######## block 1 ########
Figure 1. Clock network drawn from the DEF (block 1).
(4 px per um)
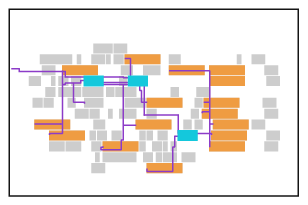
Figure 2. Wiring by layer (block 1).
(4 px per um)
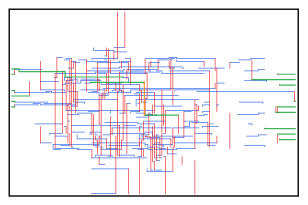
===== src/rtl/glenn_param_decoder_scan.sv =====
// glenn_param_decoder_scan: registered one-hot decoder with direct select and dwell-timed scan
module glenn_param_decoder_scan #(
  parameter int SEL_W = 3,
  parameter int DWELL = 4
) (
  input  logic                    clk,
  input  logic                    rst,
  input  logic                    en,
  input  logic                    mode,
  input  logic                    dir,
  input  logic                    load,
  input  logic [SEL_W-1:0]        sel,
  output logic [(1<<SEL_W)-1:0]   dout,
  output logic [SEL_W-1:0]        idx,
  output logic                    valid,
  output logic                    wrap
);
  localparam int N_OUT = 1 << SEL_W;
  localparam int CW = DWELL > 1 ? $clog2(DWELL) : 1;
  localparam logic [CW-1:0] LAST = CW'(DWELL - 1);
  localparam logic [N_OUT-1:0] ONE = 1;
  logic [CW-1:0] cnt;
  logic scan_act, step;
  logic [SEL_W-1:0] stepped, nidx;
  always_comb begin
    step = scan_act && !load && cnt == LAST;
    stepped = dir ? idx + 1'b1 : idx - 1'b1;
    nidx = (!mode || load) ? sel : step ? stepped : idx;
  end
  // scan_act only becomes set after one scan cycle, so entry holds the current index first
  always_ff @(posedge clk or posedge rst)
    if (rst) begin
      dout <= '0;
      idx <= '0;
      valid <= 1'b0;
      wrap <= 1'b0;
      cnt <= '0;
      scan_act <= 1'b0;
    end else if (!en) begin
      dout <= '0;
      valid <= 1'b0;
      wrap <= 1'b0;
      cnt <= '0;
      scan_act <= 1'b0;
    end else begin
      idx <= nidx;
      dout <= ONE << nidx;
      valid <= 1'b1;
      wrap <= mode && step && (dir ? &idx : ~|idx);
      cnt <= (mode && scan_act && !load && !step) ? cnt + 1'b1 : '0;
      scan_act <= mode;
    end
endmodule

===== config.mk =====
export PLATFORM = sky130hd
export DESIGN_NAME = glenn_param_decoder_scan
export DESIGN_NICKNAME = d
export VERILOG_FILES = /design/src/rtl/glenn_param_decoder_scan.sv
export SDC_FILE = /design/constraint.sdc
export NUM_CORES = 1
export LEC_CHECK = 0
export CAP_MARGIN = 10
export CORE_ASPECT_RATIO = 0.6
export CORE_MARGIN = 4
export CORE_UTILIZATION = 30
export DETAILED_ROUTE_END_ITERATION = 10
export SYNTH_ARGS = -nofsm -noshare
export SYNTH_HDL_FRONTEND = slang
export SYNTH_SLANG_ARGS = --single-unit

===== constraint.sdc =====
create_clock -name clk -period 2.14 [get_ports clk]
set_input_delay 0.642 -clock clk [delete_from_list [all_inputs] [get_ports clk]]
set_output_delay 0.642 -clock clk [all_outputs]
set_load 0.05 [all_outputs]

==> results.yml <==
# flow metrics
run_status:
  status: "finished, final reports clean"
synthesis:
  flop_cell: "dfrtp_1"
  yosys.area_share.simple_pct: 20.44
  yosys_cells: 57
  ys_chip_area_um2: 734.5
die:
  core_um2: 2245
  well_tap_count: 30
  die_width_um: 71.88
layout:
  drive_above_1_share_pct: 29.07
  layout_top_cell: "dfrtp_1"
  comb_cells: 36
  nFillCells: 204
  seq_share_pct: 37.47
timing:
  setup_slack_ns: 0.1259
  timing.hold.ws_ns: 0.4600
  relSlewSlack_pct: 59.57
  setup_violations: 0
  timing_hold_violations_final: 0
setup_path:
  ff2ff_setup_slack_ns: 0.23
  r2r-start: "idx[1]$_DFFE_PP0P_"
clock_network:
  clk_pin_slew_worst_paths_ns: 0.06
  cts_resized: 4
routing:
  first_pass_iters: 3
power:
  seq_power_mw: 0.336
  p_leak_nw: 0.4971
  comb_power_share_pct: 23.5
  p_sw_share_pct: 29.51
  peakVddDrop_mv: 0.3837
placed_design:
  gp_congestion: 0.7638
About Figure 1:
- orange: flip-flops (count 16)
- purple: clock wires (length 223 um)
- cyan: clock drivers (count 3)
- routed clock nets: 4
Final Skew: 0.008089 ns
power in the clock group: 0.269 mW
Worst-Skew Late Latency: 0.25 ns
clock share of power: 34.0%

About Figure 2:
- red: metal 2 (wire length 650 um)
- orange: metal 4 (wire length 8.20 um)
- green: metal 3 (wire length 104 um)
- blue: metal 1 (wire length 886 um)

cells in the mapped netlist (2+ instances only):
cell / n / area [um^2]
nand2_1: 3 / 11.26
mux2_2: 2 / 22.52
dfrtp_1: 16 / 400.4
o21ai_0: 2 / 10.01
inv_1: 4 / 15.01
nor3_1: 4 / 20.02
nor4b_2: 2 / 30.03
nor4b_1: 2 / 17.52
and3_1: 4 / 25.02
o21a_1: 3 / 22.52
sequential cells by signal, indices dropped and copies added (netlist names):
| signal | flops |
|---|---|
| cnt | 2 |
| dout | 8 |
| idx | 3 |
| scan_act | 1 |
| valid | 1 |
| wrap | 1 |

######## block 2 ########
Figure 3. Clock network drawn from the DEF (block 2).
(4 px per um)
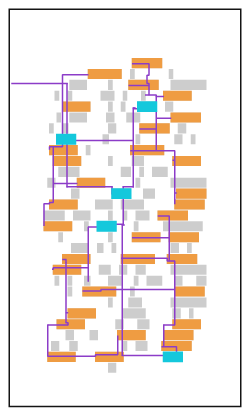
Figure 4. Wiring by layer (block 2).
(4 px per um)
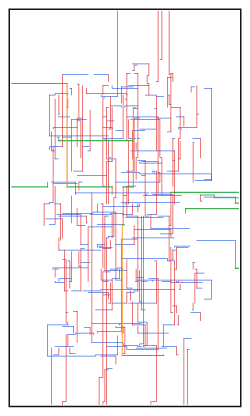
**src/rtl/multi_input_conditioner.sv**
```systemverilog
// multi_input_conditioner: per-channel synchroniser, debouncer and edge-pulse
// generator for asynchronous board inputs. Defining INPUTCOND_EDGECOUNT_EN adds
// per-channel saturating rising-edge counters with clearcount/edgecount ports.
module multi_input_conditioner #(
   parameter int                  CHANNELS       = 4,
   parameter int                  SYNCSTAGES     = 2,
   parameter int                  COUNTERWIDTH   = 3,
   parameter int                  WAITTIME       = 3,
   parameter logic [CHANNELS-1:0] RESETVAL       = {CHANNELS{1'b0}},
   parameter int                  EDGECOUNTWIDTH = 8
) (
   input  logic                               clk,
   input  logic                               reset,
   input  logic [CHANNELS-1:0]                noisysignal,
   output logic [CHANNELS-1:0]                conditioned,
   output logic [CHANNELS-1:0]                positiveedge,
   output logic [CHANNELS-1:0]                negativeedge,
   output logic                               anyedge
`ifdef INPUTCOND_EDGECOUNT_EN
   ,
   input  logic                               clearcount,
   output logic [CHANNELS*EDGECOUNTWIDTH-1:0] edgecount
`endif
);

   localparam logic [COUNTERWIDTH-1:0] WAIT_CNT = COUNTERWIDTH'(WAITTIME);

   logic [CHANNELS-1:0]     sync_q [SYNCSTAGES];
   logic [CHANNELS-1:0]     synced;
   logic [COUNTERWIDTH-1:0] count_q [CHANNELS];
   logic [COUNTERWIDTH-1:0] count_d [CHANNELS];
   logic [CHANNELS-1:0]     cond_d;
   logic [CHANNELS-1:0]     pos_d;
   logic [CHANNELS-1:0]     neg_d;

   assign synced = sync_q[SYNCSTAGES-1];

   // Debounce decision: agreement restarts the count, WAITTIME+1 disagreeing cycles commit.
   always_comb begin
      // NOTE: every output of this block gets a default first, so no path leaves one unassigned and no latch is inferred.
      cond_d = conditioned;
      pos_d  = '0;
      neg_d  = '0;
      for (int i = 0; i < CHANNELS; i++) begin
         count_d[i] = '0;
         if (synced[i] != conditioned[i]) begin
            if (count_q[i] == WAIT_CNT) begin
               cond_d[i] = synced[i];
               pos_d[i]  = synced[i];
               neg_d[i]  = ~synced[i];
            end else begin
               count_d[i] = count_q[i] + 1'b1;
            end
         end
      end
   end

   // Synchroniser chains, debounce counters and registered level/pulse outputs.
   always_ff @(posedge clk) begin
      // NOTE: non-blocking assignments so every flop samples pre-edge values and the chain shifts one stage per clock.
      if (reset) begin
         // NOTE: these arrays are a handful of flops rather than a RAM, so clearing every entry on reset is intended.
         for (int j = 0; j < SYNCSTAGES; j++) sync_q[j] <= RESETVAL;
         for (int i = 0; i < CHANNELS; i++) count_q[i] <= '0;
         conditioned  <= RESETVAL;
         positiveedge <= '0;
         negativeedge <= '0;
         anyedge      <= 1'b0;
      end else begin
         sync_q[0] <= noisysignal;
         for (int j = 1; j < SYNCSTAGES; j++) sync_q[j] <= sync_q[j-1];
         for (int i = 0; i < CHANNELS; i++) count_q[i] <= count_d[i];
         conditioned  <= cond_d;
         positiveedge <= pos_d;
         negativeedge <= neg_d;
         anyedge      <= |(pos_d | neg_d);
      end
   end

`ifdef INPUTCOND_EDGECOUNT_EN
   logic [EDGECOUNTWIDTH-1:0] edge_cnt_q [CHANNELS];

   // Saturating rising-edge counters; reset and clearcount win over a coincident pulse.
   always_ff @(posedge clk) begin
      if (reset || clearcount) begin
         for (int i = 0; i < CHANNELS; i++) edge_cnt_q[i] <= '0;
      end else begin
         for (int i = 0; i < CHANNELS; i++) begin
            if (positiveedge[i] && !(&edge_cnt_q[i])) edge_cnt_q[i] <= edge_cnt_q[i] + 1'b1;
         end
      end
   end

   for (genvar i = 0; i < CHANNELS; i++) begin : g_pack
      assign edgecount[i*EDGECOUNTWIDTH +: EDGECOUNTWIDTH] = edge_cnt_q[i];
   end
`endif

endmodule

```
**config.mk**
```make
export PLATFORM = sky130hd
export DESIGN_NAME = multi_input_conditioner
export DESIGN_NICKNAME = d
export VERILOG_FILES = /design/src/rtl/multi_input_conditioner.sv
export SDC_FILE = /design/constraint.sdc
export NUM_CORES = 1
export LEC_CHECK = 0
export CELL_PAD_IN_SITES_DETAIL_PLACEMENT = 2
export CELL_PAD_IN_SITES_GLOBAL_PLACEMENT = 2
export CORE_ASPECT_RATIO = 2
export CORE_MARGIN = 8
export CORE_UTILIZATION = 34
export DETAILED_ROUTE_END_ITERATION = 6
export DONT_BUFFER_PORTS = 1
export GPL_TIMING_DRIVEN = 0
export PLACE_DENSITY_LB_ADDON = 0.1
export SLEW_MARGIN = 20
export SYNTH_ARGS = -nofsm -noshare
export SYNTH_HDL_FRONTEND = slang
export SYNTH_SLANG_ARGS = --single-unit
```
**constraint.sdc**
```tcl
create_clock -name clk -period 1.23 [get_ports clk]
set_input_delay 0.246 -clock clk [delete_from_list [all_inputs] [get_ports clk]]
set_output_delay 0.246 -clock clk [all_outputs]
set_load 0.1 [all_outputs]
```
==> results.yml <==
# flow metrics
layout:
  nClkBuffers: 6
  seq_area_um2: 690.7
  diodes: 0
  drive_above_1_share_pct: 38.84
synthesis:
  adder_share_pct: 10.70
  top_cells_by_area: "dfxtp_1 56%, ha_1 11%, nor2b_1 6.4%, nor2_1 5.1%, mux2i_1 3.4%"
  yosys.area_share.simple_pct: 20.96
  synth.logic.top_family: "simple AND/OR/NAND/NOR gates"
  synthArstFlopShare_pct: 0
  yosys_cells: 110
global_route:
  grt_pass1_wl_mm: 3.912
routing:
  first_pass_iters: 4
  wl_met2_mm: 1.401
  routed_wl_mm: 2.390
  num_vias: 749
power:
  p_sw_share_pct: 21.89
die:
  core_um2: 3341
  fp-row-count: 30
timing:
  tns_ns: 0
  relSlewSlack_pct: 65.75
run_status:
  status: "finished, final reports clean"
setup_path:
  crit_end: "count_q[3][1]$_SDFF_PP0_"
  cpPeakStageDelay_ns: 0.41
clock_network:
  holdBufCountCts: 0
  cts.htree.levels: 2
  tritoncts: "done"
placed_design:
  gp_congestion: 0.7532
## Picture notes: Figure 3
- cyan: clock drivers (count 5)
- orange: flip-flops (count 33)
- purple: clock wires (length 458 um)
- routed clock nets: 6

## Picture notes: Figure 4
- orange: metal 4 (wire length 78.2 um)
- green: metal 3 (wire length 108 um)
- blue: metal 1 (wire length 803 um)
- red: metal 2 (wire length 1400 um)

[layout by cell type (no fill, tap or decap), drive strengths merged]
master / Yosys / routed
a22oi: 1 / 1
o21ai: 2 / 2
clkbuf: 2 / 8
nor2: 22 / 22
nor4b: 4 / 4
inv: 10 / 10
clkinv: 0 / 2
ha: 10 / 10
xnor2: 2 / 2
mux2i: 4 / 4
or3: 2 / 2
a41oi: 1 / 1
nor2b: 12 / 12
nand2: 4 / 4
dfxtp: 33 / 33
buf: 0 / 3
o22a: 1 / 1

######## block 3 ########
Figure 5. Routing congestion map (block 3).
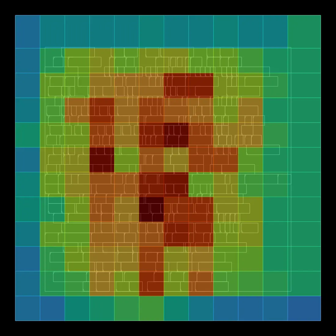
Figure 6. M3 wires (block 3).
(3 px per um)
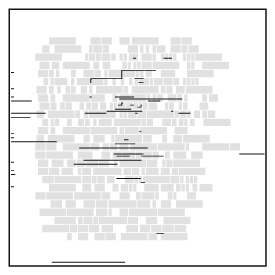
===== config.mk =====
export PLATFORM = sky130hd
export DESIGN_NAME = pattern_scan_ctrl
export DESIGN_NICKNAME = d
export VERILOG_FILES = /design/src/rtl/pattern_scan_ctrl.sv
export SDC_FILE = /design/constraint.sdc
export NUM_CORES = 1
export LEC_CHECK = 0
export CAP_MARGIN = 20
export CORE_MARGIN = 8
export CORE_UTILIZATION = 56
export CTS_BUF_LIST = sky130_fd_sc_hd__clkbuf_8
export DETAILED_ROUTE_END_ITERATION = 10
export GPL_TIMING_DRIVEN = 0
export PLACE_DENSITY = 0.92
export SYNTH_ARGS = -nofsm -noshare
export SYNTH_HDL_FRONTEND = slang
export SYNTH_SLANG_ARGS = --single-unit

===== constraint.sdc =====
create_clock -name clk -period 3.34 [get_ports clk]
set_input_delay 0.501 -clock clk [delete_from_list [all_inputs] [get_ports clk]]
set_output_delay 0.501 -clock clk [all_outputs]
set_load 0.02 [all_outputs]

===== src/rtl/pattern_scan_ctrl.sv =====
// Programmable serial pattern scanner: holds pattern/length/overlap config, scans one frame of
// frame_len valid bits and emits a registered match pulse plus a saturating match count.
module pattern_scan_ctrl #(
    parameter int unsigned MAXLEN = 8,
    parameter int unsigned CNTW   = 8,
    parameter int unsigned FRAMEW = 8
) (
    input  logic                         clk,
    input  logic                         R,
    input  logic                         cfg_we,
    input  logic [MAXLEN-1:0]            cfg_pattern,
    input  logic [$clog2(MAXLEN+1)-1:0]  cfg_len,
    input  logic                         cfg_overlap,
    input  logic                         start,
    input  logic [FRAMEW-1:0]            frame_len,
    input  logic                         in_valid,
    input  logic                         in,
    output logic                         busy,
    output logic                         match,
    output logic [CNTW-1:0]              match_count,
    output logic                         done,
    output logic                         cfg_err
);

    localparam int unsigned LW = $clog2(MAXLEN + 1);

    typedef enum logic [1:0] {StIdle, StScan, StDone} state_e;

    state_e              state_q, state_d;
    logic [MAXLEN-1:0]   pat_q, pat_d;
    logic [LW-1:0]       len_q, len_d;
    logic                ovl_q, ovl_d;
    logic                err_q, err_d;
    logic [MAXLEN-2:0]   hist_q, hist_d;
    logic [LW-1:0]       fill_q, fill_d;
    logic [FRAMEW-1:0]   bitcnt_q, bitcnt_d;
    logic [FRAMEW-1:0]   flen_q, flen_d;
    logic                match_q, match_d;
    logic [CNTW-1:0]     count_q, count_d;

    logic [MAXLEN-1:0]   new_hist;
    logic [MAXLEN-1:0]   mask;
    logic [LW-1:0]       new_fill;
    logic [FRAMEW-1:0]   bitcnt_inc;
    logic                hit;
    logic                len_ok;

    always_ff @(posedge clk or negedge R) begin
        if (!R) begin
            state_q  <= StIdle;
            pat_q    <= MAXLEN'(3'b101);
            len_q    <= LW'(3);
            ovl_q    <= 1'b0;
            err_q    <= 1'b0;
            hist_q   <= '0;
            fill_q   <= '0;
            bitcnt_q <= '0;
            flen_q   <= '0;
            match_q  <= 1'b0;
            count_q  <= '0;
        end else begin
            state_q  <= state_d;
            pat_q    <= pat_d;
            len_q    <= len_d;
            ovl_q    <= ovl_d;
            err_q    <= err_d;
            hist_q   <= hist_d;
            fill_q   <= fill_d;
            bitcnt_q <= bitcnt_d;
            flen_q   <= flen_d;
            match_q  <= match_d;
            count_q  <= count_d;
        end
    end

    always_comb begin
        state_d  = state_q;
        pat_d    = pat_q;
        len_d    = len_q;
        ovl_d    = ovl_q;
        err_d    = err_q;
        hist_d   = hist_q;
        fill_d   = fill_q;
        bitcnt_d = bitcnt_q;
        flen_d   = flen_q;
        match_d  = 1'b0;
        count_d  = count_q;

        // Match is judged on the history including the bit being accepted this cycle.
        new_hist   = {hist_q, in};
        new_fill   = (fill_q == LW'(MAXLEN)) ? fill_q : fill_q + 1'b1;
        mask       = ~({MAXLEN{1'b1}} << len_q);
        hit        = (new_fill >= len_q) && ((new_hist & mask) == (pat_q & mask));
        bitcnt_inc = bitcnt_q + 1'b1;
        len_ok     = (cfg_len != '0) && (cfg_len <= LW'(MAXLEN));

        if (cfg_we) begin
            if (state_q == StIdle && len_ok) begin
                pat_d = cfg_pattern;
                len_d = cfg_len;
                ovl_d = cfg_overlap;
                err_d = 1'b0;
            end else begin
                err_d = 1'b1;
            end
        end

        case (state_q)
            StIdle: begin
                if (start) begin
                    flen_d   = frame_len;
                    count_d  = '0;
                    hist_d   = '0;
                    fill_d   = '0;
                    bitcnt_d = '0;
                    state_d  = (frame_len == '0) ? StDone : StScan;
                end
            end
            StScan: begin
                if (in_valid) begin
                    hist_d   = new_hist[MAXLEN-2:0];
                    fill_d   = new_fill;
                    bitcnt_d = bitcnt_inc;
                    if (hit) begin
                        match_d = 1'b1;
                        if (count_q != '1) begin
                            count_d = count_q + 1'b1;
                        end
                        // Non-overlapping mode needs a full fresh pattern after each hit.
                        if (!ovl_q) begin
                            fill_d = '0;
                        end
                    end
                    if (bitcnt_inc == flen_q) begin
                        state_d = StDone;
                    end
                end
            end
            StDone: state_d = StIdle;
            default: state_d = StIdle;
        endcase
    end

    assign busy        = (state_q != StIdle);
    assign done        = (state_q == StDone);
    assign match       = match_q;
    assign match_count = count_q;
    assign cfg_err     = err_q;

endmodule


==> results.yml <==
# flow metrics
run_status:
  status: "finished, final reports clean"
setup_path:
  r2r-end: "match_count[0]$_DFFE_PN0P_"
  cp_top_family: "AND-OR/OR-AND gates"
  critPathKind: "flop to flop"
  cp_max_fo: 10
  path_cells: "inv_1 > ha_1 > nand2_1 > nor2_1 > xnor2_1 > ha_1 > nand2b_1 > a2111oi_1 > nor4_2 > a31oi_2 > buf_2 > nor3_1 > a21o_1"
timing:
  relSlewSlack_pct: 62.40
  timing_hold_violations_final: 0
routing:
  dr_wl_met3_um: 269
  routed_wl_mm: 6.065
synthesis:
  syn_area_um2: 2673
  ys_chip_area_um2: 2673
  ys_types: 42
  yosys_register_bits: 52
  flop_cell: "dfrtp_1"
  synth-edff-count: 0
layout:
  seq_area_um2: 1306
  finalNonFillerCells: 369
  nFillCells: 342
  nClkBuffers: 5
  seq_cells: 52
clock_network:
  cts_resized: 0
  clk_pin_slew_worst_paths_ns: 0.09
  tritoncts: "done"
global_route:
  grt_overflow: 0
  grt_pass1_vias: 2392
power:
  comb_power_share_pct: 42.5
die:
  die_y_um: 85.08
## Picture notes: Figure 5
met2 Use GR: 30.68%
met1 Track Usage GR: 21.86%
GRT busiest layer: met2
Final Util: 69.18%

## Picture notes: Figure 6
- main direction: horizontal
- wire length on this layer: 270 um
- nets with wire on the layer: 34

[logic make-up (layout without fill, tap and decap cells)]
kind of cell               after synthesis  after routing  synth area share, %
AOI/OAI and AO/OA                       61             61                14.84
xor gates and xnor gates                23             23                7.537
DFF                                     52             52                48.88
buffers and inverters                   23             70                3.324
muxes                                   14             14                5.899
and+or+nand+nor                         87             87                15.78
adders and majority gates                8              8                3.745
[registers in the layout, indices dropped and copies added (netlist names)]
name / flops
fill_q: 4
match: 1
ovl_q: 1
len_q: 4
hist_q: 7
pat_q: 8
bitcnt_q: 8
flen_q: 8
match_count: 8
state_q: 2
cfg_err: 1

######## block 4 ########
<file path="src/rtl/mux_pkg.sv">
// rtl/mux_pkg.sv - shared selection helpers for arbitrated multiplexers
// Contents:
//   SEL_MAX_W  widest selection index any arbitrated mux in the core uses
//   sel_t      generic selection index; users cast to their own SEL_W
//   next_ptr   round-robin successor of a grant, wrapping at n-1 -> 0
package mux_pkg;

    localparam int SEL_MAX_W = 8;

    typedef logic [SEL_MAX_W-1:0] sel_t;

    // Works for any n, not only powers of two, so the wrap is explicit
    // rather than relying on index overflow.
    function automatic sel_t next_ptr(input sel_t g, input int unsigned n);
        return (g == sel_t'(n - 1)) ? '0 : sel_t'(g + 1'b1);
    endfunction

endpackage

</file>
<file path="src/rtl/rr_arbiter.sv">
// rtl/rr_arbiter.sv - combinational round-robin grant search
// Ports:
//   req        one request bit per channel
//   ptr        channel with highest priority this cycle (0..NUM_VECTORS-1)
//   grant      first requesting channel at or above ptr, with wrap-around
//   any_grant  at least one request is set; grant is 0 when this is low
module rr_arbiter
    import mux_pkg::*;
#(
    parameter  int NUM_VECTORS = 4,
    localparam int SEL_W       = $clog2(NUM_VECTORS)
) (
    input  logic [NUM_VECTORS-1:0] req,
    input  logic [SEL_W-1:0]       ptr,
    output logic [SEL_W-1:0]       grant,
    output logic                   any_grant
);

    // One extra bit so ptr + k (at most 2N-2) cannot overflow before the wrap.
    logic [SEL_W:0]   sum;
    logic [SEL_W-1:0] cand;

    always_comb begin
        grant     = '0;
        any_grant = 1'b0;
        sum       = '0;
        cand      = '0;
        for (int k = 0; k < NUM_VECTORS; k++) begin
            sum = {1'b0, ptr} + (SEL_W+1)'(k);
            if (sum >= (SEL_W+1)'(NUM_VECTORS)) begin
                sum = sum - (SEL_W+1)'(NUM_VECTORS);
            end
            cand = sum[SEL_W-1:0];
            if (!any_grant && req[cand]) begin
                any_grant = 1'b1;
                grant     = cand;
            end
        end
    end

endmodule

</file>
<file path="src/rtl/rr_mux_vector.sv">
// rtl/rr_mux_vector.sv - registered round-robin N-way vector mux with valid/ready
// Ports:
//   clk, rst_n  clock; asynchronous active-low reset
//   in_data     packed channels, channel i at [i*BIT_WIDTH +: BIT_WIDTH]
//   in_valid    per-channel offer
//   in_ready    one-hot or zero; the granted channel's word is taken
//   out_data    registered selected word
//   out_valid   out_data/out_sel hold a word
//   out_ready   consumer accepts the output word
//   out_sel     channel index that supplied out_data
module rr_mux_vector
    import mux_pkg::*;
#(
    parameter  int BIT_WIDTH   = 32,
    parameter  int NUM_VECTORS = 4,
    localparam int SEL_W       = $clog2(NUM_VECTORS)
) (
    input  logic                             clk,
    input  logic                             rst_n,
    input  logic [NUM_VECTORS*BIT_WIDTH-1:0] in_data,
    input  logic [NUM_VECTORS-1:0]           in_valid,
    output logic [NUM_VECTORS-1:0]           in_ready,
    output logic [BIT_WIDTH-1:0]             out_data,
    output logic                             out_valid,
    input  logic                             out_ready,
    output logic [SEL_W-1:0]                 out_sel
);

    logic [SEL_W-1:0] ptr;
    logic [SEL_W-1:0] grant;
    logic             any_grant;
    logic             load_en;
    logic             take;

    rr_arbiter #(
        .NUM_VECTORS (NUM_VECTORS)
    ) u_arb (
        .req       (in_valid),
        .ptr       (ptr),
        .grant     (grant),
        .any_grant (any_grant)
    );

    // Loading while draining keeps full throughput with a single register.
    assign load_en  = !out_valid || out_ready;
    assign take     = load_en && any_grant;
    assign in_ready = take ? (NUM_VECTORS'(1) << grant) : '0;

    always_ff @(posedge clk or negedge rst_n) begin
        if (!rst_n) begin
            out_data  <= '0;
            out_sel   <= '0;
            out_valid <= 1'b0;
            ptr       <= '0;
        end else if (load_en) begin
            if (any_grant) begin
                out_data  <= in_data[int'(grant)*BIT_WIDTH +: BIT_WIDTH];
                out_sel   <= grant;
                out_valid <= 1'b1;
                ptr       <= SEL_W'(next_ptr(sel_t'(grant), unsigned'(NUM_VECTORS)));
            end else begin
                // Drained with nothing to refill: data and sel keep their last values.
                out_valid <= 1'b0;
            end
        end
    end

endmodule

</file>
<file path="config.mk">
export PLATFORM = sky130hd
export DESIGN_NAME = rr_mux_vector
export DESIGN_NICKNAME = d
export VERILOG_FILES = /design/src/rtl/mux_pkg.sv /design/src/rtl/rr_arbiter.sv /design/src/rtl/rr_mux_vector.sv
export SDC_FILE = /design/constraint.sdc
export NUM_CORES = 1
export LEC_CHECK = 0
export ABC_AREA = 1
export CORE_MARGIN = 2
export CORE_UTILIZATION = 35
export DETAILED_ROUTE_END_ITERATION = 10
export PLACE_DENSITY = 0.89
export SLEW_MARGIN = 10
export SYNTH_ARGS = -nofsm -noshare
export SYNTH_HDL_FRONTEND = slang
export SYNTH_SLANG_ARGS = --single-unit
</file>
<file path="constraint.sdc">
create_clock -name clk -period 2.2 [get_ports clk]
set_clock_uncertainty 0.05 [all_clocks]
set_input_delay 0.55 -clock clk [delete_from_list [all_inputs] [get_ports clk]]
set_output_delay 0.55 -clock clk [all_outputs]
set_load 0.1 [all_outputs]
</file>
Figure 7. Sequential cells grouped by signal name (block 4).
(3 px per um) Other sequential cells in the stronger gray, the rest of the logic in the fainter gray.
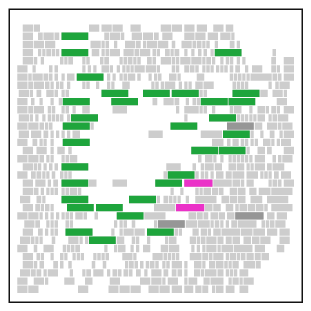
- magenta: `ptr` (sequential cells 2)
- green: `out_data` (sequential cells 32)
- not colored: 3

Figure 8. Routing congestion map (block 4).
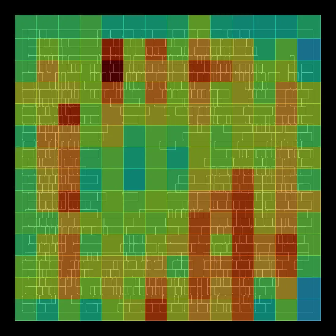
Final Util: 62.75%
GR Layer Usage met3: 5.827%
met2 Use GR: 41.13%
GRT busiest layer: met2

==> results.yml <==
# flow metrics
run_status:
  status: "finished with violations"
  violations: "setup timing"
synthesis:
  syn_nets: 671
  synth-warning-count: 0
  ys_seq_share_pct: 30.48
clock_network:
  cts-root-buf: "clkbuf_8"
  cts.htree.levels: 2
setup_path:
  r2r-start: "ptr[0]$_DFFE_PN0P_"
  crit_end: "in_ready[0]"
layout:
  nFillCells: 743
  seq_area_um2: 929.6
global_route:
  grt_pass1_vias: 3903
  gr-usage-met1_pct: 25.85
timing:
  setup_violations: 36
  setup_slack_ns: -0.4544
  timing.hold.ws_ns: 0.3108
routing:
  wl_met1_mm: 4.354
placed_design:
  place_ws_ns: -0.7506
flow_run:
  drv_cap: 0
die:
  well_tap_count: 105
Figure 9. M3 wires (block 4).
(3 px per um)
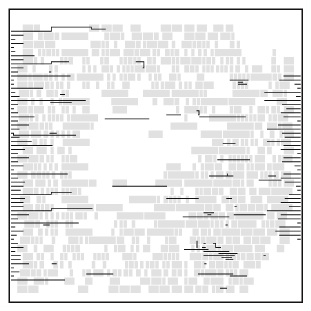
- longest straight run: 24.6 um
- share of all routed wire: 7.8%

-- what timing repair did --
item	4_1_cts	5_1_grt
pin swaps	10	8
buffers inserted	4	4
hold endpoints to repair	0	0
gates resized	19	16
endpoints found under the setup margin	37	36
-- kinds of logic (layout without fill, tap and decap cells) --
family	after synthesis	in the layout	synth area share, %
compound gates	5	5	0.9470
buf+inv	49	229	9.432
flops	37	37	30.48
simple gates	445	445	59.14
-- sequential cells by signal, indices dropped and copies added (netlist names) --
signal / cells
out_data: 32
out_sel: 2
ptr: 2
out_valid: 1

######## block 5 ########
Figure 10. Routing congestion map (block 5).
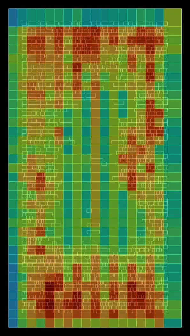
Figure 11. Clock network drawn from the DEF (block 5).
(2 px per um)
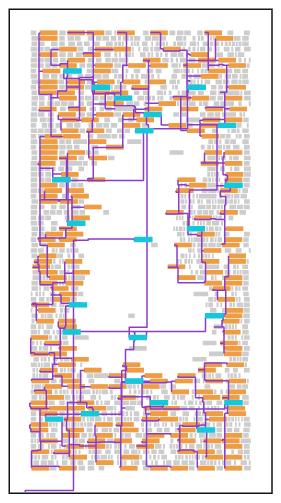
<file path="src/rtl/mem_arb_pkg.sv">
// mem_arb_pkg: shared types and line geometry for the memory-port arbiters.
package mem_arb_pkg;
  typedef enum logic [1:0] {IDLE, BUSY_I, BUSY_D, RESP} arbState_t;
  typedef enum logic {REQ_I, REQ_D} reqId_t;
  localparam int LINE_BYTES = 8;
  localparam logic [31:0] LINE_MASK = ~(32'(LINE_BYTES) - 32'd1);
endpackage

</file>
<file path="src/rtl/rr_pick2.sv">
// rr_pick2: two-way round-robin pick; on contention the side not granted last wins.
module rr_pick2
  import mem_arb_pkg::*;
(
  input  logic   reqI,
  input  logic   reqD,
  input  reqId_t lastGrant,
  output logic   grantValid,
  output reqId_t grantId
);
  always_comb begin
    grantValid = reqI | reqD;
    grantId    = reqId_t'(reqD && !(reqI && lastGrant == REQ_D));
  end
endmodule

</file>
<file path="src/rtl/mem_port_arbiter.sv">
// mem_port_arbiter: shares one 64-bit memory port between instruction refill and data access,
// one transaction in flight, round-robin on contention, per-transaction timeout.
module mem_port_arbiter
  import mem_arb_pkg::*;
#(
  parameter int TIMEOUT_CYCLES = 256,
  parameter bit DATA_FIRST     = 1'b1
) (
  input  logic        clk,
  input  logic        reset,
  input  logic        iReq,
  input  logic [31:0] iAddr,
  output logic        iDone,
  output logic [63:0] iRData,
  input  logic        dReq,
  input  logic        dWrite,
  input  logic [31:0] dAddr,
  input  logic [63:0] dWData,
  input  logic [7:0]  dByteEn,
  output logic        dDone,
  output logic [63:0] dRData,
  output logic        memReq,
  output logic        memWrite,
  output logic [31:0] memAddr,
  output logic [63:0] memWData,
  output logic [7:0]  memByteEn,
  input  logic        memAck,
  input  logic [63:0] memRData,
  output logic        busError
);
  localparam int CW = $clog2(TIMEOUT_CYCLES) + 1;
  localparam logic [CW-1:0] CNT_LAST = CW'(TIMEOUT_CYCLES - 1);

  arbState_t   state_q, state_d;
  reqId_t      last_q, last_d;
  logic [CW-1:0] cnt_q, cnt_d;
  logic        mem_req_q, mem_req_d, mem_write_q, mem_write_d;
  logic [31:0] mem_addr_q, mem_addr_d;
  logic [63:0] mem_wdata_q, mem_wdata_d;
  logic [7:0]  mem_be_q, mem_be_d;
  logic        i_done_q, i_done_d, d_done_q, d_done_d;
  logic [63:0] i_rdata_q, i_rdata_d, d_rdata_q, d_rdata_d;
  logic        bus_err_q, bus_err_d;
  logic        grant_valid, grant_d, finish;
  reqId_t      grant_id;

  rr_pick2 u_pick (
    .reqI      (iReq),
    .reqD      (dReq),
    .lastGrant (last_q),
    .grantValid(grant_valid),
    .grantId   (grant_id)
  );

  always_comb begin
    state_d     = state_q;
    last_d      = last_q;
    cnt_d       = cnt_q;
    mem_req_d   = mem_req_q;
    mem_write_d = mem_write_q;
    mem_addr_d  = mem_addr_q;
    mem_wdata_d = mem_wdata_q;
    mem_be_d    = mem_be_q;
    i_done_d    = 1'b0;
    d_done_d    = 1'b0;
    i_rdata_d   = i_rdata_q;
    d_rdata_d   = d_rdata_q;
    bus_err_d   = bus_err_q;
    grant_d     = grant_id == REQ_D;
    finish      = memAck || cnt_q == CNT_LAST;
    case (state_q)
      IDLE: if (grant_valid) begin
        state_d     = grant_d ? BUSY_D : BUSY_I;
        last_d      = grant_id;
        cnt_d       = '0;
        mem_req_d   = 1'b1;
        mem_addr_d  = (grant_d ? dAddr : iAddr) & LINE_MASK;
        mem_write_d = grant_d && dWrite;
        mem_wdata_d = grant_d ? dWData : '0;
        mem_be_d    = (grant_d && dWrite) ? dByteEn : 8'hFF;
      end
      BUSY_I, BUSY_D: if (finish) begin
        // an ack on the timeout cycle still counts as a normal completion
        state_d   = RESP;
        mem_req_d = 1'b0;
        i_done_d  = state_q == BUSY_I;
        d_done_d  = state_q == BUSY_D;
        bus_err_d = bus_err_q || !memAck;
        if (memAck && state_q == BUSY_I) i_rdata_d = memRData;
        if (memAck && state_q == BUSY_D && !mem_write_q) d_rdata_d = memRData;
      end else cnt_d = cnt_q + 1'b1;
      default: state_d = IDLE;
    endcase
  end

  always_ff @(posedge clk or negedge reset) begin
    if (!reset) begin
      state_q     <= IDLE;
      last_q      <= DATA_FIRST ? REQ_I : REQ_D;
      cnt_q       <= '0;
      mem_req_q   <= 1'b0;
      mem_write_q <= 1'b0;
      mem_addr_q  <= '0;
      mem_wdata_q <= '0;
      mem_be_q    <= '0;
      i_done_q    <= 1'b0;
      d_done_q    <= 1'b0;
      i_rdata_q   <= '0;
      d_rdata_q   <= '0;
      bus_err_q   <= 1'b0;
    end else begin
      state_q     <= state_d;
      last_q      <= last_d;
      cnt_q       <= cnt_d;
      mem_req_q   <= mem_req_d;
      mem_write_q <= mem_write_d;
      mem_addr_q  <= mem_addr_d;
      mem_wdata_q <= mem_wdata_d;
      mem_be_q    <= mem_be_d;
      i_done_q    <= i_done_d;
      d_done_q    <= d_done_d;
      i_rdata_q   <= i_rdata_d;
      d_rdata_q   <= d_rdata_d;
      bus_err_q   <= bus_err_d;
    end
  end

  assign memReq    = mem_req_q;
  assign memWrite  = mem_write_q;
  assign memAddr   = mem_addr_q;
  assign memWData  = mem_wdata_q;
  assign memByteEn = mem_be_q;
  assign iDone     = i_done_q;
  assign dDone     = d_done_q;
  assign iRData    = i_rdata_q;
  assign dRData    = d_rdata_q;
  assign busError  = bus_err_q;
endmodule

</file>
<file path="config.mk">
export PLATFORM = sky130hd
export DESIGN_NAME = mem_port_arbiter
export DESIGN_NICKNAME = d
export VERILOG_FILES = /design/src/rtl/mem_arb_pkg.sv /design/src/rtl/rr_pick2.sv /design/src/rtl/mem_port_arbiter.sv
export SDC_FILE = /design/constraint.sdc
export NUM_CORES = 1
export LEC_CHECK = 0
export ABC_AREA = 1
export CORE_ASPECT_RATIO = 2
export CORE_MARGIN = 10
export CORE_UTILIZATION = 39
export DETAILED_ROUTE_END_ITERATION = 8
export PLACE_DENSITY = 0.87
export REMOVE_ABC_BUFFERS = 1
export SYNTH_ARGS = -nofsm -noshare
export SYNTH_HDL_FRONTEND = slang
export SYNTH_HIERARCHICAL = 1
export SYNTH_SLANG_ARGS = --single-unit
</file>
<file path="constraint.sdc">
create_clock -name clk -period 1.9 [get_ports clk]
set_clock_uncertainty 0.05 [all_clocks]
set_input_delay 0.475 -clock clk [delete_from_list [all_inputs] [get_ports clk]]
set_output_delay 0.475 -clock clk [all_outputs]
set_load 0.01 [all_outputs]
</file>
==> results.yml <==
# flow metrics
timing:
  timing.hold.ws_ns: 0.4293
  fin_crit_sh_pct: 103.3
  setup_violations: 7
  setup_slack_ns: -0.06187
routing:
  top_layer: "met5"
  routed_wl_mm: 35.07
layout:
  finalNonFillerCells: 1692
run_status:
  status: "finished with violations"
  violations: "setup timing"
power:
  p_leak_nw: 7.662
setup_path:
  crit_cells: 9
synthesis:
  flop_cell: "dfrtp_1"
min_path:
  whs_path_depth: 1
die:
  fp-row-count: 81
flow_run:
  warnings: 36
## Picture notes: Figure 10
met2 Use GR: 38.05%
GRT busiest layer: met2
GR Layer Usage met3: 5.806%
GRT Total Usage: 21.34%

## Picture notes: Figure 11
- cyan: clock drivers (count 22)
- orange: flip-flops (count 246)
- purple: clock wires (length 2990 um)
- flops lie: widely spread
power in the clock group: 4.66 mW
Worst-Skew Late Latency: 0.51 ns

[state kept, by name, indices dropped and copies added, names as in the netlist, 2 cells and up]
signal	count
dRData	64
iRData	64
memWData	64
memAddr	29
cnt_q	9
memByteEn	8
state_q	2
[cell type report]
cell class                      count  area, um^2  area share [%]
Timing Repair Buffer              489        4669           30.95
Inverter                           89       336.6           2.231
Antenna cell                        5       12.51         0.08293
Clock buffer                       33       673.1           4.461
Sequential cell                   246        6156           40.80
Clock inverter                      7       85.08          0.5639
Multi-Input combinational cell    533        2793           18.51
Tap cell                          290       362.8           2.405

######## block 6 ########
Figure 12. Sequential cells grouped by signal name (block 6).
(3 px per um) Other sequential cells in the stronger gray, the rest of the logic in the fainter gray.
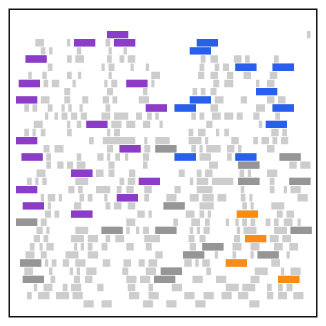
File: src/rtl/rtc_menu_pkg.sv
// Shared types for the RTC menu controller.
//   state_t   : menu FSM states
//   btn_t     : single serviced button after priority encoding
//   btn_pick  : priority encoder Bcentro > Barriba > Babajo > Bizquierda > Bderecha
//   clog2     : ceil(log2(v)), used to size counters
package rtc_menu_pkg;

  typedef enum logic [2:0] {
    IDLE,
    RD_REQ,
    EDIT,
    WR_REQ,
    ALARM,
    CLR_REQ
  } state_t;

  typedef enum logic [2:0] {
    BTN_NONE,
    BTN_CENTRO,
    BTN_ARRIBA,
    BTN_ABAJO,
    BTN_IZQ,
    BTN_DER
  } btn_t;

  function automatic btn_t btn_pick(input logic c, input logic u, input logic d,
                                    input logic l, input logic r);
    if (c)      return BTN_CENTRO;
    else if (u) return BTN_ARRIBA;
    else if (d) return BTN_ABAJO;
    else if (l) return BTN_IZQ;
    else if (r) return BTN_DER;
    else        return BTN_NONE;
  endfunction

  function automatic int unsigned clog2(input int unsigned v);
    int unsigned res;
    res = 0;
    for (int unsigned p = 1; p < v; p = p << 1) res = res + 1;
    return res;
  endfunction

endpackage

File: src/rtl/rtc_menu_fsm_n_if.sv
// Signal bundle between the menu FSM, the button block and the RTC bus
// controller.
//   master : button/bus side (drives buttons, IRQ, FRW; reads results)
//   slave  : menu FSM side
interface rtc_menu_fsm_n_if #(
  parameter int unsigned ADDR_W = 8,
  parameter int unsigned CUR_W  = 4
);
  logic              Barriba;
  logic              Babajo;
  logic              Bizquierda;
  logic              Bderecha;
  logic              Bcentro;
  logic              IRQ;
  logic              FRW;
  logic [ADDR_W-1:0] Dir;
  logic              Acceso;
  logic              Mod;
  logic              Alarma;
  logic              Edit;
  logic              Numup;
  logic              Numdown;
  logic [CUR_W-1:0]  Punt;

  modport master (
    output Barriba, Babajo, Bizquierda, Bderecha, Bcentro, IRQ, FRW,
    input  Dir, Acceso, Mod, Alarma, Edit, Numup, Numdown, Punt
  );

  modport slave (
    input  Barriba, Babajo, Bizquierda, Bderecha, Bcentro, IRQ, FRW,
    output Dir, Acceso, Mod, Alarma, Edit, Numup, Numdown, Punt
  );
endinterface

File: src/rtl/rtc_sweep_seq.sv
// Issues len consecutive RTC transactions starting at base.
//   start        : one-cycle pulse, captures base/len/mode and raises req
//   frw          : bus done strobe, only honoured while req is high
//   addr/req/wr  : current address, request (Acceso), direction (Mod)
//   done         : combinational, high on the FRW of the last transaction
// req drops for one cycle after every FRW, then re-raises for the next field.
module rtc_sweep_seq
  import rtc_menu_pkg::*;
#(
  parameter int unsigned       ADDR_W   = 8,
  parameter int unsigned       LEN_W    = 4,
  parameter logic [ADDR_W-1:0] RST_BASE = '0
) (
  input  logic              CLK,
  input  logic              RST,
  input  logic              start,
  input  logic [ADDR_W-1:0] base,
  input  logic [LEN_W-1:0]  len,
  input  logic              mode,
  input  logic              frw,
  output logic [ADDR_W-1:0] addr,
  output logic              req,
  output logic              wr,
  output logic              done
);

  logic [ADDR_W-1:0] base_r;
  logic [LEN_W-1:0]  len_r;
  logic [LEN_W-1:0]  idx;
  logic              mode_r;
  logic              active;
  logic              last;

  assign last = (idx == len_r - LEN_W'(1));
  assign done = req & frw & last;
  assign addr = base_r + ADDR_W'(idx);
  assign wr   = mode_r;

  always_ff @(posedge CLK) begin
    if (RST) begin
      base_r <= RST_BASE;
      len_r  <= '0;
      idx    <= '0;
      mode_r <= 1'b0;
      active <= 1'b0;
      req    <= 1'b0;
    end else if (start) begin
      base_r <= base;
      len_r  <= len;
      idx    <= '0;
      mode_r <= mode;
      active <= 1'b1;
      req    <= 1'b1;
    end else if (req && frw) begin
      req <= 1'b0;
      if (last) active <= 1'b0;
      else      idx    <= idx + LEN_W'(1);
    end else if (active) begin
      req <= 1'b1;
    end
  end

endmodule

File: src/rtl/rtc_menu_fsm_n.sv
// Menu FSM of the RTC controller, parametrised on the number of fields.
//   CLK, RST : clock, synchronous active-high reset
//   bus      : buttons, IRQ, FRW in; Dir/Acceso/Mod bus request, Alarma,
//              Edit, Numup/Numdown pulses and Punt cursor out
// Periodic read sweeps, edit mode with cursor and write-back sweep, and
// alarm acknowledge with a flag-clear write.
module rtc_menu_fsm_n
  import rtc_menu_pkg::*;
#(
  parameter int unsigned       N_FIELDS       = 7,
  parameter int unsigned       ADDR_W         = 8,
  parameter logic [ADDR_W-1:0] BASE_ADDR      = 8'h21,
  parameter logic [ADDR_W-1:0] ALARM_CLR_ADDR = 8'h44,
  parameter int unsigned       REFRESH_CYC    = 1000,
  parameter int unsigned       TIMEOUT_CYC    = 100000,
  parameter int unsigned       CUR_W          = 4
) (
  input logic              CLK,
  input logic              RST,
  rtc_menu_fsm_n_if.slave  bus
);

  localparam int unsigned REF_W = clog2(REFRESH_CYC) + 1;
  localparam int unsigned TO_W  = clog2(TIMEOUT_CYC) + 1;
  localparam int unsigned LEN_W = clog2(N_FIELDS) + 1;

  localparam logic [REF_W-1:0] REF_LAST  = REF_W'(REFRESH_CYC - 1);
  localparam logic [TO_W-1:0]  TO_LAST   = TO_W'(TIMEOUT_CYC - 1);
  localparam logic [CUR_W-1:0] PUNT_LAST = CUR_W'(N_FIELDS - 1);

  state_t            state, state_n;
  btn_t              btn;
  logic [CUR_W-1:0]  punt, punt_n;
  logic              numup, numup_n;
  logic              numdown, numdown_n;
  logic [REF_W-1:0]  ref_cnt, ref_n;
  logic [TO_W-1:0]   to_cnt, to_n;
  logic              irq_l, irq_n;

  logic              sw_start;
  logic [ADDR_W-1:0] sw_base;
  logic [LEN_W-1:0]  sw_len;
  logic              sw_mode;
  logic              sw_done;

  rtc_sweep_seq #(
    .ADDR_W   (ADDR_W),
    .LEN_W    (LEN_W),
    .RST_BASE (BASE_ADDR)
  ) u_sweep (
    .CLK   (CLK),
    .RST   (RST),
    .start (sw_start),
    .base  (sw_base),
    .len   (sw_len),
    .mode  (sw_mode),
    .frw   (bus.FRW),
    .addr  (bus.Dir),
    .req   (bus.Acceso),
    .wr    (bus.Mod),
    .done  (sw_done)
  );

  always_ff @(posedge CLK) begin
    if (RST) begin
      state   <= IDLE;
      punt    <= '0;
      numup   <= 1'b0;
      numdown <= 1'b0;
      ref_cnt <= '0;
      to_cnt  <= '0;
      irq_l   <= 1'b0;
    end else begin
      state   <= state_n;
      punt    <= punt_n;
      numup   <= numup_n;
      numdown <= numdown_n;
      ref_cnt <= ref_n;
      to_cnt  <= to_n;
      irq_l   <= irq_n;
    end
  end

  always_comb begin
    state_n   = state;
    punt_n    = punt;
    numup_n   = 1'b0;
    numdown_n = 1'b0;
    ref_n     = ref_cnt;
    to_n      = to_cnt;
    irq_n     = irq_l | bus.IRQ;
    sw_start  = 1'b0;
    sw_base   = BASE_ADDR;
    sw_len    = LEN_W'(N_FIELDS);
    sw_mode   = 1'b0;
    btn       = btn_pick(bus.Bcentro, bus.Barriba, bus.Babajo,
                         bus.Bizquierda, bus.Bderecha);
    case (state)
      IDLE: begin
        // Refresh counter only advances when nothing else claims the cycle.
        if (bus.Bcentro) begin
          state_n = EDIT;
          punt_n  = '0;
          to_n    = '0;
        end else if (irq_l) begin
          state_n = ALARM;
        end else if (ref_cnt == REF_LAST) begin
          state_n  = RD_REQ;
          sw_start = 1'b1;
        end else begin
          ref_n = ref_cnt + REF_W'(1);
        end
      end
      RD_REQ: begin
        if (sw_done) begin
          state_n = IDLE;
          ref_n   = '0;
        end
      end
      EDIT: begin
        if (btn != BTN_NONE) to_n = '0;
        case (btn)
          BTN_CENTRO: begin
            state_n  = WR_REQ;
            sw_start = 1'b1;
            sw_mode  = 1'b1;
          end
          BTN_ARRIBA: numup_n   = 1'b1;
          BTN_ABAJO:  numdown_n = 1'b1;
          BTN_IZQ:    punt_n = (punt == '0) ? PUNT_LAST : punt - CUR_W'(1);
          BTN_DER:    punt_n = (punt == PUNT_LAST) ? '0 : punt + CUR_W'(1);
          default: begin
            if (to_cnt == TO_LAST) state_n = IDLE;
            else                   to_n    = to_cnt + TO_W'(1);
          end
        endcase
      end
      WR_REQ: begin
        if (sw_done) begin
          state_n = IDLE;
          punt_n  = '0;
        end
      end
      ALARM: begin
        if (bus.Bcentro) begin
          state_n  = CLR_REQ;
          sw_start = 1'b1;
          sw_base  = ALARM_CLR_ADDR;
          sw_len   = LEN_W'(1);
          sw_mode  = 1'b1;
          irq_n    = 1'b0;
        end
      end
      CLR_REQ: begin
        if (sw_done) state_n = IDLE;
      end
      default: state_n = IDLE;
    endcase
  end

  assign bus.Edit    = (state == EDIT) || (state == WR_REQ);
  assign bus.Alarma  = (state == ALARM) || (state == CLR_REQ);
  assign bus.Numup   = numup;
  assign bus.Numdown = numdown;
  assign bus.Punt    = punt;

endmodule

File: src/flat_wrapper.sv
// flat-port wrapper written by rule: the top's interface ports become plain ports
module rtc_menu_fsm_n_flat import rtc_menu_pkg::*;
#(
  parameter int unsigned       N_FIELDS       = 7,
  parameter int unsigned       ADDR_W         = 8,
  parameter logic [ADDR_W-1:0] BASE_ADDR      = 8'h21,
  parameter logic [ADDR_W-1:0] ALARM_CLR_ADDR = 8'h44,
  parameter int unsigned       REFRESH_CYC    = 1000,
  parameter int unsigned       TIMEOUT_CYC    = 100000,
  parameter int unsigned       CUR_W          = 4
)
  (CLK, RST, bus_Barriba, bus_Babajo, bus_Bizquierda, bus_Bderecha, bus_Bcentro, bus_IRQ, bus_FRW, bus_Dir, bus_Acceso, bus_Mod, bus_Alarma, bus_Edit, bus_Numup, bus_Numdown, bus_Punt);
  rtc_menu_fsm_n_if #(.ADDR_W(ADDR_W), .CUR_W(CUR_W)) bus_i ();
  input logic CLK;
  input logic RST;
  input wire logic [$bits(bus_i.Barriba)-1:0] bus_Barriba;
  input wire logic [$bits(bus_i.Babajo)-1:0] bus_Babajo;
  input wire logic [$bits(bus_i.Bizquierda)-1:0] bus_Bizquierda;
  input wire logic [$bits(bus_i.Bderecha)-1:0] bus_Bderecha;
  input wire logic [$bits(bus_i.Bcentro)-1:0] bus_Bcentro;
  input wire logic [$bits(bus_i.IRQ)-1:0] bus_IRQ;
  input wire logic [$bits(bus_i.FRW)-1:0] bus_FRW;
  output wire logic [$bits(bus_i.Dir)-1:0] bus_Dir;
  output wire logic [$bits(bus_i.Acceso)-1:0] bus_Acceso;
  output wire logic [$bits(bus_i.Mod)-1:0] bus_Mod;
  output wire logic [$bits(bus_i.Alarma)-1:0] bus_Alarma;
  output wire logic [$bits(bus_i.Edit)-1:0] bus_Edit;
  output wire logic [$bits(bus_i.Numup)-1:0] bus_Numup;
  output wire logic [$bits(bus_i.Numdown)-1:0] bus_Numdown;
  output wire logic [$bits(bus_i.Punt)-1:0] bus_Punt;
  assign bus_i.Barriba = bus_Barriba;
  assign bus_i.Babajo = bus_Babajo;
  assign bus_i.Bizquierda = bus_Bizquierda;
  assign bus_i.Bderecha = bus_Bderecha;
  assign bus_i.Bcentro = bus_Bcentro;
  assign bus_i.IRQ = bus_IRQ;
  assign bus_i.FRW = bus_FRW;
  assign bus_Dir = bus_i.Dir;
  assign bus_Acceso = bus_i.Acceso;
  assign bus_Mod = bus_i.Mod;
  assign bus_Alarma = bus_i.Alarma;
  assign bus_Edit = bus_i.Edit;
  assign bus_Numup = bus_i.Numup;
  assign bus_Numdown = bus_i.Numdown;
  assign bus_Punt = bus_i.Punt;
  rtc_menu_fsm_n #(.N_FIELDS(N_FIELDS), .ADDR_W(ADDR_W), .BASE_ADDR(BASE_ADDR), .ALARM_CLR_ADDR(ALARM_CLR_ADDR), .REFRESH_CYC(REFRESH_CYC), .TIMEOUT_CYC(TIMEOUT_CYC), .CUR_W(CUR_W)) u_core (.CLK(CLK), .RST(RST), .bus(bus_i));
endmodule
File: config.mk
export PLATFORM = sky130hd
export DESIGN_NAME = rtc_menu_fsm_n_flat
export DESIGN_NICKNAME = d
export VERILOG_FILES = /design/src/rtl/rtc_menu_pkg.sv /design/src/rtl/rtc_menu_fsm_n_if.sv /design/src/rtl/rtc_sweep_seq.sv /design/src/rtl/rtc_menu_fsm_n.sv /design/src/flat_wrapper.sv
export SDC_FILE = /design/constraint.sdc
export NUM_CORES = 1
export LEC_CHECK = 0
export CELL_PAD_IN_SITES_DETAIL_PLACEMENT = 1
export CELL_PAD_IN_SITES_GLOBAL_PLACEMENT = 1
export CORE_UTILIZATION = 30
export CTS_CLUSTER_DIAMETER = 60
export CTS_CLUSTER_SIZE = 12
export DETAILED_ROUTE_END_ITERATION = 6
export HOLD_SLACK_MARGIN = 0.15
export PLACE_DENSITY_LB_ADDON = 0.1
export SETUP_SLACK_MARGIN = 0.4
export SYNTH_ARGS = -nofsm -noshare
export SYNTH_HDL_FRONTEND = slang
export SYNTH_SLANG_ARGS = --single-unit
File: constraint.sdc
create_clock -name CLK -period 3.3 [get_ports CLK]
set_clock_uncertainty 0.15 [all_clocks]
set_input_delay 0.495 -clock CLK [delete_from_list [all_inputs] [get_ports CLK]]
set_output_delay 0.495 -clock CLK [all_outputs]
set_load 0.02 [all_outputs]
==> results.yml <==
# flow metrics
run_status:
  status: "finished, final reports clean"
global_route:
  gr-usage-met2_pct: 30.41
  grt_overflow: 0
timing:
  rsz0062_at_grt: "no"
die:
  core_um2: 9729
synthesis:
  yosys_cells: 370
  yosys-top-cells-count: "50 x dfxtp_1, 37 x a21oi_1, 27 x nand2_1, 27 x nor2_1, 26 x o21ai_0"
  top_cell_area_share_pct: 33.35
setup_path:
  cp_slowest_cell: "clkdlybuf4s50_1"
  r2r-start: "u_core.u_sweep.len_r[0]$_SDFFE_PP0P_"
routing:
  viasPerCell: 5.440
layout:
  nFillCells: 1210
  drive_above_1_share_pct: 5.685
clock_network:
  cts-root-buf: "clkbuf_8"
  cts.htree.levels: 2
min_path:
  hold_class: "flop to flop"
placed_design:
  dpl.cell_count: 512
power:
  comb_power_share_pct: 16.4
## Picture notes: Figure 12
- blue: `u_core.ref_cnt` (sequential cells 11)
- purple: `u_core.to_cnt` (sequential cells 18)
- orange: `u_core.u_sweep.idx` (sequential cells 4; where lower right)
- not colored: 17
Final Util: 35.52%
sequential cell area share: 28.96%

## final cells by class
cell class / instances / area [um^2] / area share, %
Multi-Input combinational cell: 286 / 1842 / 53.29
Sequential cell: 50 / 1001 / 28.96
Timing Repair Buffer: 30 / 287.8 / 8.327
Tap cell: 133 / 166.4 / 4.815
Clock buffer: 6 / 72.57 / 2.100
Inverter: 13 / 48.80 / 1.412
Clock inverter: 2 / 37.54 / 1.086

######## block 7 ########
## src/rtl/pattern_player.sv

```systemverilog
// Pattern store and playback engine: symbols are appended one at a time, then replayed
// forward or reversed onto a one-hot LED bus with on/gap timing and a busy/done handshake.
module pattern_player #(
  parameter int unsigned SYM_W      = 3,
  parameter int unsigned MAX_LEN    = 32,
  parameter int unsigned ON_CYCLES  = 8,
  parameter int unsigned GAP_CYCLES = 4,
  parameter int unsigned LEN_W      = $clog2(MAX_LEN + 1)
) (
  input  logic                  clk,
  input  logic                  rst_n,
  input  logic                  clr,
  input  logic                  push,
  input  logic [SYM_W-1:0]      push_sym,
  input  logic                  start,
  input  logic                  reverse,
  output logic [LEN_W-1:0]      len,
  output logic                  full,
  output logic                  busy,
  output logic                  done,
  output logic [(1<<SYM_W)-1:0] led,
  output logic [LEN_W-1:0]      cur_idx
);

  localparam int unsigned LED_W   = 1 << SYM_W;
  localparam int unsigned IDX_W   = (MAX_LEN > 1) ? $clog2(MAX_LEN) : 1;
  localparam int unsigned CNT_MAX = (ON_CYCLES > GAP_CYCLES) ? ON_CYCLES : GAP_CYCLES;
  localparam int unsigned CNT_W   = $clog2(CNT_MAX + 1);

  typedef enum logic [1:0] {S_IDLE, S_ON, S_GAP, S_DONE} state_e;

  state_e           state_q;
  logic [LEN_W-1:0] len_q;
  logic [LEN_W-1:0] cur_idx_q;
  logic [CNT_W-1:0] cnt_q;
  logic             rev_q;
  logic             busy_q;
  logic             done_q;
  logic [LED_W-1:0] led_q;
  logic [SYM_W-1:0] mem_q [MAX_LEN];

  logic             push_ok;
  logic [LEN_W-1:0] last_idx;
  logic [LEN_W-1:0] start_idx;
  logic [LEN_W-1:0] step_idx;
  logic             at_last;

  function automatic logic [LED_W-1:0] onehot(input logic [SYM_W-1:0] s);
    onehot = LED_W'(1) << s;
  endfunction

  assign full      = (len_q == LEN_W'(MAX_LEN));
  assign push_ok   = push && !clr && !full && (state_q == S_IDLE);
  assign last_idx  = len_q - LEN_W'(1);
  assign start_idx = reverse ? last_idx : '0;
  assign step_idx  = rev_q ? (cur_idx_q - LEN_W'(1)) : (cur_idx_q + LEN_W'(1));
  assign at_last   = rev_q ? (cur_idx_q == '0) : (cur_idx_q == last_idx);

  // Symbol array; only entries below len_q are ever read, so no reset is needed.
  always_ff @(posedge clk) begin
    if (push_ok) mem_q[IDX_W'(len_q)] <= push_sym;
  end

  always_ff @(posedge clk or negedge rst_n) begin
    if (!rst_n) begin
      state_q   <= S_IDLE;
      len_q     <= '0;
      cur_idx_q <= '0;
      cnt_q     <= '0;
      rev_q     <= 1'b0;
      busy_q    <= 1'b0;
      done_q    <= 1'b0;
      led_q     <= '0;
    end else if (clr) begin
      state_q   <= S_IDLE;
      len_q     <= '0;
      cur_idx_q <= '0;
      cnt_q     <= '0;
      busy_q    <= 1'b0;
      done_q    <= 1'b0;
      led_q     <= '0;
    end else begin
      unique case (state_q)
        S_IDLE: begin
          if (push_ok) begin
            len_q <= len_q + LEN_W'(1);
          end else if (start && !push) begin
            if (len_q != '0) begin
              state_q   <= S_ON;
              rev_q     <= reverse;
              cur_idx_q <= start_idx;
              cnt_q     <= CNT_W'(ON_CYCLES - 1);
              busy_q    <= 1'b1;
              led_q     <= onehot(mem_q[IDX_W'(start_idx)]);
            end else begin
              state_q <= S_DONE;
              done_q  <= 1'b1;
            end
          end
        end
        S_ON: begin
          if (cnt_q == '0) begin
            state_q <= S_GAP;
            cnt_q   <= CNT_W'(GAP_CYCLES - 1);
            led_q   <= '0;
          end else begin
            cnt_q <= cnt_q - CNT_W'(1);
          end
        end
        S_GAP: begin
          if (cnt_q != '0) begin
            cnt_q <= cnt_q - CNT_W'(1);
          end else if (at_last) begin
            state_q <= S_DONE;
            busy_q  <= 1'b0;
            done_q  <= 1'b1;
          end else begin
            state_q   <= S_ON;
            cur_idx_q <= step_idx;
            cnt_q     <= CNT_W'(ON_CYCLES - 1);
            led_q     <= onehot(mem_q[IDX_W'(step_idx)]);
          end
        end
        S_DONE: begin
          state_q   <= S_IDLE;
          done_q    <= 1'b0;
          cur_idx_q <= '0;
        end
        default: state_q <= S_IDLE;
      endcase
    end
  end

  assign len     = len_q;
  assign busy    = busy_q;
  assign done    = done_q;
  assign led     = led_q;
  assign cur_idx = cur_idx_q;

endmodule

```

## config.mk

```make
export PLATFORM = sky130hd
export DESIGN_NAME = pattern_player
export DESIGN_NICKNAME = d
export VERILOG_FILES = /design/src/rtl/pattern_player.sv
export SDC_FILE = /design/constraint.sdc
export NUM_CORES = 1
export LEC_CHECK = 0
export ABC_AREA = 0
export CORE_ASPECT_RATIO = 0.9
export CORE_MARGIN = 2
export CORE_UTILIZATION = 38
export CTS_CLUSTER_SIZE = 24
export DETAILED_ROUTE_END_ITERATION = 12
export PLACE_DENSITY = 0.54
export SYNTH_ARGS = -nofsm -noshare
export SYNTH_HDL_FRONTEND = slang
export SYNTH_SLANG_ARGS = --single-unit
```

## constraint.sdc

```tcl
create_clock -name clk -period 4.4 [get_ports clk]
set_input_delay 0.88 -clock clk [delete_from_list [all_inputs] [get_ports clk]]
set_output_delay 0.88 -clock clk [all_outputs]
set_load 0.05 [all_outputs]
```

Figure 13. Routing congestion map (block 7).
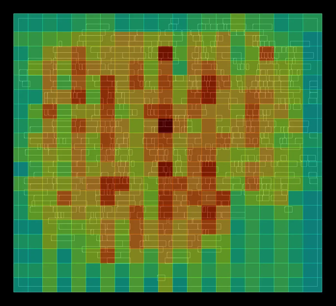
Final Util: 44.43%
GR Layer Usage met3: 4.931%
drt wl/cell: 23.04 um
met2 Use GR: 30.74%
GRT busiest layer: met2

Figure 14. Wiring by layer (block 7).
(2 px per um)
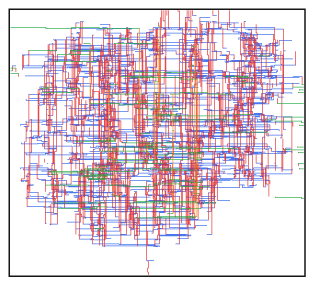
- red: metal 2 (wire length 8630 um)
- green: metal 3 (wire length 1470 um)
- blue: metal 1 (wire length 8300 um)
- orange: metal 4 (wire length 498 um)
routed vias: 4861
aggregate routed wire length: 18.89 mm
GRT Total Usage: 20.24%

==> results.yml <==
# flow metrics
layout:
  combGateArea_um2: 3167
  largest_class: "flip-flops and latches"
  largest_reg_flops: 96
  finalNonFillerCells: 820
  area_growth_pct: 15.65
  n_all_buffers: 42
min_path:
  hp-start: "led[7]$_DFFE_PN0P_"
setup_path:
  cpPeakStageDelay_ns: 0.86
  required_ns: 4.75
  critPathKind: "flop to flop"
synthesis:
  flop_cell: "edfxtp_1"
  avgSynthCellArea_um2: 13.16
  adder_share_pct: 2.966
  synth.cellmix.compoundShare_pct: 11.63
  synth-edff-count: 96
clock_network:
  cts_resized: 0
placed_design:
  dp_hpwl_mm: 13.03
die:
  die_area_um2: 19530
  num_io_pins: 32
power:
  p_sw_mw: 2.457
run_status:
  status: "finished, final reports clean"
routing:
  first_pass_iters: 5
  viasPerCell: 5.928
-- synth_stat cells, types with 10 or more instances --
library cell  instances  area share (%)
inv_1                10            0.54
ha_1                 15             2.7
xnor2_1              10             1.3
edfxtp_1             96              41
mux4_1               12             4.5
clkbuf_1             13            0.70
mux4_2               23             7.4
o21ai_0              11            0.79
mux2i_1              24             3.4
nor2_1               63             3.4
nor3_1               10            0.71
dfrtp_1              29              10
a21oi_1              22             1.6
nand2_1              28             1.5
nand3_1              11            0.79
a221oi_1             12             1.5

######## block 8 ########
Figure 15. Routing congestion map (block 8).
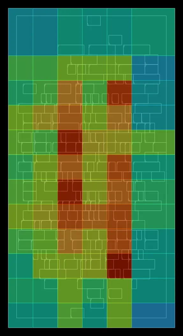
===== src/rtl/minterm_sequencer_pkg.sv =====
// Shared types and defaults for the minterm sweep controller.
package minterm_pkg;

    localparam int unsigned DEFAULT_N = 3;

    typedef enum logic [1:0] {
        IDLE   = 2'd0,
        APPLY  = 2'd1,
        SAMPLE = 2'd2,
        DONE   = 2'd3
    } state_e;

endpackage


===== src/rtl/minterm_sequencer_settle_timer.sv =====
// Per-minterm settle counter: reloads to zero on load, flags the last settle cycle.
module settle_timer #(
    parameter int unsigned SETTLE = 1
) (
    input  logic clk,
    input  logic reset,
    input  logic load,
    output logic expired
);

    localparam int unsigned W = $clog2(SETTLE + 1);
    localparam logic [W-1:0] LAST = W'(SETTLE - 1);
    localparam logic [W-1:0] MAX  = W'(SETTLE);

    logic [W-1:0] cnt_q;
    logic [W-1:0] cnt_d;

    // Saturates at SETTLE so it idles harmlessly until the next load.
    always_comb begin
        cnt_d = cnt_q;
        if (load) begin
            cnt_d = '0;
        end else if (cnt_q != MAX) begin
            cnt_d = cnt_q + W'(1);
        end
    end

    always_ff @(posedge clk) begin
        if (reset) begin
            cnt_q <= '0;
        end else begin
            cnt_q <= cnt_d;
        end
    end

    assign expired = (cnt_q == LAST);

endmodule


===== src/rtl/minterm_sequencer.sv =====
// Walks all 2**N minterms through two implementations, captures both truth tables and grades them.
module minterm_sequencer
    import minterm_pkg::*;
#(
    parameter int unsigned N      = DEFAULT_N,
    parameter int unsigned SETTLE = 1
) (
    input  logic              clk,
    input  logic              reset,
    input  logic              start,
    input  logic [2**N-1:0]   expect_tt,
    input  logic              f_a,
    input  logic              f_b,
    output logic [N-1:0]      x_out,
    output logic              busy,
    output logic              done,
    output logic [2**N-1:0]   truth,
    output logic [2**N-1:0]   mismatch,
    output logic              pass
);

    state_e            state_q, state_d;
    logic [N-1:0]      idx_q, idx_d;
    logic [2**N-1:0]   truth_q, truth_d;
    logic [2**N-1:0]   mismatch_q, mismatch_d;
    logic              pass_q, pass_d;
    logic [N-1:0]      x_out_q, x_out_d;
    logic              busy_q, busy_d;
    logic              done_q, done_d;
    logic              load;
    logic              expired;

    settle_timer #(.SETTLE(SETTLE)) u_settle_timer (
        .clk     (clk),
        .reset   (reset),
        .load    (load),
        .expired (expired)
    );

    always_comb begin
        state_d    = state_q;
        idx_d      = idx_q;
        truth_d    = truth_q;
        mismatch_d = mismatch_q;
        pass_d     = pass_q;
        load       = 1'b0;

        unique case (state_q)
            IDLE: begin
                if (start) begin
                    state_d    = APPLY;
                    idx_d      = '0;
                    truth_d    = '0;
                    mismatch_d = '0;
                    pass_d     = 1'b0;
                    load       = 1'b1;
                end
            end
            APPLY: begin
                if (expired) begin
                    state_d = SAMPLE;
                end
            end
            SAMPLE: begin
                truth_d[idx_q]    = f_a;
                mismatch_d[idx_q] = f_a ^ f_b;
                // Grade on the way into DONE so pass is already valid alongside the done pulse.
                if (idx_q == '1) begin
                    state_d = DONE;
                    pass_d  = (mismatch_d == '0) && (truth_d == expect_tt);
                end else begin
                    state_d = APPLY;
                    idx_d   = idx_q + N'(1);
                    load    = 1'b1;
                end
            end
            DONE: begin
                state_d = IDLE;
            end
            default: begin
                state_d = IDLE;
            end
        endcase

        busy_d  = (state_d == APPLY) || (state_d == SAMPLE);
        done_d  = (state_d == DONE);
        x_out_d = busy_d ? idx_d : '0;
    end

    always_ff @(posedge clk) begin
        if (reset) begin
            state_q    <= IDLE;
            idx_q      <= '0;
            truth_q    <= '0;
            mismatch_q <= '0;
            pass_q     <= 1'b0;
            x_out_q    <= '0;
            busy_q     <= 1'b0;
            done_q     <= 1'b0;
        end else begin
            state_q    <= state_d;
            idx_q      <= idx_d;
            truth_q    <= truth_d;
            mismatch_q <= mismatch_d;
            pass_q     <= pass_d;
            x_out_q    <= x_out_d;
            busy_q     <= busy_d;
            done_q     <= done_d;
        end
    end

    assign x_out    = x_out_q;
    assign busy     = busy_q;
    assign done     = done_q;
    assign truth    = truth_q;
    assign mismatch = mismatch_q;
    assign pass     = pass_q;

endmodule

===== config.mk =====
export PLATFORM = sky130hd
export DESIGN_NAME = minterm_sequencer
export DESIGN_NICKNAME = d
export VERILOG_FILES = /design/src/rtl/minterm_sequencer_pkg.sv /design/src/rtl/minterm_sequencer_settle_timer.sv /design/src/rtl/minterm_sequencer.sv
export SDC_FILE = /design/constraint.sdc
export NUM_CORES = 1
export LEC_CHECK = 0
export CAP_MARGIN = 20
export CORE_ASPECT_RATIO = 2
export CORE_MARGIN = 2
export CORE_UTILIZATION = 40
export CTS_CLUSTER_SIZE = 12
export DETAILED_ROUTE_END_ITERATION = 12
export GPL_TIMING_DRIVEN = 0
export PLACE_DENSITY = 0.76
export REMOVE_ABC_BUFFERS = 1
export SYNTH_ARGS = -nofsm -noshare
export SYNTH_HDL_FRONTEND = slang
export SYNTH_SLANG_ARGS = --single-unit

===== constraint.sdc =====
create_clock -name clk -period 3.1 [get_ports clk]
set_clock_uncertainty 0.2 [all_clocks]
set_input_delay 0.465 -clock clk [delete_from_list [all_inputs] [get_ports clk]]
set_output_delay 0.465 -clock clk [all_outputs]
set_load 0.01 [all_outputs]

==> results.yml <==
# flow metrics
setup_path:
  arrival_ns: 2.42
synthesis:
  yosys-top-cells-count: "28 x dfxtp_1, 26 x nor2_1, 18 x a22oi_1"
  top_area_cell: "dfxtp_1"
  synth.logic.top_family: "simple AND/OR/NAND/NOR gates"
  synth-warning-count: 0
  xor_share_pct: 3.022
  synthArstFlopShare_pct: 0
clock_network:
  clk_pin_slew_worst_paths_ns: 0.10
  clk_latency_ns: 0.29
layout:
  buf_share_pct: 18.37
  n_all_buffers: 34
  seq_cells: 28
  num-nets-final: 213
power:
  power_density_nw_per_um2: 404.8
placed_design:
  dpl.cell_count: 242
  dp_hpwl_mm: 2.317
  gp_congestion: 0.8017
run_status:
  status: "finished, final reports clean"
flow_run:
  warnings: 25
global_route:
  grt_overflow: 0
About Figure 15:
Final Util: 52.50%
GRT busiest layer: met2

[layer usage]
| layer | wire length [um] | global-route usage [%] | vias to the layer above |
|---|---|---|---|
| li1 | - | - | 659 |
| met1 | 1481 | 24.97 | 618 |
| met2 | 1622 | 29.17 | 52 |
| met3 | 182 | 2.626 | 7 |
| met4 | 68 | 6.753 | 0 |
| met5 | 0 | 0 | - |
[power by group]
part           internal [mW]  switching [mW]
clock                  0.173           0.121
sequential             0.366         0.00553
combinational         0.0388          0.0457
total                  0.578           0.172

######## block 9 ########
Figure 16. Wiring by layer (block 9).
(4 px per um)
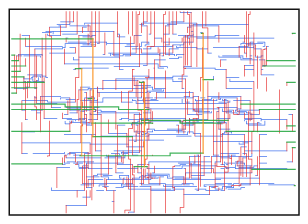
Figure 17. Sequential cells grouped by signal name (block 9).
(4 px per um) Other sequential cells in the stronger gray, the rest of the logic in the fainter gray.
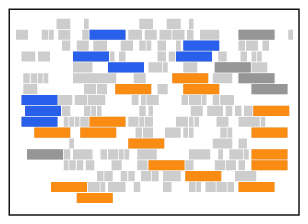
===== config.mk =====
export PLATFORM = sky130hd
export DESIGN_NAME = ocd_sram_out_sel
export DESIGN_NICKNAME = d
export VERILOG_FILES = /design/src/rtl/ocd_sram_out_sel.sv
export SDC_FILE = /design/constraint.sdc
export NUM_CORES = 1
export LEC_CHECK = 0
export CAP_MARGIN = 0
export CORE_ASPECT_RATIO = 0.7
export CORE_UTILIZATION = 48
export CTS_CLUSTER_DIAMETER = 100
export DETAILED_ROUTE_END_ITERATION = 6
export DONT_BUFFER_PORTS = 1
export PLACE_DENSITY_LB_ADDON = 0.08
export SETUP_SLACK_MARGIN = 0.05
export SYNTH_ARGS = -nofsm -noshare
export SYNTH_HDL_FRONTEND = slang
export SYNTH_SLANG_ARGS = --single-unit

===== constraint.sdc =====
create_clock -name clk -period 3.34 [get_ports clk]
set_input_delay 1.002 -clock clk [delete_from_list [all_inputs] [get_ports clk]]
set_output_delay 1.002 -clock clk [all_outputs]
set_load 0.01 [all_outputs]

===== src/rtl/ocd_sram_out_sel.sv =====
// Registered output selector for the SRAM test harness: routes one of NUM_CH
// banks to dout a fixed delay after each read strobe, with optional data compare.
module ocd_sram_out_sel #(
    parameter int  WIDTH   = 8,
    parameter int  NUM_CH  = 2,
    parameter int  CAP_DLY = 1,
    parameter int  ERR_W   = 16,
    localparam int SEL_W   = $clog2(NUM_CH)
) (
`ifdef USE_POWER_PINS
    inout  wire                     vdd,
    inout  wire                     vss,
`endif
    input  logic                    clk,
    input  logic                    resetn,
    input  logic [NUM_CH*WIDTH-1:0] din,
    input  logic [SEL_W-1:0]        sel_req,
    input  logic                    sel_ld,
    input  logic                    rd_stb,
    input  logic                    cmp_en,
    input  logic [WIDTH-1:0]        expect_val,
    input  logic                    err_clr,
    output logic [WIDTH-1:0]        dout,
    output logic                    dout_vld,
    output logic [SEL_W-1:0]        sel_cur,
    output logic                    busy,
    output logic                    err_flag,
    output logic [ERR_W-1:0]        err_cnt
);

    localparam logic [SEL_W:0] NUM_CH_L = (SEL_W+1)'(NUM_CH);

    logic [WIDTH-1:0] dout_r;
    logic             dout_vld_r;
    logic [SEL_W-1:0] sel_cur_r;
    logic [SEL_W-1:0] pend_r;
    logic             pend_vld_r;
    logic             err_flag_r;
    logic [ERR_W-1:0] err_cnt_r;

    logic             cap_v_s;
    logic             cap_cmp_s;
    logic [WIDTH-1:0] cap_exp_s;
    logic             busy_s;
    logic [WIDTH-1:0] sel_data_s;
    logic             ld_ok_s;
    logic             apply_s;
    logic             mismatch_s;

    // With a one-cycle delay the strobe itself is the capture request.
    generate
        if (CAP_DLY == 1) begin : g_direct
            assign cap_v_s   = rd_stb;
            assign cap_cmp_s = cmp_en;
            assign cap_exp_s = expect_val;
            assign busy_s    = 1'b0;
        end else begin : g_pipe
            logic [CAP_DLY-2:0] v_r;
            logic [CAP_DLY-2:0] c_r;
            logic [WIDTH-1:0]   e_r [CAP_DLY-1];

            // Strobe shift register carrying {valid, cmp_en, expect}.
            always_ff @(posedge clk or negedge resetn) begin
                if (!resetn) begin
                    v_r <= '0;
                    c_r <= '0;
                    for (int k = 0; k < CAP_DLY-1; k++) e_r[k] <= '0;
                end else begin
                    v_r[0] <= rd_stb;
                    c_r[0] <= cmp_en;
                    e_r[0] <= expect_val;
                    for (int k = 1; k < CAP_DLY-1; k++) begin
                        v_r[k] <= v_r[k-1];
                        c_r[k] <= c_r[k-1];
                        e_r[k] <= e_r[k-1];
                    end
                end
            end

            assign cap_v_s   = v_r[CAP_DLY-2];
            assign cap_cmp_s = c_r[CAP_DLY-2];
            assign cap_exp_s = e_r[CAP_DLY-2];
            assign busy_s    = |v_r;
        end
    endgenerate

    // Bank multiplexer driven by the currently routed selection.
    always_comb begin
        sel_data_s = '0;
        for (int k = 0; k < NUM_CH; k++) begin
            sel_data_s = (sel_cur_r == SEL_W'(k)) ? din[k*WIDTH +: WIDTH] : sel_data_s;
        end
    end

    assign ld_ok_s    = sel_ld && ({1'b0, sel_req} < NUM_CH_L);
    assign apply_s    = !busy_s && !rd_stb;
    assign mismatch_s = cap_v_s && cap_cmp_s && (sel_data_s != cap_exp_s);

    // Capture, selection switching and error accounting.
    always_ff @(posedge clk or negedge resetn) begin
        if (!resetn) begin
            dout_r     <= '0;
            dout_vld_r <= 1'b0;
            sel_cur_r  <= '0;
            pend_r     <= '0;
            pend_vld_r <= 1'b0;
            err_flag_r <= 1'b0;
            err_cnt_r  <= '0;
        end else begin
            dout_vld_r <= cap_v_s;
            if (cap_v_s) begin
                dout_r <= sel_data_s;
            end

            // A fresh legal request in an idle cycle bypasses the pending slot.
            if (apply_s) begin
                if (ld_ok_s) begin
                    sel_cur_r <= sel_req;
                end else if (pend_vld_r) begin
                    sel_cur_r <= pend_r;
                end
                pend_vld_r <= 1'b0;
            end else if (ld_ok_s) begin
                pend_r     <= sel_req;
                pend_vld_r <= 1'b1;
            end

            if (err_clr) begin
                err_flag_r <= 1'b0;
                err_cnt_r  <= '0;
            end else if (mismatch_s) begin
                err_flag_r <= 1'b1;
                if (err_cnt_r != {ERR_W{1'b1}}) begin
                    err_cnt_r <= err_cnt_r + ERR_W'(1);
                end
            end
        end
    end

    assign dout     = dout_r;
    assign dout_vld = dout_vld_r;
    assign sel_cur  = sel_cur_r;
    assign busy     = busy_s;
    assign err_flag = err_flag_r;
    assign err_cnt  = err_cnt_r;

endmodule


==> results.yml <==
# flow metrics
synthesis:
  synth.most_common_cell: "dfrtp_1"
  xor_share_pct: 4.246
  synth.logic.top_family: "simple AND/OR/NAND/NOR gates"
global_route:
  grt_pass1_vias: 1184
layout:
  comb_cells: 121
  largest_class: "multi-input combinational cells"
  layout_top_cell: "dfrtp_1"
  n_all_buffers: 1
power:
  clkPwrFrac_pct: 44.8
run_status:
  status: "finished, final reports clean"
setup_path:
  ff2ff_setup_slack_ns: 0.65
  critPathKind: "flop to flop"
  worstSetupStartpoint: "sel_cur$_DFFE_PN0P_"
die:
  fp_util_pct: 51.38
placed_design:
  dpl.cell_count: 206
routing:
  viasPerCell: 5.799
  first_pass_iters: 4
  drt-initial-drc-count: 86
clock_network:
  clk_latency_ns: 0.29
timing:
  min_period_ns: 2.686
  fin_crit_sh_pct: 80.43
Notes on Figure 16 above:
- red: metal 2 (wire length 1410 um)
- orange: metal 4 (wire length 97.2 um)
- green: metal 3 (wire length 301 um)
- blue: metal 1 (wire length 1610 um)

Notes on Figure 17 above:
- blue: `dout` (sequential cells 8)
- orange: `err_cnt` (sequential cells 16)
Final Util: 54.62%
Reg area: 725.7 um^2
sequential cell area share: 41.37%
seq pwr: 0.401 mW

## metal layers
| metal | track usage [%] | vias to the layer above | part of all wire, % |
|---|---|---|---|
| met4 | 12.09 | 0 | 2.8 |
| met1 | 29.02 | 589 | 47 |
| met2 | 27.10 | 45 | 41 |
| met3 | 8.087 | 9 | 8.8 |
| li1 | - | 598 | - |
| met5 | 0 | - | 0 |
## worst max-delay path: stages, from the launching register on
cell and delay (ns):
dfrtp_1 0.71, mux2i_1 0.33, xnor2_1 0.10, nor4_1 0.46, a21bo_2 0.53, nor4b_1 0.12
mux2_2 0.30

######## block 10 ########
Figure 18. Clock network drawn from the DEF (block 10).
(6 px per um)
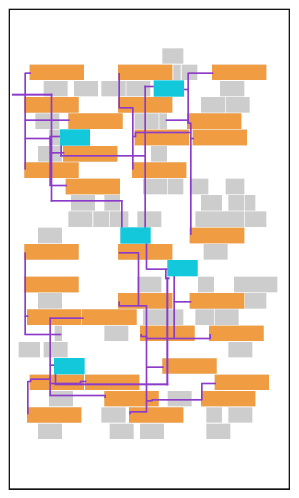
Figure 19. Wiring by layer (block 10).
(4 px per um)
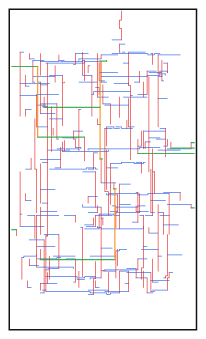
Figure 20. M3 wires (block 10).
(4 px per um)
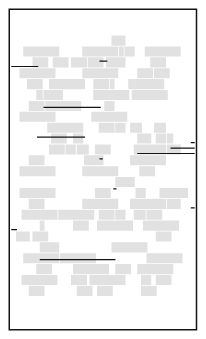
## config.mk

```make
export PLATFORM = sky130hd
export DESIGN_NAME = prbs_lfsr_pred
export DESIGN_NICKNAME = d
export VERILOG_FILES = /design/src/rtl/prbs_pkg.sv /design/src/rtl/prbs_lfsr_pred.sv
export SDC_FILE = /design/constraint.sdc
export NUM_CORES = 1
export LEC_CHECK = 0
export CAP_MARGIN = 30
export CELL_PAD_IN_SITES_DETAIL_PLACEMENT = 0
export CELL_PAD_IN_SITES_GLOBAL_PLACEMENT = 2
export CORE_ASPECT_RATIO = 1.75
export CORE_UTILIZATION = 35
export DETAILED_ROUTE_END_ITERATION = 10
export PLACE_DENSITY_LB_ADDON = 0.05
export SLEW_MARGIN = 20
export SYNTH_ARGS = -nofsm -noshare
export SYNTH_HDL_FRONTEND = slang
export SYNTH_SLANG_ARGS = --single-unit
export TNS_END_PERCENT = 20
```

## constraint.sdc

```tcl
create_clock -name clk -period 1.5 [get_ports clk]
set_input_delay 0.15 -clock clk [delete_from_list [all_inputs] [get_ports clk]]
set_output_delay 0.15 -clock clk [all_outputs]
set_load 0.01 [all_outputs]
```

## src/rtl/prbs_pkg.sv

```systemverilog
// Shared types and per-polynomial constants for the PRBS checker.
package prbs_pkg;

  typedef enum logic [1:0] {
    POLY_7  = 2'd0,
    POLY_15 = 2'd1,
    POLY_23 = 2'd2,
    POLY_31 = 2'd3
  } poly_e;

  typedef enum logic [1:0] {
    ST_SEED   = 2'd0,
    ST_VERIFY = 2'd1,
    ST_LOCKED = 2'd2
  } state_e;

  localparam int LFSR_W = 31;

  // Polynomial order: number of bits needed to fill the seed.
  localparam logic [4:0] POLY_ORDER  [0:3] = '{5'd7, 5'd15, 5'd23, 5'd31};
  // LFSR bit indices XORed to form the predicted bit (S[0] = newest bit).
  localparam logic [4:0] POLY_TAP_HI [0:3] = '{5'd6, 5'd14, 5'd22, 5'd30};
  localparam logic [4:0] POLY_TAP_LO [0:3] = '{5'd5, 5'd13, 5'd17, 5'd27};

endpackage

```

## src/rtl/prbs_lfsr_pred.sv

```systemverilog
// Receive-side LFSR: shift register of past decided bits plus the tap mux
// that predicts the next incoming bit for the selected polynomial.
module prbs_lfsr_pred
  import prbs_pkg::*;
(
  input  logic  clk,
  input  logic  rst,
  input  logic  shift_en,
  input  logic  shift_in,
  input  poly_e poly,
  output logic  pred
);

  logic [LFSR_W-1:0] lfsr;

  // Shift in the decided bit on every qualified input bit.
  always_ff @(posedge clk or posedge rst) begin
    if (rst) begin
      lfsr <= '0;
    end else if (shift_en) begin
      lfsr <= {lfsr[LFSR_W-2:0], shift_in};
    end
  end

  assign pred = lfsr[POLY_TAP_HI[poly]] ^ lfsr[POLY_TAP_LO[poly]];

endmodule

```

==> results.yml <==
# flow metrics
run_status:
  status: "finished with violations"
  violations: "setup timing"
die:
  fp_util_pct: 37.66
  num_io_pins: 7
synthesis:
  yosys_cells: 71
  ys_types: 6
  xor_share_pct: 2.899
timing:
  setup_violations: 1
  fin_crit_sh_pct: 105.4
  setup_slack_ns: -0.08078
layout:
  nFillCells: 313
  diodes: 0
clock_network:
  holdBufCountCts: 0
placed_design:
  dp_hpwl_mm: 1.011
  place_ws_ns: -0.2651
routing:
  avgRoutedWirePerCell_um: 11.92
global_route:
  gr-max-usage-layer: "met2"
About Figure 18:
- orange: flip-flops (count 31)
- cyan: clock drivers (count 5)
- purple: clock wires (length 402 um)
- routed clock nets: 6

About Figure 19:
- red: metal 2 (wire length 825 um)
- green: metal 3 (wire length 75.3 um)
- blue: metal 1 (wire length 650 um)
- orange: metal 4 (wire length 59.8 um)

About Figure 20:
- wire length on this layer: 75.3 um
- longest straight run: 18.6 um
- share of all routed wire: 4.7%
- main direction: horizontal
- nets with wire on the layer: 7

==> report_power, final <==
group	switching, mW	total (mW)	internal (mW)	leakage [nW]
Sequential	0.166	1.34	1.17	0.384
Clock	0.285	0.609	0.325	0.0422
Combinational	0.196	0.670	0.473	0.250
Total	0.647	2.62	1.97	0.675
==> layout make-up <==
class	count	area, um^2	share of cell area (%)
Clock inverter	1	5.005	0.3419
Clock buffer	7	76.32	5.214
Tap cell	43	53.80	3.675
Multi-Input combinational cell	36	406.6	27.78
Sequential cell	31	775.7	52.99
Inverter	1	3.754	0.2564
Timing Repair Buffer	16	142.6	9.744

######## block 11 ########
<file path="config.mk">
export PLATFORM = sky130hd
export DESIGN_NAME = touch_spi_responder
export DESIGN_NICKNAME = d
export VERILOG_FILES = /design/src/rtl/touch_pkg.sv /design/src/rtl/spi_sync_edge.sv /design/src/rtl/touch_spi_responder.sv
export SDC_FILE = /design/constraint.sdc
export NUM_CORES = 1
export LEC_CHECK = 0
export CAP_MARGIN = 20
export CORE_UTILIZATION = 30
export DETAILED_ROUTE_END_ITERATION = 8
export GPL_TIMING_DRIVEN = 0
export PLACE_DENSITY = 0.62
export SLEW_MARGIN = 30
export SYNTH_ARGS = -nofsm -noshare
export SYNTH_HDL_FRONTEND = slang
export SYNTH_SLANG_ARGS = --single-unit
export TNS_END_PERCENT = 50
</file>
<file path="constraint.sdc">
create_clock -name FAB_CLK -period 1.7 [get_ports FAB_CLK]
set_input_delay 0.17 -clock FAB_CLK [delete_from_list [all_inputs] [get_ports FAB_CLK]]
set_output_delay 0.17 -clock FAB_CLK [all_outputs]
set_load 0.03 [all_outputs]
</file>
<file path="src/rtl/touch_pkg.sv">
// Shared encodings for the touch-controller SPI responder: FSM states, channel codes, frame lengths.
package touch_pkg;

  typedef enum logic [1:0] {
    ST_IDLE = 2'd0,
    ST_CMD  = 2'd1,
    ST_DATA = 2'd2
  } touch_state_e;

  localparam logic [2:0] CH_X  = 3'b101;
  localparam logic [2:0] CH_Y  = 3'b001;
  localparam logic [2:0] CH_Z1 = 3'b011;
  localparam logic [2:0] CH_Z2 = 3'b100;

  localparam int unsigned CMD_BITS  = 8;
  localparam int unsigned DATA_CLKS = 16;

endpackage

</file>
<file path="src/rtl/spi_sync_edge.sv">
// Multi-flop synchronizer for an asynchronous SPI line; rise/fall pulses come from the last two stages.
module spi_sync_edge #(
  parameter int unsigned SYNC_STAGES = 2,
  parameter logic        RST_VAL     = 1'b0
) (
  input  logic clk,
  input  logic rst_n,
  input  logic din,
  output logic level,
  output logic rise,
  output logic fall
);

  logic [SYNC_STAGES-1:0] sync_q;

  always_ff @(posedge clk) begin
    if (!rst_n) sync_q <= {SYNC_STAGES{RST_VAL}};
    else        sync_q <= {sync_q[SYNC_STAGES-2:0], din};
  end

  assign level = sync_q[SYNC_STAGES-1];
  assign rise  =  sync_q[SYNC_STAGES-2] & ~sync_q[SYNC_STAGES-1];
  assign fall  = ~sync_q[SYNC_STAGES-2] &  sync_q[SYNC_STAGES-1];

endmodule

</file>
<file path="src/rtl/touch_spi_responder.sv">
// Mode-0 SPI slave emulating an ADS7846-style touch controller: decodes command bytes and
// returns the selected sample MSB first after a busy slot.
module touch_spi_responder
  import touch_pkg::*;
#(
  parameter int unsigned SYNC_STAGES = 2,
  parameter int unsigned DATA_W      = 12
) (
  input  logic              FAB_CLK,
  input  logic              MSS_RESET_N,
  input  logic              spi_sclk,
  input  logic              spi_ss_n,
  input  logic              spi_mosi,
  output logic              spi_miso,
  output logic              spi_miso_oe,
  input  logic [DATA_W-1:0] x_pos,
  input  logic [DATA_W-1:0] y_pos,
  input  logic [DATA_W-1:0] z1_val,
  input  logic [DATA_W-1:0] z2_val,
  input  logic              pen_down,
  output logic              pen_irq_n,
  output logic              cmd_valid,
  output logic [7:0]        cmd_byte
);

  logic sclk_lvl, sclk_rise, sclk_fall;
  logic ss_lvl, ss_rise, ss_fall;
  logic [SYNC_STAGES-1:0] mosi_sync, pen_sync;
  logic mosi_lvl, pen_lvl;

  spi_sync_edge #(.SYNC_STAGES(SYNC_STAGES), .RST_VAL(1'b0)) u_sclk_sync (
    .clk(FAB_CLK), .rst_n(MSS_RESET_N), .din(spi_sclk),
    .level(sclk_lvl), .rise(sclk_rise), .fall(sclk_fall)
  );

  spi_sync_edge #(.SYNC_STAGES(SYNC_STAGES), .RST_VAL(1'b1)) u_ss_sync (
    .clk(FAB_CLK), .rst_n(MSS_RESET_N), .din(spi_ss_n),
    .level(ss_lvl), .rise(ss_rise), .fall(ss_fall)
  );

  always_ff @(posedge FAB_CLK) begin
    if (!MSS_RESET_N) begin
      mosi_sync <= '0;
      pen_sync  <= '0;
    end else begin
      mosi_sync <= {mosi_sync[SYNC_STAGES-2:0], spi_mosi};
      pen_sync  <= {pen_sync[SYNC_STAGES-2:0], pen_down};
    end
  end

  assign mosi_lvl = mosi_sync[SYNC_STAGES-1];
  assign pen_lvl  = pen_sync[SYNC_STAGES-1];

  touch_state_e      state_q, state_d;
  logic [4:0]        bit_cnt_q, bit_cnt_d;
  logic [6:0]        shift_q, shift_d;
  logic [DATA_W-1:0] shadow_q, shadow_d;
  logic              mode_q, mode_d;
  logic [7:0]        cmd_byte_q, cmd_byte_d;
  logic              cmd_valid_q, cmd_valid_d;
  logic [1:0]        pd_mode_q, pd_mode_d;
  logic              miso_q, miso_d;
  logic              pen_irq_n_q, pen_irq_n_d;

  logic [7:0]        cmd_full;
  logic [DATA_W-1:0] sample_sel;
  logic [4:0]        data_limit;
  logic              ss_abort;

  always_ff @(posedge FAB_CLK) begin
    if (!MSS_RESET_N) begin
      state_q     <= ST_IDLE;
      bit_cnt_q   <= '0;
      shift_q     <= '0;
      shadow_q    <= '0;
      mode_q      <= 1'b0;
      cmd_byte_q  <= '0;
      cmd_valid_q <= 1'b0;
      pd_mode_q   <= 2'b00;
      miso_q      <= 1'b0;
      pen_irq_n_q <= 1'b1;
    end else begin
      state_q     <= state_d;
      bit_cnt_q   <= bit_cnt_d;
      shift_q     <= shift_d;
      shadow_q    <= shadow_d;
      mode_q      <= mode_d;
      cmd_byte_q  <= cmd_byte_d;
      cmd_valid_q <= cmd_valid_d;
      pd_mode_q   <= pd_mode_d;
      miso_q      <= miso_d;
      pen_irq_n_q <= pen_irq_n_d;
    end
  end

  assign cmd_full   = {shift_q, mosi_lvl};
  assign data_limit = mode_q ? 5'd8 : 5'(DATA_W);
  // Select edges are included so a deassertion already seen in the synchronizer wins over a coincident SCLK edge.
  assign ss_abort   = ss_lvl | ss_rise | ss_fall;

  always_comb begin
    case (cmd_full[6:4])
      CH_X:    sample_sel = x_pos;
      CH_Y:    sample_sel = y_pos;
      CH_Z1:   sample_sel = z1_val;
      CH_Z2:   sample_sel = z2_val;
      default: sample_sel = '0;
    endcase
  end

  always_comb begin
    state_d     = state_q;
    bit_cnt_d   = bit_cnt_q;
    shift_d     = shift_q;
    shadow_d    = shadow_q;
    mode_d      = mode_q;
    cmd_byte_d  = cmd_byte_q;
    cmd_valid_d = 1'b0;
    pd_mode_d   = pd_mode_q;
    miso_d      = miso_q;
    pen_irq_n_d = (pd_mode_q == 2'b00 && state_q != ST_DATA) ? ~pen_lvl : 1'b1;

    if (ss_abort) begin
      state_d   = ST_IDLE;
      bit_cnt_d = '0;
      shift_d   = '0;
      miso_d    = 1'b0;
    end else begin
      case (state_q)
        ST_IDLE: begin
          miso_d = 1'b0;
          if (sclk_rise && mosi_lvl) begin
            state_d   = ST_CMD;
            bit_cnt_d = 5'd1;
            shift_d   = 7'd1;
          end
        end
        ST_CMD: begin
          if (sclk_rise) begin
            shift_d   = {shift_q[5:0], mosi_lvl};
            bit_cnt_d = bit_cnt_q + 5'd1;
            if (bit_cnt_q == 5'(CMD_BITS - 1)) begin
              cmd_byte_d  = cmd_full;
              cmd_valid_d = 1'b1;
              pd_mode_d   = cmd_full[1:0];
              mode_d      = cmd_full[3];
              shadow_d    = sample_sel;
              state_d     = ST_DATA;
              bit_cnt_d   = '0;
            end
          end
        end
        ST_DATA: begin
          // bit_cnt counts data rises, so the fall being served is number bit_cnt+1.
          if (sclk_fall) begin
            if (bit_cnt_q >= 5'd1 && bit_cnt_q <= data_limit) begin
              miso_d   = shadow_q[DATA_W-1];
              shadow_d = shadow_q << 1;
            end else begin
              miso_d = 1'b0;
            end
          end else if (sclk_rise) begin
            if (bit_cnt_q == 5'(DATA_CLKS - 1)) begin
              state_d   = ST_IDLE;
              bit_cnt_d = '0;
            end else begin
              bit_cnt_d = bit_cnt_q + 5'd1;
            end
          end
        end
        default: state_d = ST_IDLE;
      endcase
    end
  end

  assign spi_miso_oe = ~ss_lvl;
  assign spi_miso    = miso_q & ~ss_lvl;
  assign pen_irq_n   = pen_irq_n_q;
  assign cmd_valid   = cmd_valid_q;
  assign cmd_byte    = cmd_byte_q;

endmodule

</file>
==> results.yml <==
# flow metrics
setup_path:
  worstRegToRegCells: 6
  cp_max_fo: 9
  critPathKind: "flop to flop"
timing:
  timing_hold_violations_final: 0
  setup_violations: 23
  setup_slack_ns: -0.1445
run_status:
  violations: "setup timing"
  status: "finished with violations"
power:
  p_int_mw: 1.474
  clkPwrFrac_pct: 34.8
synthesis:
  ys_types: 41
clock_network:
  clock_path_buffers: 2
global_route:
  gr-usage-met1_pct: 21.74
  grt_max_degree: 15
routing:
  drc: 0
-- final cells by class --
| cell class | instances | area (um^2) |
|---|---|---|
| plain buffers | 23 | 181.4 |
| flip-flops and latches | 45 | 915.9 |
| inverters | 13 | 51.30 |
| repair buffers | 71 | 716.9 |
| fillers | 806 | 4461 |
| multi-input cells | 192 | 1630 |
| clock buffers | 6 | 72.57 |
| clock inverters | 2 | 15.01 |
| well taps | 105 | 131.4 |
-- repair_timing --
action	4_1_cts	5_1_grt
resized	40	28
gates cloned	1	1
setup endpoints to repair	28	36
setup buffers	4	0
pin swaps	3	16
Figure 21. M3 wires (block 11).
(3 px per um)
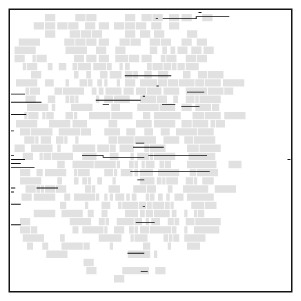
- share of all routed wire: 3.0%
- nets with wire on the layer: 26
- wire length on this layer: 217 um


######## block 12 ########
### src/rtl/div_pkg.sv
// Shared types and sizing helpers for the sequential signed divider.
package div_pkg;

  typedef enum logic [1:0] {IDLE, ITER, FIX, DONE} div_state_t;

  localparam int DIV_WIDTH_DEFAULT = 8;

  // Iteration counter must hold the value WIDTH itself.
  function automatic int cnt_width(input int width);
    return $clog2(width + 1);
  endfunction

endpackage

### src/rtl/div_step.sv
// One restoring shift-subtract iteration on unsigned magnitudes (combinational).
module div_step
  import div_pkg::*;
#(
  parameter int WIDTH = DIV_WIDTH_DEFAULT
) (
  input  logic [WIDTH:0]   a,
  input  logic [WIDTH-1:0] q,
  input  logic [WIDTH-1:0] m,
  output logic [WIDTH:0]   a_next,
  output logic [WIDTH-1:0] q_next
);

  logic [2*WIDTH:0] pair_shifted;
  logic [WIDTH:0]   a_shifted;
  logic [WIDTH:0]   trial;

  // A stays below M, so the partial remainder never needs its top bit after the shift.
  always_comb begin
    pair_shifted = {a, q} << 1;
    a_shifted    = pair_shifted[2*WIDTH:WIDTH];
    trial        = a_shifted - {1'b0, m};
    if (!trial[WIDTH]) begin
      a_next = trial;
      q_next = {pair_shifted[WIDTH-1:1], 1'b1};
    end else begin
      a_next = a_shifted;
      q_next = {pair_shifted[WIDTH-1:1], 1'b0};
    end
  end

endmodule

### src/rtl/signed_divider.sv
// Sequential signed divider: restoring division on magnitudes with sign fix-up.
// Handshake: start is taken only in IDLE; done pulses one cycle when results are valid.
module signed_divider
  import div_pkg::*;
#(
  parameter int WIDTH = DIV_WIDTH_DEFAULT
) (
  input  logic             clk,
  input  logic             reset,
  input  logic             start,
  input  logic [WIDTH-1:0] num_1,
  input  logic [WIDTH-1:0] num_2,
  output logic             busy,
  output logic             done,
  output logic [WIDTH-1:0] quotient,
  output logic [WIDTH-1:0] remainder,
  output logic             div_zero,
  output logic             overflow,
  output div_state_t       state
);

  localparam int CW = cnt_width(WIDTH);
  localparam logic [WIDTH-1:0] MIN_NEG = {1'b1, {(WIDTH-1){1'b0}}};

  function automatic logic [WIDTH-1:0] negate(input logic [WIDTH-1:0] x);
    return (~x) + 1'b1;
  endfunction

  // Unsigned magnitude; the most negative value maps exactly to 2^(WIDTH-1).
  function automatic logic [WIDTH-1:0] abs_val(input logic [WIDTH-1:0] x);
    return x[WIDTH-1] ? negate(x) : x;
  endfunction

  div_state_t     state_next;
  logic [WIDTH:0]   a_reg;
  logic [WIDTH-1:0] q_reg;
  logic [WIDTH-1:0] m_reg;
  logic [CW-1:0]    cnt;
  logic             sign_q;
  logic             sign_r;
  logic             zero_pend;
  logic             ovf_pend;
  logic [WIDTH:0]   a_next;
  logic [WIDTH-1:0] q_next;

  div_step #(.WIDTH(WIDTH)) u_step (
    .a      (a_reg),
    .q      (q_reg),
    .m      (m_reg),
    .a_next (a_next),
    .q_next (q_next)
  );

  always_ff @(posedge clk) begin
    if (reset) state <= IDLE;
    else       state <= state_next;
  end

  always_comb begin
    state_next = state;
    busy       = 1'b0;
    case (state)
      IDLE: if (start) state_next = (num_2 == '0) ? FIX : ITER;
      ITER: begin
        busy = 1'b1;
        if (cnt == CW'(1)) state_next = FIX;
      end
      FIX: begin
        busy       = 1'b1;
        state_next = DONE;
      end
      DONE:    state_next = IDLE;
      default: state_next = IDLE;
    endcase
  end

  always_ff @(posedge clk) begin
    if (reset) begin
      a_reg     <= '0;
      q_reg     <= '0;
      m_reg     <= '0;
      cnt       <= '0;
      sign_q    <= 1'b0;
      sign_r    <= 1'b0;
      zero_pend <= 1'b0;
      ovf_pend  <= 1'b0;
      done      <= 1'b0;
      quotient  <= '0;
      remainder <= '0;
      div_zero  <= 1'b0;
      overflow  <= 1'b0;
    end else begin
      done <= 1'b0;
      case (state)
        IDLE: begin
          if (start) begin
            a_reg     <= '0;
            q_reg     <= abs_val(num_1);
            m_reg     <= abs_val(num_2);
            sign_q    <= num_1[WIDTH-1] ^ num_2[WIDTH-1];
            sign_r    <= num_1[WIDTH-1];
            zero_pend <= (num_2 == '0);
            ovf_pend  <= (num_1 == MIN_NEG) && (num_2 == '1);
            div_zero  <= 1'b0;
            overflow  <= 1'b0;
            cnt       <= CW'(WIDTH);
          end
        end
        ITER: begin
          a_reg <= a_next;
          q_reg <= q_next;
          cnt   <= cnt - CW'(1);
        end
        FIX: begin
          done     <= 1'b1;
          div_zero <= zero_pend;
          overflow <= ovf_pend;
          // On divide-by-zero Q still holds |num_1|, so re-signing it returns the dividend.
          if (zero_pend) begin
            quotient  <= '0;
            remainder <= sign_r ? negate(q_reg) : q_reg;
          end else begin
            quotient  <= sign_q ? negate(q_reg) : q_reg;
            remainder <= sign_r ? negate(a_reg[WIDTH-1:0]) : a_reg[WIDTH-1:0];
          end
        end
        default: ;
      endcase
    end
  end

endmodule

### config.mk
export PLATFORM = sky130hd
export DESIGN_NAME = signed_divider
export DESIGN_NICKNAME = d
export VERILOG_FILES = /design/src/rtl/div_pkg.sv /design/src/rtl/div_step.sv /design/src/rtl/signed_divider.sv
export SDC_FILE = /design/constraint.sdc
export NUM_CORES = 1
export LEC_CHECK = 0
export CORE_MARGIN = 1.5
export CORE_UTILIZATION = 60
export CTS_CLUSTER_DIAMETER = 120
export DETAILED_ROUTE_END_ITERATION = 10
export PLACE_DENSITY = 0.94
export SLEW_MARGIN = 25
export SYNTH_ARGS = -nofsm -noshare
export SYNTH_HDL_FRONTEND = slang
export SYNTH_HIERARCHICAL = 1
export SYNTH_SLANG_ARGS = --single-unit
### constraint.sdc
create_clock -name clk -period 7.6 [get_ports clk]
set_input_delay 2.28 -clock clk [delete_from_list [all_inputs] [get_ports clk]]
set_output_delay 2.28 -clock clk [all_outputs]
set_load 0.005 [all_outputs]
==> results.yml <==
# flow metrics
routing:
  first_pass_iters: 5
  drt-initial-drc-count: 224
  num_vias: 3054
min_path:
  hp-start: "m_reg[7]$_SDFFE_PP0P_"
placed_design:
  dpl-instance-area_um2: 3776
  dp_hpwl_mm: 5.484
layout:
  lay_top_cells: "53 x dfxtp_1, 40 x nor2_1, 40 x clkdlybuf4s50_1, 36 x nand2_1, 31 x a21oi_1"
  layout_top_cell: "dfxtp_1"
synthesis:
  synth_cells: 430
clock_network:
  holdBufCountCts: 0
  tritoncts: "done"
  cts-root-buf: "clkbuf_8"
  cts.htree.levels: 2
timing:
  fmax_ghz: 0.2537
run_status:
  status: "finished, final reports clean"
power:
  p_sw_share_pct: 44.99
die:
  die_y_um: 78.92
-- layout make-up --
class                      count  area [um^2]
inverter                      27        101.3
clock buffer                   5        68.82
tap                           72        90.09
sequential                    53         1061
timing repair buffer          42        415.4
clock inverter                 3        43.79
multi-input combinational    314         2108
fill                         434         1652
-- layer usage --
metal  up-vias  GRT usage, %  wire length (um)
met2       111         46.98              3772
li1       1514             -                 -
met4         0         7.368               107
met5         -             0                 0
met1      1418         32.26              3412
met3        11         4.023               390
-- critical path, delay by kind of cell (launching register included) --
family	cells	cell delay, ns
fa+ha+maj	1	0.32
buf+inv	2	0.60
flops	1	0.42
Figure 22. Wiring by layer (block 12).
(4 px per um)
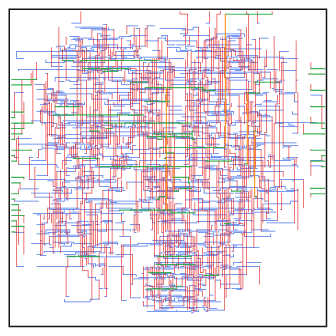
- blue: metal 1 (wire length 3410 um)
- red: metal 2 (wire length 3770 um)
- orange: metal 4 (wire length 107 um)
- green: metal 3 (wire length 391 um)

Figure 23. Routing congestion map (block 12).
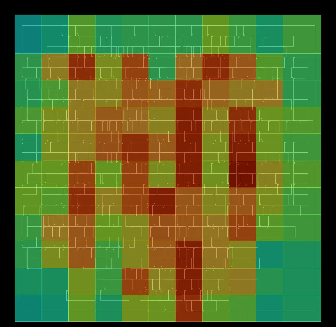
GRT busiest layer: met2
Final Util: 70.19%
GRT Total Usage: 26.13%


######## block 13 ########
`src/rtl/checkout_pkg.sv`:
```
// Shared types and constants for the checkout tally: FSM states, price table,
// expensive-item codes and a saturating two-digit BCD increment.
package checkout_pkg;

  typedef enum logic [1:0] {
    ST_IDLE   = 2'd0,
    ST_ADD_D0 = 2'd1,
    ST_ADD_D1 = 2'd2,
    ST_ADD_D2 = 2'd3
  } state_t;

  // Items that trip the alarm when scanned without the paid mark
  localparam logic [2:0] UPC_EXP_A = 3'b110;
  localparam logic [2:0] UPC_EXP_B = 3'b111;

  localparam logic [7:0] BCD_COUNT_MAX = 8'h99;

  // Two-digit BCD price in dollars; the hundreds digit is always zero
  function automatic logic [7:0] price_of(input logic [2:0] upc);
    logic [7:0] p;
    case (upc)
      3'b000:  p = 8'h12;
      3'b001:  p = 8'h05;
      3'b010:  p = 8'h03;
      3'b011:  p = 8'h40;
      3'b100:  p = 8'h08;
      3'b101:  p = 8'h25;
      3'b110:  p = 8'h99;
      default: p = 8'h60;
    endcase
    return p;
  endfunction

  function automatic logic is_expensive(input logic [2:0] upc);
    return (upc == UPC_EXP_A) || (upc == UPC_EXP_B);
  endfunction

  // Two-digit BCD increment that sticks at 99
  function automatic logic [7:0] bcd2_inc_sat(input logic [7:0] v);
    logic [7:0] r;
    if (v == BCD_COUNT_MAX)     r = v;
    else if (v[3:0] == 4'd9)    r = {v[7:4] + 4'd1, 4'd0};
    else                        r = {v[7:4], v[3:0] + 4'd1};
    return r;
  endfunction

endpackage

```
`src/rtl/bcd_digit_add.sv`:
```
// Single BCD digit adder: a + b + cin -> one decimal digit plus carry.
module bcd_digit_add (
  input  logic [3:0] a,
  input  logic [3:0] b,
  input  logic       cin,
  output logic [3:0] sum,
  output logic       cout
);

  logic [4:0] raw;

  // Binary add, then fold anything above 9 back into 0..9 with a carry
  always_comb begin
    raw = 5'(a) + 5'(b) + 5'(cin);
    if (raw > 5'd9) begin
      sum  = 4'(raw - 5'd10);
      cout = 1'b1;
    end else begin
      sum  = raw[3:0];
      cout = 1'b0;
    end
  end

endmodule

```
`src/rtl/checkout_tally.sv`:
```
// Checkout register: adds item prices into a 3-digit BCD total one digit per
// cycle through a single shared digit adder, counts items, flags theft/overflow.
module checkout_tally (
  input  logic        clk,
  input  logic        reset,
  input  logic        scan,
  input  logic [2:0]  upc,
  input  logic        marked,
  input  logic        clear,
  output logic [11:0] total_bcd,
  output logic [7:0]  item_count_bcd,
  output logic        busy,
  output logic        stolen,
  output logic        ovf
);

  import checkout_pkg::*;

  state_t          state_reg, state_next;
  logic            prev_scan_reg;
  logic            armed_reg;      // set once scan has been seen low since reset
  logic [7:0]      price_reg;
  logic            carry_reg;
  logic            stolen_reg;
  logic            ovf_reg;
  logic [7:0]      count_reg;
  logic [2:0][3:0] total_digits;

  logic            add_active;
  logic [1:0]      digit_idx;
  logic            accept;
  logic            steal;
  logic [3:0]      add_a, add_b, add_sum;
  logic            add_cin, add_cout;

  // A scan held high through reset must fall before it counts, hence armed_reg
  assign accept = scan && !prev_scan_reg && armed_reg && (state_reg == ST_IDLE) && !clear;
  assign steal  = is_expensive(upc) && !marked;

  // State register
  always_ff @(posedge clk or posedge reset) begin
    if (reset) state_reg <= ST_IDLE;
    else       state_reg <= state_next;
  end

  // Next-state: clear aborts; otherwise walk the three digit states
  always_comb begin
    state_next = state_reg;
    if (clear) begin
      state_next = ST_IDLE;
    end else begin
      case (state_reg)
        ST_IDLE:   if (accept && !steal) state_next = ST_ADD_D0;
        ST_ADD_D0: state_next = ST_ADD_D1;
        ST_ADD_D1: state_next = ST_ADD_D2;
        default:   state_next = ST_IDLE;
      endcase
    end
  end

  // Outputs of the FSM: busy plus which total digit the adder works on
  always_comb begin
    busy       = 1'b0;
    add_active = 1'b0;
    digit_idx  = 2'd0;
    case (state_reg)
      ST_ADD_D0: begin busy = 1'b1; add_active = 1'b1; digit_idx = 2'd0; end
      ST_ADD_D1: begin busy = 1'b1; add_active = 1'b1; digit_idx = 2'd1; end
      ST_ADD_D2: begin busy = 1'b1; add_active = 1'b1; digit_idx = 2'd2; end
      default:   ;
    endcase
  end

  // Operand steering for the shared adder; hundreds of the price is zero
  always_comb begin
    case (digit_idx)
      2'd0:    begin add_a = total_digits[0]; add_b = price_reg[3:0]; add_cin = 1'b0;      end
      2'd1:    begin add_a = total_digits[1]; add_b = price_reg[7:4]; add_cin = carry_reg; end
      default: begin add_a = total_digits[2]; add_b = 4'd0;           add_cin = carry_reg; end
    endcase
  end

  bcd_digit_add u_add (
    .a    (add_a),
    .b    (add_b),
    .cin  (add_cin),
    .sum  (add_sum),
    .cout (add_cout)
  );

  // Control/status registers: edge detect, price latch, carry, flags, count
  always_ff @(posedge clk or posedge reset) begin
    if (reset) begin
      prev_scan_reg <= 1'b0;
      armed_reg     <= 1'b0;
      price_reg     <= '0;
      carry_reg     <= 1'b0;
      stolen_reg    <= 1'b0;
      ovf_reg       <= 1'b0;
      count_reg     <= '0;
    end else begin
      prev_scan_reg <= scan;
      if (!scan) armed_reg <= 1'b1;
      if (clear) begin
        carry_reg  <= 1'b0;
        stolen_reg <= 1'b0;
        ovf_reg    <= 1'b0;
        count_reg  <= '0;
      end else begin
        if (accept && steal)  stolen_reg <= 1'b1;
        if (accept && !steal) price_reg  <= price_of(upc);
        if (add_active)       carry_reg  <= add_cout;
        if (state_reg == ST_ADD_D2) begin
          count_reg <= bcd2_inc_sat(count_reg);
          if (add_cout) ovf_reg <= 1'b1;
        end
      end
    end
  end

  // One register per total digit; a hundreds carry pins every digit to 9
  for (genvar gi = 0; gi < 3; gi++) begin : g_digit
    logic [3:0] digit_reg;
    always_ff @(posedge clk or posedge reset) begin
      if (reset) begin
        digit_reg <= '0;
      end else if (clear) begin
        digit_reg <= '0;
      end else if (add_active && !ovf_reg) begin
        if (digit_idx == 2'd2 && add_cout) digit_reg <= 4'd9;
        else if (digit_idx == 2'(gi))      digit_reg <= add_sum;
      end
    end
    assign total_digits[gi] = digit_reg;
  end

  assign total_bcd      = total_digits;
  assign item_count_bcd = count_reg;
  assign stolen         = stolen_reg;
  assign ovf            = ovf_reg;

endmodule

```
`config.mk`:
```
export PLATFORM = sky130hd
export DESIGN_NAME = checkout_tally
export DESIGN_NICKNAME = d
export VERILOG_FILES = /design/src/rtl/checkout_pkg.sv /design/src/rtl/bcd_digit_add.sv /design/src/rtl/checkout_tally.sv
export SDC_FILE = /design/constraint.sdc
export NUM_CORES = 1
export LEC_CHECK = 0
export CAP_MARGIN = 0
export CORE_ASPECT_RATIO = 0.75
export CORE_MARGIN = 4
export CORE_UTILIZATION = 59
export CTS_BUF_LIST = sky130_fd_sc_hd__clkbuf_4 sky130_fd_sc_hd__clkbuf_8
export CTS_CLUSTER_SIZE = 20
export DETAILED_ROUTE_END_ITERATION = 8
export GPL_ROUTABILITY_DRIVEN = 0
export MAX_ROUTING_LAYER = met4
export PLACE_DENSITY = 0.87
export SETUP_SLACK_MARGIN = 0.4
export SLEW_MARGIN = 25
export SYNTH_ARGS = -nofsm -noshare
export SYNTH_HDL_FRONTEND = slang
export SYNTH_HIERARCHICAL = 1
export SYNTH_SLANG_ARGS = --single-unit
```
`constraint.sdc`:
```
create_clock -name clk -period 11.3 [get_ports clk]
set_clock_uncertainty 0.2 [all_clocks]
set_input_delay 2.825 -clock clk [delete_from_list [all_inputs] [get_ports clk]]
set_output_delay 2.825 -clock clk [all_outputs]
set_load 0.01 [all_outputs]
```
Figure 24. Sequential cells grouped by signal name (block 13).
(4 px per um) Other sequential cells in the stronger gray, the rest of the logic in the fainter gray.
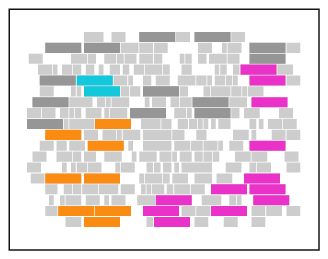
- cyan: `state_reg` (sequential cells 2)
- orange: `price_reg` (sequential cells 8)
- magenta: `g_digit.digit_reg` (sequential cells 12)
- not colored: 13
Final Util: 74.76%
sequential cell area share: 34.91%
seq pwr: 0.179 mW
Reg area: 875.8 um^2

==> results.yml <==
# flow metrics
timing:
  worst_pin_slew_ns: 0.8804
  setup_slack_ns: 6.456
  fmax_ghz: 0.2064
run_status:
  status: "finished, final reports clean"
min_path:
  hp-start: "armed_reg$_DFFE_PP0N_"
  hold_class: "flop to flop"
  whs_path_depth: 1
layout:
  num-nets-final: 248
  comb_share_pct: 45.84
  nClkBuffers: 6
  drive_above_1_share_pct: 15.04
die:
  well_tap_count: 40
  num_io_pins: 31
  die_area_um2: 4606
synthesis:
  adder_share_pct: 8.422
  syn_nets: 217
  yosys-top-cells-count: "35 x dfrtp_1, 19 x mux2_2, 17 x mux2i_1"
  ys_types: 39
  avgSynthCellArea_um2: 10.76
routing:
  num_vias: 1519
  routed_wl_mm: 4.238
clock_network:
  clk_pin_slew_worst_paths_ns: 0.06
  cts-root-buf: "clkbuf_8"
  holdBufCountCts: 0
setup_path:
  crit_buf_inv: 1
  arrival_ns: 4.82
  critPathKind: "primary input to flop"
==> layout by cell type, fill, tap and decap left out, types with 5 or more instances in the layout <==
cell type,n
mux2i_1,17
a21oi_1,10
ha_1,11
nand2_1,11
nand2b_1,7
dfrtp_1,35
nor2_1,16
mux2_2,19
inv_1,11
clkdlybuf4s50_1,30
clkbuf_8,5
==> report_power, final <==
part | switching [mW] | internal, mW | leakage, nW
Combinational | 0.157 | 0.156 | 0.607
Sequential | 0.0206 | 0.158 | 0.461
Clock | 0.0425 | 0.0434 | 0.0406
Total | 0.220 | 0.357 | 1.11

######## block 14 ########
## config.mk

```make
export PLATFORM = sky130hd
export DESIGN_NAME = te_event_fifo
export DESIGN_NICKNAME = d
export VERILOG_FILES = /design/src/rtl/gnss_te_pkg.sv /design/src/rtl/te_sync_fifo.sv /design/src/rtl/te_event_fifo.sv
export SDC_FILE = /design/constraint.sdc
export NUM_CORES = 1
export LEC_CHECK = 0
export CAP_MARGIN = 20
export CORE_MARGIN = 5
export CORE_UTILIZATION = 49
export CTS_CLUSTER_SIZE = 20
export DETAILED_ROUTE_END_ITERATION = 10
export HOLD_SLACK_MARGIN = 0.03
export PLACE_DENSITY = 0.67
export RECOVER_POWER = 100
export SYNTH_ARGS = -nofsm -noshare
export SYNTH_HDL_FRONTEND = slang
export SYNTH_SLANG_ARGS = --single-unit
```

## constraint.sdc

```tcl
create_clock -name clk -period 7.9 [get_ports clk]
set_input_delay 1.58 -clock clk [delete_from_list [all_inputs] [get_ports clk]]
set_output_delay 1.58 -clock clk [all_outputs]
set_load 0.005 [all_outputs]
```

## src/rtl/gnss_te_pkg.sv

```systemverilog
// rtl/gnss_te_pkg.sv - register map and event type codes shared by the TE event FIFO
package gnss_te_pkg;

  localparam logic [5:0] TE_FIFO_CTRL      = 6'h00;
  localparam logic [5:0] TE_FIFO_STATUS    = 6'h01;
  localparam logic [5:0] TE_FIFO_DATA      = 6'h02;
  localparam logic [5:0] TE_FIFO_WATERMARK = 6'h03;

  typedef enum logic [1:0] {
    TE_EV_NONE = 2'b00,
    TE_EV_PPS  = 2'b01,
    TE_EV_MEAS = 2'b10,
    TE_EV_BOTH = 2'b11
  } te_ev_type_e;

  function automatic te_ev_type_e te_ev_type(input logic pps, input logic meas);
    return te_ev_type_e'({meas, pps});
  endfunction

endpackage

```

## src/rtl/te_sync_fifo.sv

```systemverilog
// rtl/te_sync_fifo.sv - DEPTH x 32 synchronous FIFO with flush, count and full/empty
module te_sync_fifo #(
  parameter int DEPTH = 16,
  parameter int AW    = $clog2(DEPTH)
) (
  input  logic          clk,
  input  logic          rst_b,
  input  logic          flush,
  input  logic          push,
  input  logic          pop,
  input  logic [31:0]   wdata,
  output logic [31:0]   rdata,
  output logic [AW:0]   count,
  output logic [AW:0]   count_nxt,
  output logic          full,
  output logic          empty
);

  logic [31:0]   mem_q [DEPTH];
  logic [31:0]   mem_d [DEPTH];
  logic [AW-1:0] wr_ptr_q, wr_ptr_d;
  logic [AW-1:0] rd_ptr_q, rd_ptr_d;
  logic [AW:0]   count_q, count_d;
  logic          do_push, do_pop;

  assign full      = (count_q == (AW+1)'(DEPTH));
  assign empty     = (count_q == '0);
  assign count     = count_q;
  assign count_nxt = count_d;
  assign rdata     = empty ? '0 : mem_q[rd_ptr_q];

  always_comb begin
    // A full FIFO still accepts a push when the head leaves in the same cycle.
    do_push  = push & (~full | pop) & ~flush;
    do_pop   = pop & ~empty & ~flush;
    mem_d    = mem_q;
    wr_ptr_d = wr_ptr_q;
    rd_ptr_d = rd_ptr_q;
    count_d  = count_q;
    if (do_push) begin
      mem_d[wr_ptr_q] = wdata;
      wr_ptr_d        = wr_ptr_q + AW'(1);
    end
    if (do_pop) begin
      rd_ptr_d = rd_ptr_q + AW'(1);
    end
    case ({do_push, do_pop})
      2'b10:   count_d = count_q + (AW+1)'(1);
      2'b01:   count_d = count_q - (AW+1)'(1);
      default: count_d = count_q;
    endcase
    if (flush) begin
      wr_ptr_d = '0;
      rd_ptr_d = '0;
      count_d  = '0;
    end
  end

  always_ff @(posedge clk or negedge rst_b) begin
    if (!rst_b) begin
      for (int i = 0; i < DEPTH; i++) mem_q[i] <= '0;
      wr_ptr_q <= '0;
      rd_ptr_q <= '0;
      count_q  <= '0;
    end else begin
      mem_q    <= mem_d;
      wr_ptr_q <= wr_ptr_d;
      rd_ptr_q <= rd_ptr_d;
      count_q  <= count_d;
    end
  end

endmodule

```

## src/rtl/te_event_fifo.sv

```systemverilog
// rtl/te_event_fifo.sv - timestamps PPS and TE measurement events into a host-drained FIFO
// TE_FIFO_WATERMARK_IRQ_EN adds a WATERMARK register that sets the interrupt threshold.
module te_event_fifo
  import gnss_te_pkg::*;
#(
  parameter int DEPTH    = 16,
  parameter int TS_WIDTH = 30
) (
  input  logic                clk,
  input  logic                rst_b,
  input  logic                host_cs,
  input  logic                host_rd,
  input  logic                host_wr,
  input  logic [5:0]          host_addr,
  input  logic [31:0]         host_d4wt,
  output logic [31:0]         host_d4rd,
  input  logic                pps_event,
  input  logic                meas_event,
  input  logic [TS_WIDTH-1:0] te_count,
  output logic                fifo_irq
);

  localparam int AW = $clog2(DEPTH);

  logic              pps_s1_q, pps_s1_d, pps_s2_q, pps_s2_d, pps_dly_q, pps_dly_d;
  logic [3:0]        ctrl_q, ctrl_d;
  logic              ovf_q, ovf_d;
  logic              irq_q, irq_d;
  logic              pps_hit, meas_hit, pps_take, meas_take;
  logic              wr_en, rd_en, flush, push, pop;
  logic [31:0]       wdata, rdata;
  logic [AW:0]       fifo_count, fifo_count_nxt;
  logic              fifo_full, fifo_empty;
  logic [8:0]        count9, count9_nxt;
  te_ev_type_e       ev_type;
  logic              unused_wdata;
`ifdef TE_FIFO_WATERMARK_IRQ_EN
  logic [8:0]        wm_q, wm_d, wm_eff;
`endif

  assign count9       = 9'(fifo_count);
  assign count9_nxt   = 9'(fifo_count_nxt);
  assign fifo_irq     = irq_q;
  assign unused_wdata = ^host_d4wt[30:4];

  always_comb begin
    // Synchroniser keeps running while disabled so re-enable never sees a stale edge.
    pps_s1_d  = pps_event;
    pps_s2_d  = pps_s1_q;
    pps_dly_d = pps_s2_q;
    pps_hit   = pps_s2_q & ~pps_dly_q;
    meas_hit  = meas_event;

    wr_en     = host_cs & host_wr;
    rd_en     = host_cs & host_rd;
    flush     = wr_en & (host_addr == TE_FIFO_CTRL) & host_d4wt[31];
    pop       = rd_en & (host_addr == TE_FIFO_DATA);
    pps_take  = ctrl_q[0] & ctrl_q[1] & pps_hit;
    meas_take = ctrl_q[0] & ctrl_q[2] & meas_hit;
    push      = pps_take | meas_take;
    ev_type   = te_ev_type(pps_take, meas_take);
    wdata     = {ev_type, te_count};

    ctrl_d = ctrl_q;
    if (wr_en && host_addr == TE_FIFO_CTRL) ctrl_d = host_d4wt[3:0];

    ovf_d = ovf_q;
    if (wr_en && host_addr == TE_FIFO_STATUS && host_d4wt[11]) ovf_d = 1'b0;
    if (push && fifo_full && !pop) ovf_d = 1'b1;
    if (flush) ovf_d = 1'b0;

`ifdef TE_FIFO_WATERMARK_IRQ_EN
    wm_d = wm_q;
    if (wr_en && host_addr == TE_FIFO_WATERMARK) wm_d = host_d4wt[8:0];
    wm_eff = (wm_d == 9'd0) ? 9'd1 : wm_d;
    irq_d  = ctrl_d[3] & ((count9_nxt >= wm_eff) | ovf_d);
`else
    irq_d  = ctrl_d[3] & ((count9_nxt != 9'd0) | ovf_d);
`endif
  end

  always_comb begin
    host_d4rd = '0;
    case (host_addr)
      TE_FIFO_CTRL:      host_d4rd = {28'd0, ctrl_q};
      TE_FIFO_STATUS:    host_d4rd = {20'd0, ovf_q, fifo_full, fifo_empty, count9};
      TE_FIFO_DATA:      host_d4rd = rdata;
`ifdef TE_FIFO_WATERMARK_IRQ_EN
      TE_FIFO_WATERMARK: host_d4rd = {23'd0, wm_q};
`endif
      default:           host_d4rd = '0;
    endcase
  end

  always_ff @(posedge clk or negedge rst_b) begin
    if (!rst_b) begin
      pps_s1_q  <= 1'b0;
      pps_s2_q  <= 1'b0;
      pps_dly_q <= 1'b0;
      ctrl_q    <= '0;
      ovf_q     <= 1'b0;
      irq_q     <= 1'b0;
`ifdef TE_FIFO_WATERMARK_IRQ_EN
      wm_q      <= 9'd1;
`endif
    end else begin
      pps_s1_q  <= pps_s1_d;
      pps_s2_q  <= pps_s2_d;
      pps_dly_q <= pps_dly_d;
      ctrl_q    <= ctrl_d;
      ovf_q     <= ovf_d;
      irq_q     <= irq_d;
`ifdef TE_FIFO_WATERMARK_IRQ_EN
      wm_q      <= wm_d;
`endif
    end
  end

  te_sync_fifo #(.DEPTH(DEPTH)) u_fifo (
    .clk       (clk),
    .rst_b     (rst_b),
    .flush     (flush),
    .push      (push),
    .pop       (pop),
    .wdata     (wdata),
    .rdata     (rdata),
    .count     (fifo_count),
    .count_nxt (fifo_count_nxt),
    .full      (fifo_full),
    .empty     (fifo_empty)
  );

endmodule
```

Figure 25. Sequential cells grouped by signal name (block 14).
(1 px per um) Other sequential cells in the stronger gray, the rest of the logic in the fainter gray.
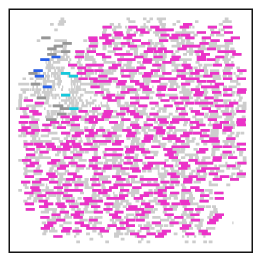
- magenta: `u_fifo.mem_q` (sequential cells 512; where widely spread)
- cyan: `u_fifo.wr_ptr_q` (sequential cells 4)
- blue: `u_fifo.count` (sequential cells 5; where upper left)
- not colored: 13
Final Util: 52.44%
seq pwr: 2.77 mW

==> results.yml <==
# flow metrics
layout:
  comb_cells: 835
  final_area_um2: 27730
  comb_share_pct: 37.93
  seq_share_pct: 48.23
power:
  clkPwrFrac_pct: 47.2
  peakVddDrop_mv: 0.1570
synthesis:
  top_cells_by_area: "dfrtp_1 51%, mux2_4 22%, mux4_2 14%, mux2_2 5.5%, buf_6 1.8%"
  yosys-top-cells-count: "534 x dfrtp_1, 382 x mux2_4, 160 x mux4_2"
  adder_share_pct: 0.3813
  top_area_cell: "dfrtp_1"
timing:
  setup_violations: 0
  drv_slew: 389
  timing_hold_violations_final: 0
run_status:
  status: "finished with violations"
  violations: "capacitance limit, slew limit"
setup_path:
  worstSetupStartpoint: "u_fifo.rd_ptr_q[0]$_DFFE_PN0P_"
die:
  fp_util_pct: 49.66
  die_area_um2: 58310
global_route:
  grtUsageMet3_pct: 3.085
routing:
  wl_met2_mm: 28.53
  first_pass_iters: 5
flow_run:
  drv_cap: 18
Figure 26. Wiring by layer (block 14).
(1 px per um)
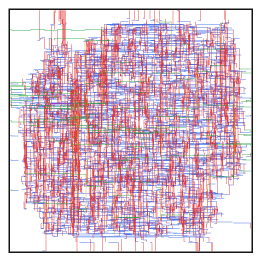
- orange: metal 4 (wire length 1290 um)
- green: metal 3 (wire length 2210 um)
- purple: metal 5 (wire length 20.2 um)
- red: metal 2 (wire length 28.5 mm)
- blue: metal 1 (wire length 27.6 mm)
routed vias: 13460
GRT Total Usage: 20.90%
aggregate routed wire length: 59.63 mm

[power by group through the flow]
stage          registers (mW)  clock network (mW)  logic, mW
3_3_place_gp             2.82                   0      0.292
3_5_place_dp             2.82                   0      0.298
5_1_grt                  2.78                2.90      0.306
4_1_cts                  2.78                2.79      0.299
6_report                 2.77                2.73      0.272
2_1_floorplan            2.80                   0      0.175
[worst max-delay path: stages (launching register included)]
cell and delay (ns):
dfrtp_4 0.84, clkbuf_2 1.20, mux4_2 0.62, mux4_2 0.47
inv_1 0.13, o22ai_1 0.13, dlygate4sd3_1 0.60


==> gallery <==
Sequential cells grouped by signal name.
panel A
(4 px per um) Other sequential cells in the stronger gray, the rest of the logic in the fainter gray.
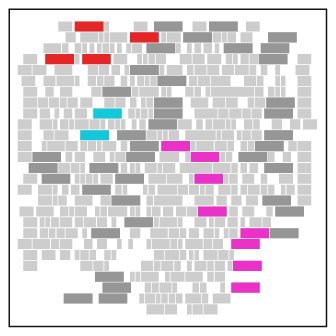
panel B
(3 px per um) Other sequential cells in the stronger gray, the rest of the logic in the fainter gray.
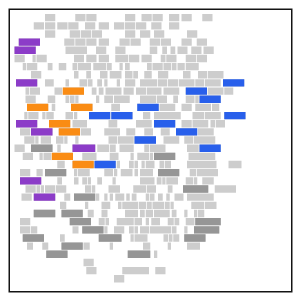
panel C
(2 px per um) Other sequential cells in the stronger gray, the rest of the logic in the fainter gray.
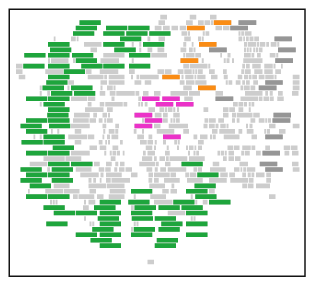
panel D
(4 px per um) Other sequential cells in the stronger gray, the rest of the logic in the fainter gray.
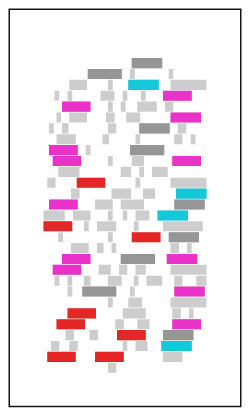
panel E
(3 px per um) Other sequential cells in the stronger gray, the rest of the logic in the fainter gray.
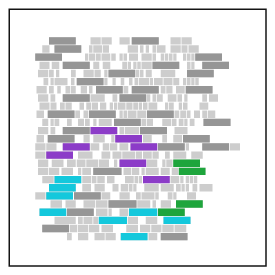
panel F
(1.5 px per um) Other sequential cells in the stronger gray, the rest of the logic in the fainter gray.
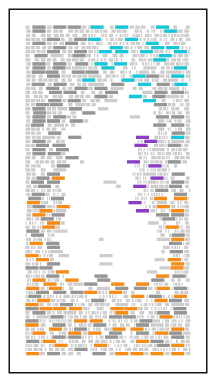
The one with the most cells is panel F.
Panel C is block 7.
Panel E is block 3.
Panel A is block 12.
Panel F is block 5.
Panel D is block 2.
Panel B is block 11.

Key to panel F:
- orange: `iRData` (sequential cells 64)
- cyan: `memAddr` (sequential cells 29)
- purple: `cnt_q` (sequential cells 9)
- not colored: 144


==> screenshots <==
Clock network drawn from the DEF.
Plate I
(4 px per um)
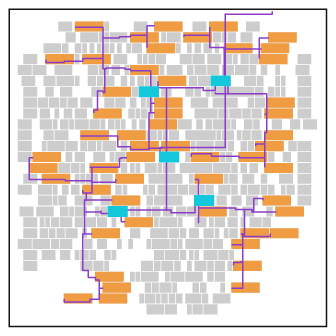
Plate II
(4 px per um)
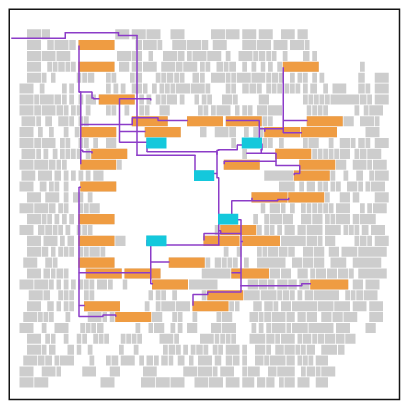
Plate III
(1.5 px per um)
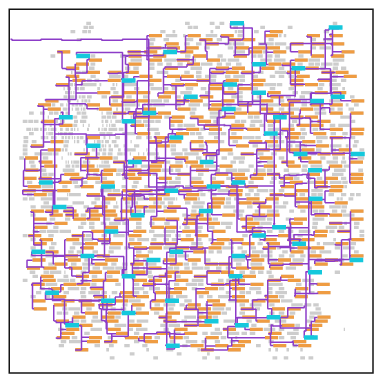
Plate IV
(4 px per um)
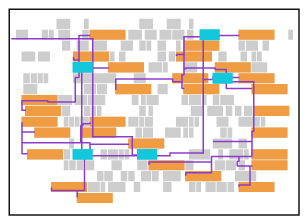
Plate V
(6 px per um)
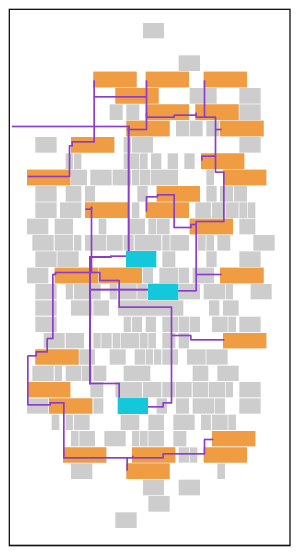
Plate VI
(4 px per um)
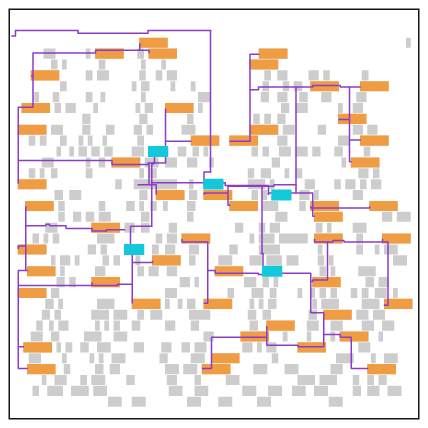
Plate V comes from block 8.
Plate VI comes from block 6.
Plate I comes from block 12.
Plate IV comes from block 9.
Plate III comes from block 14.
Plate II comes from block 4.

Power figures rest on the tool's default switching activity, not on a simulated workload.
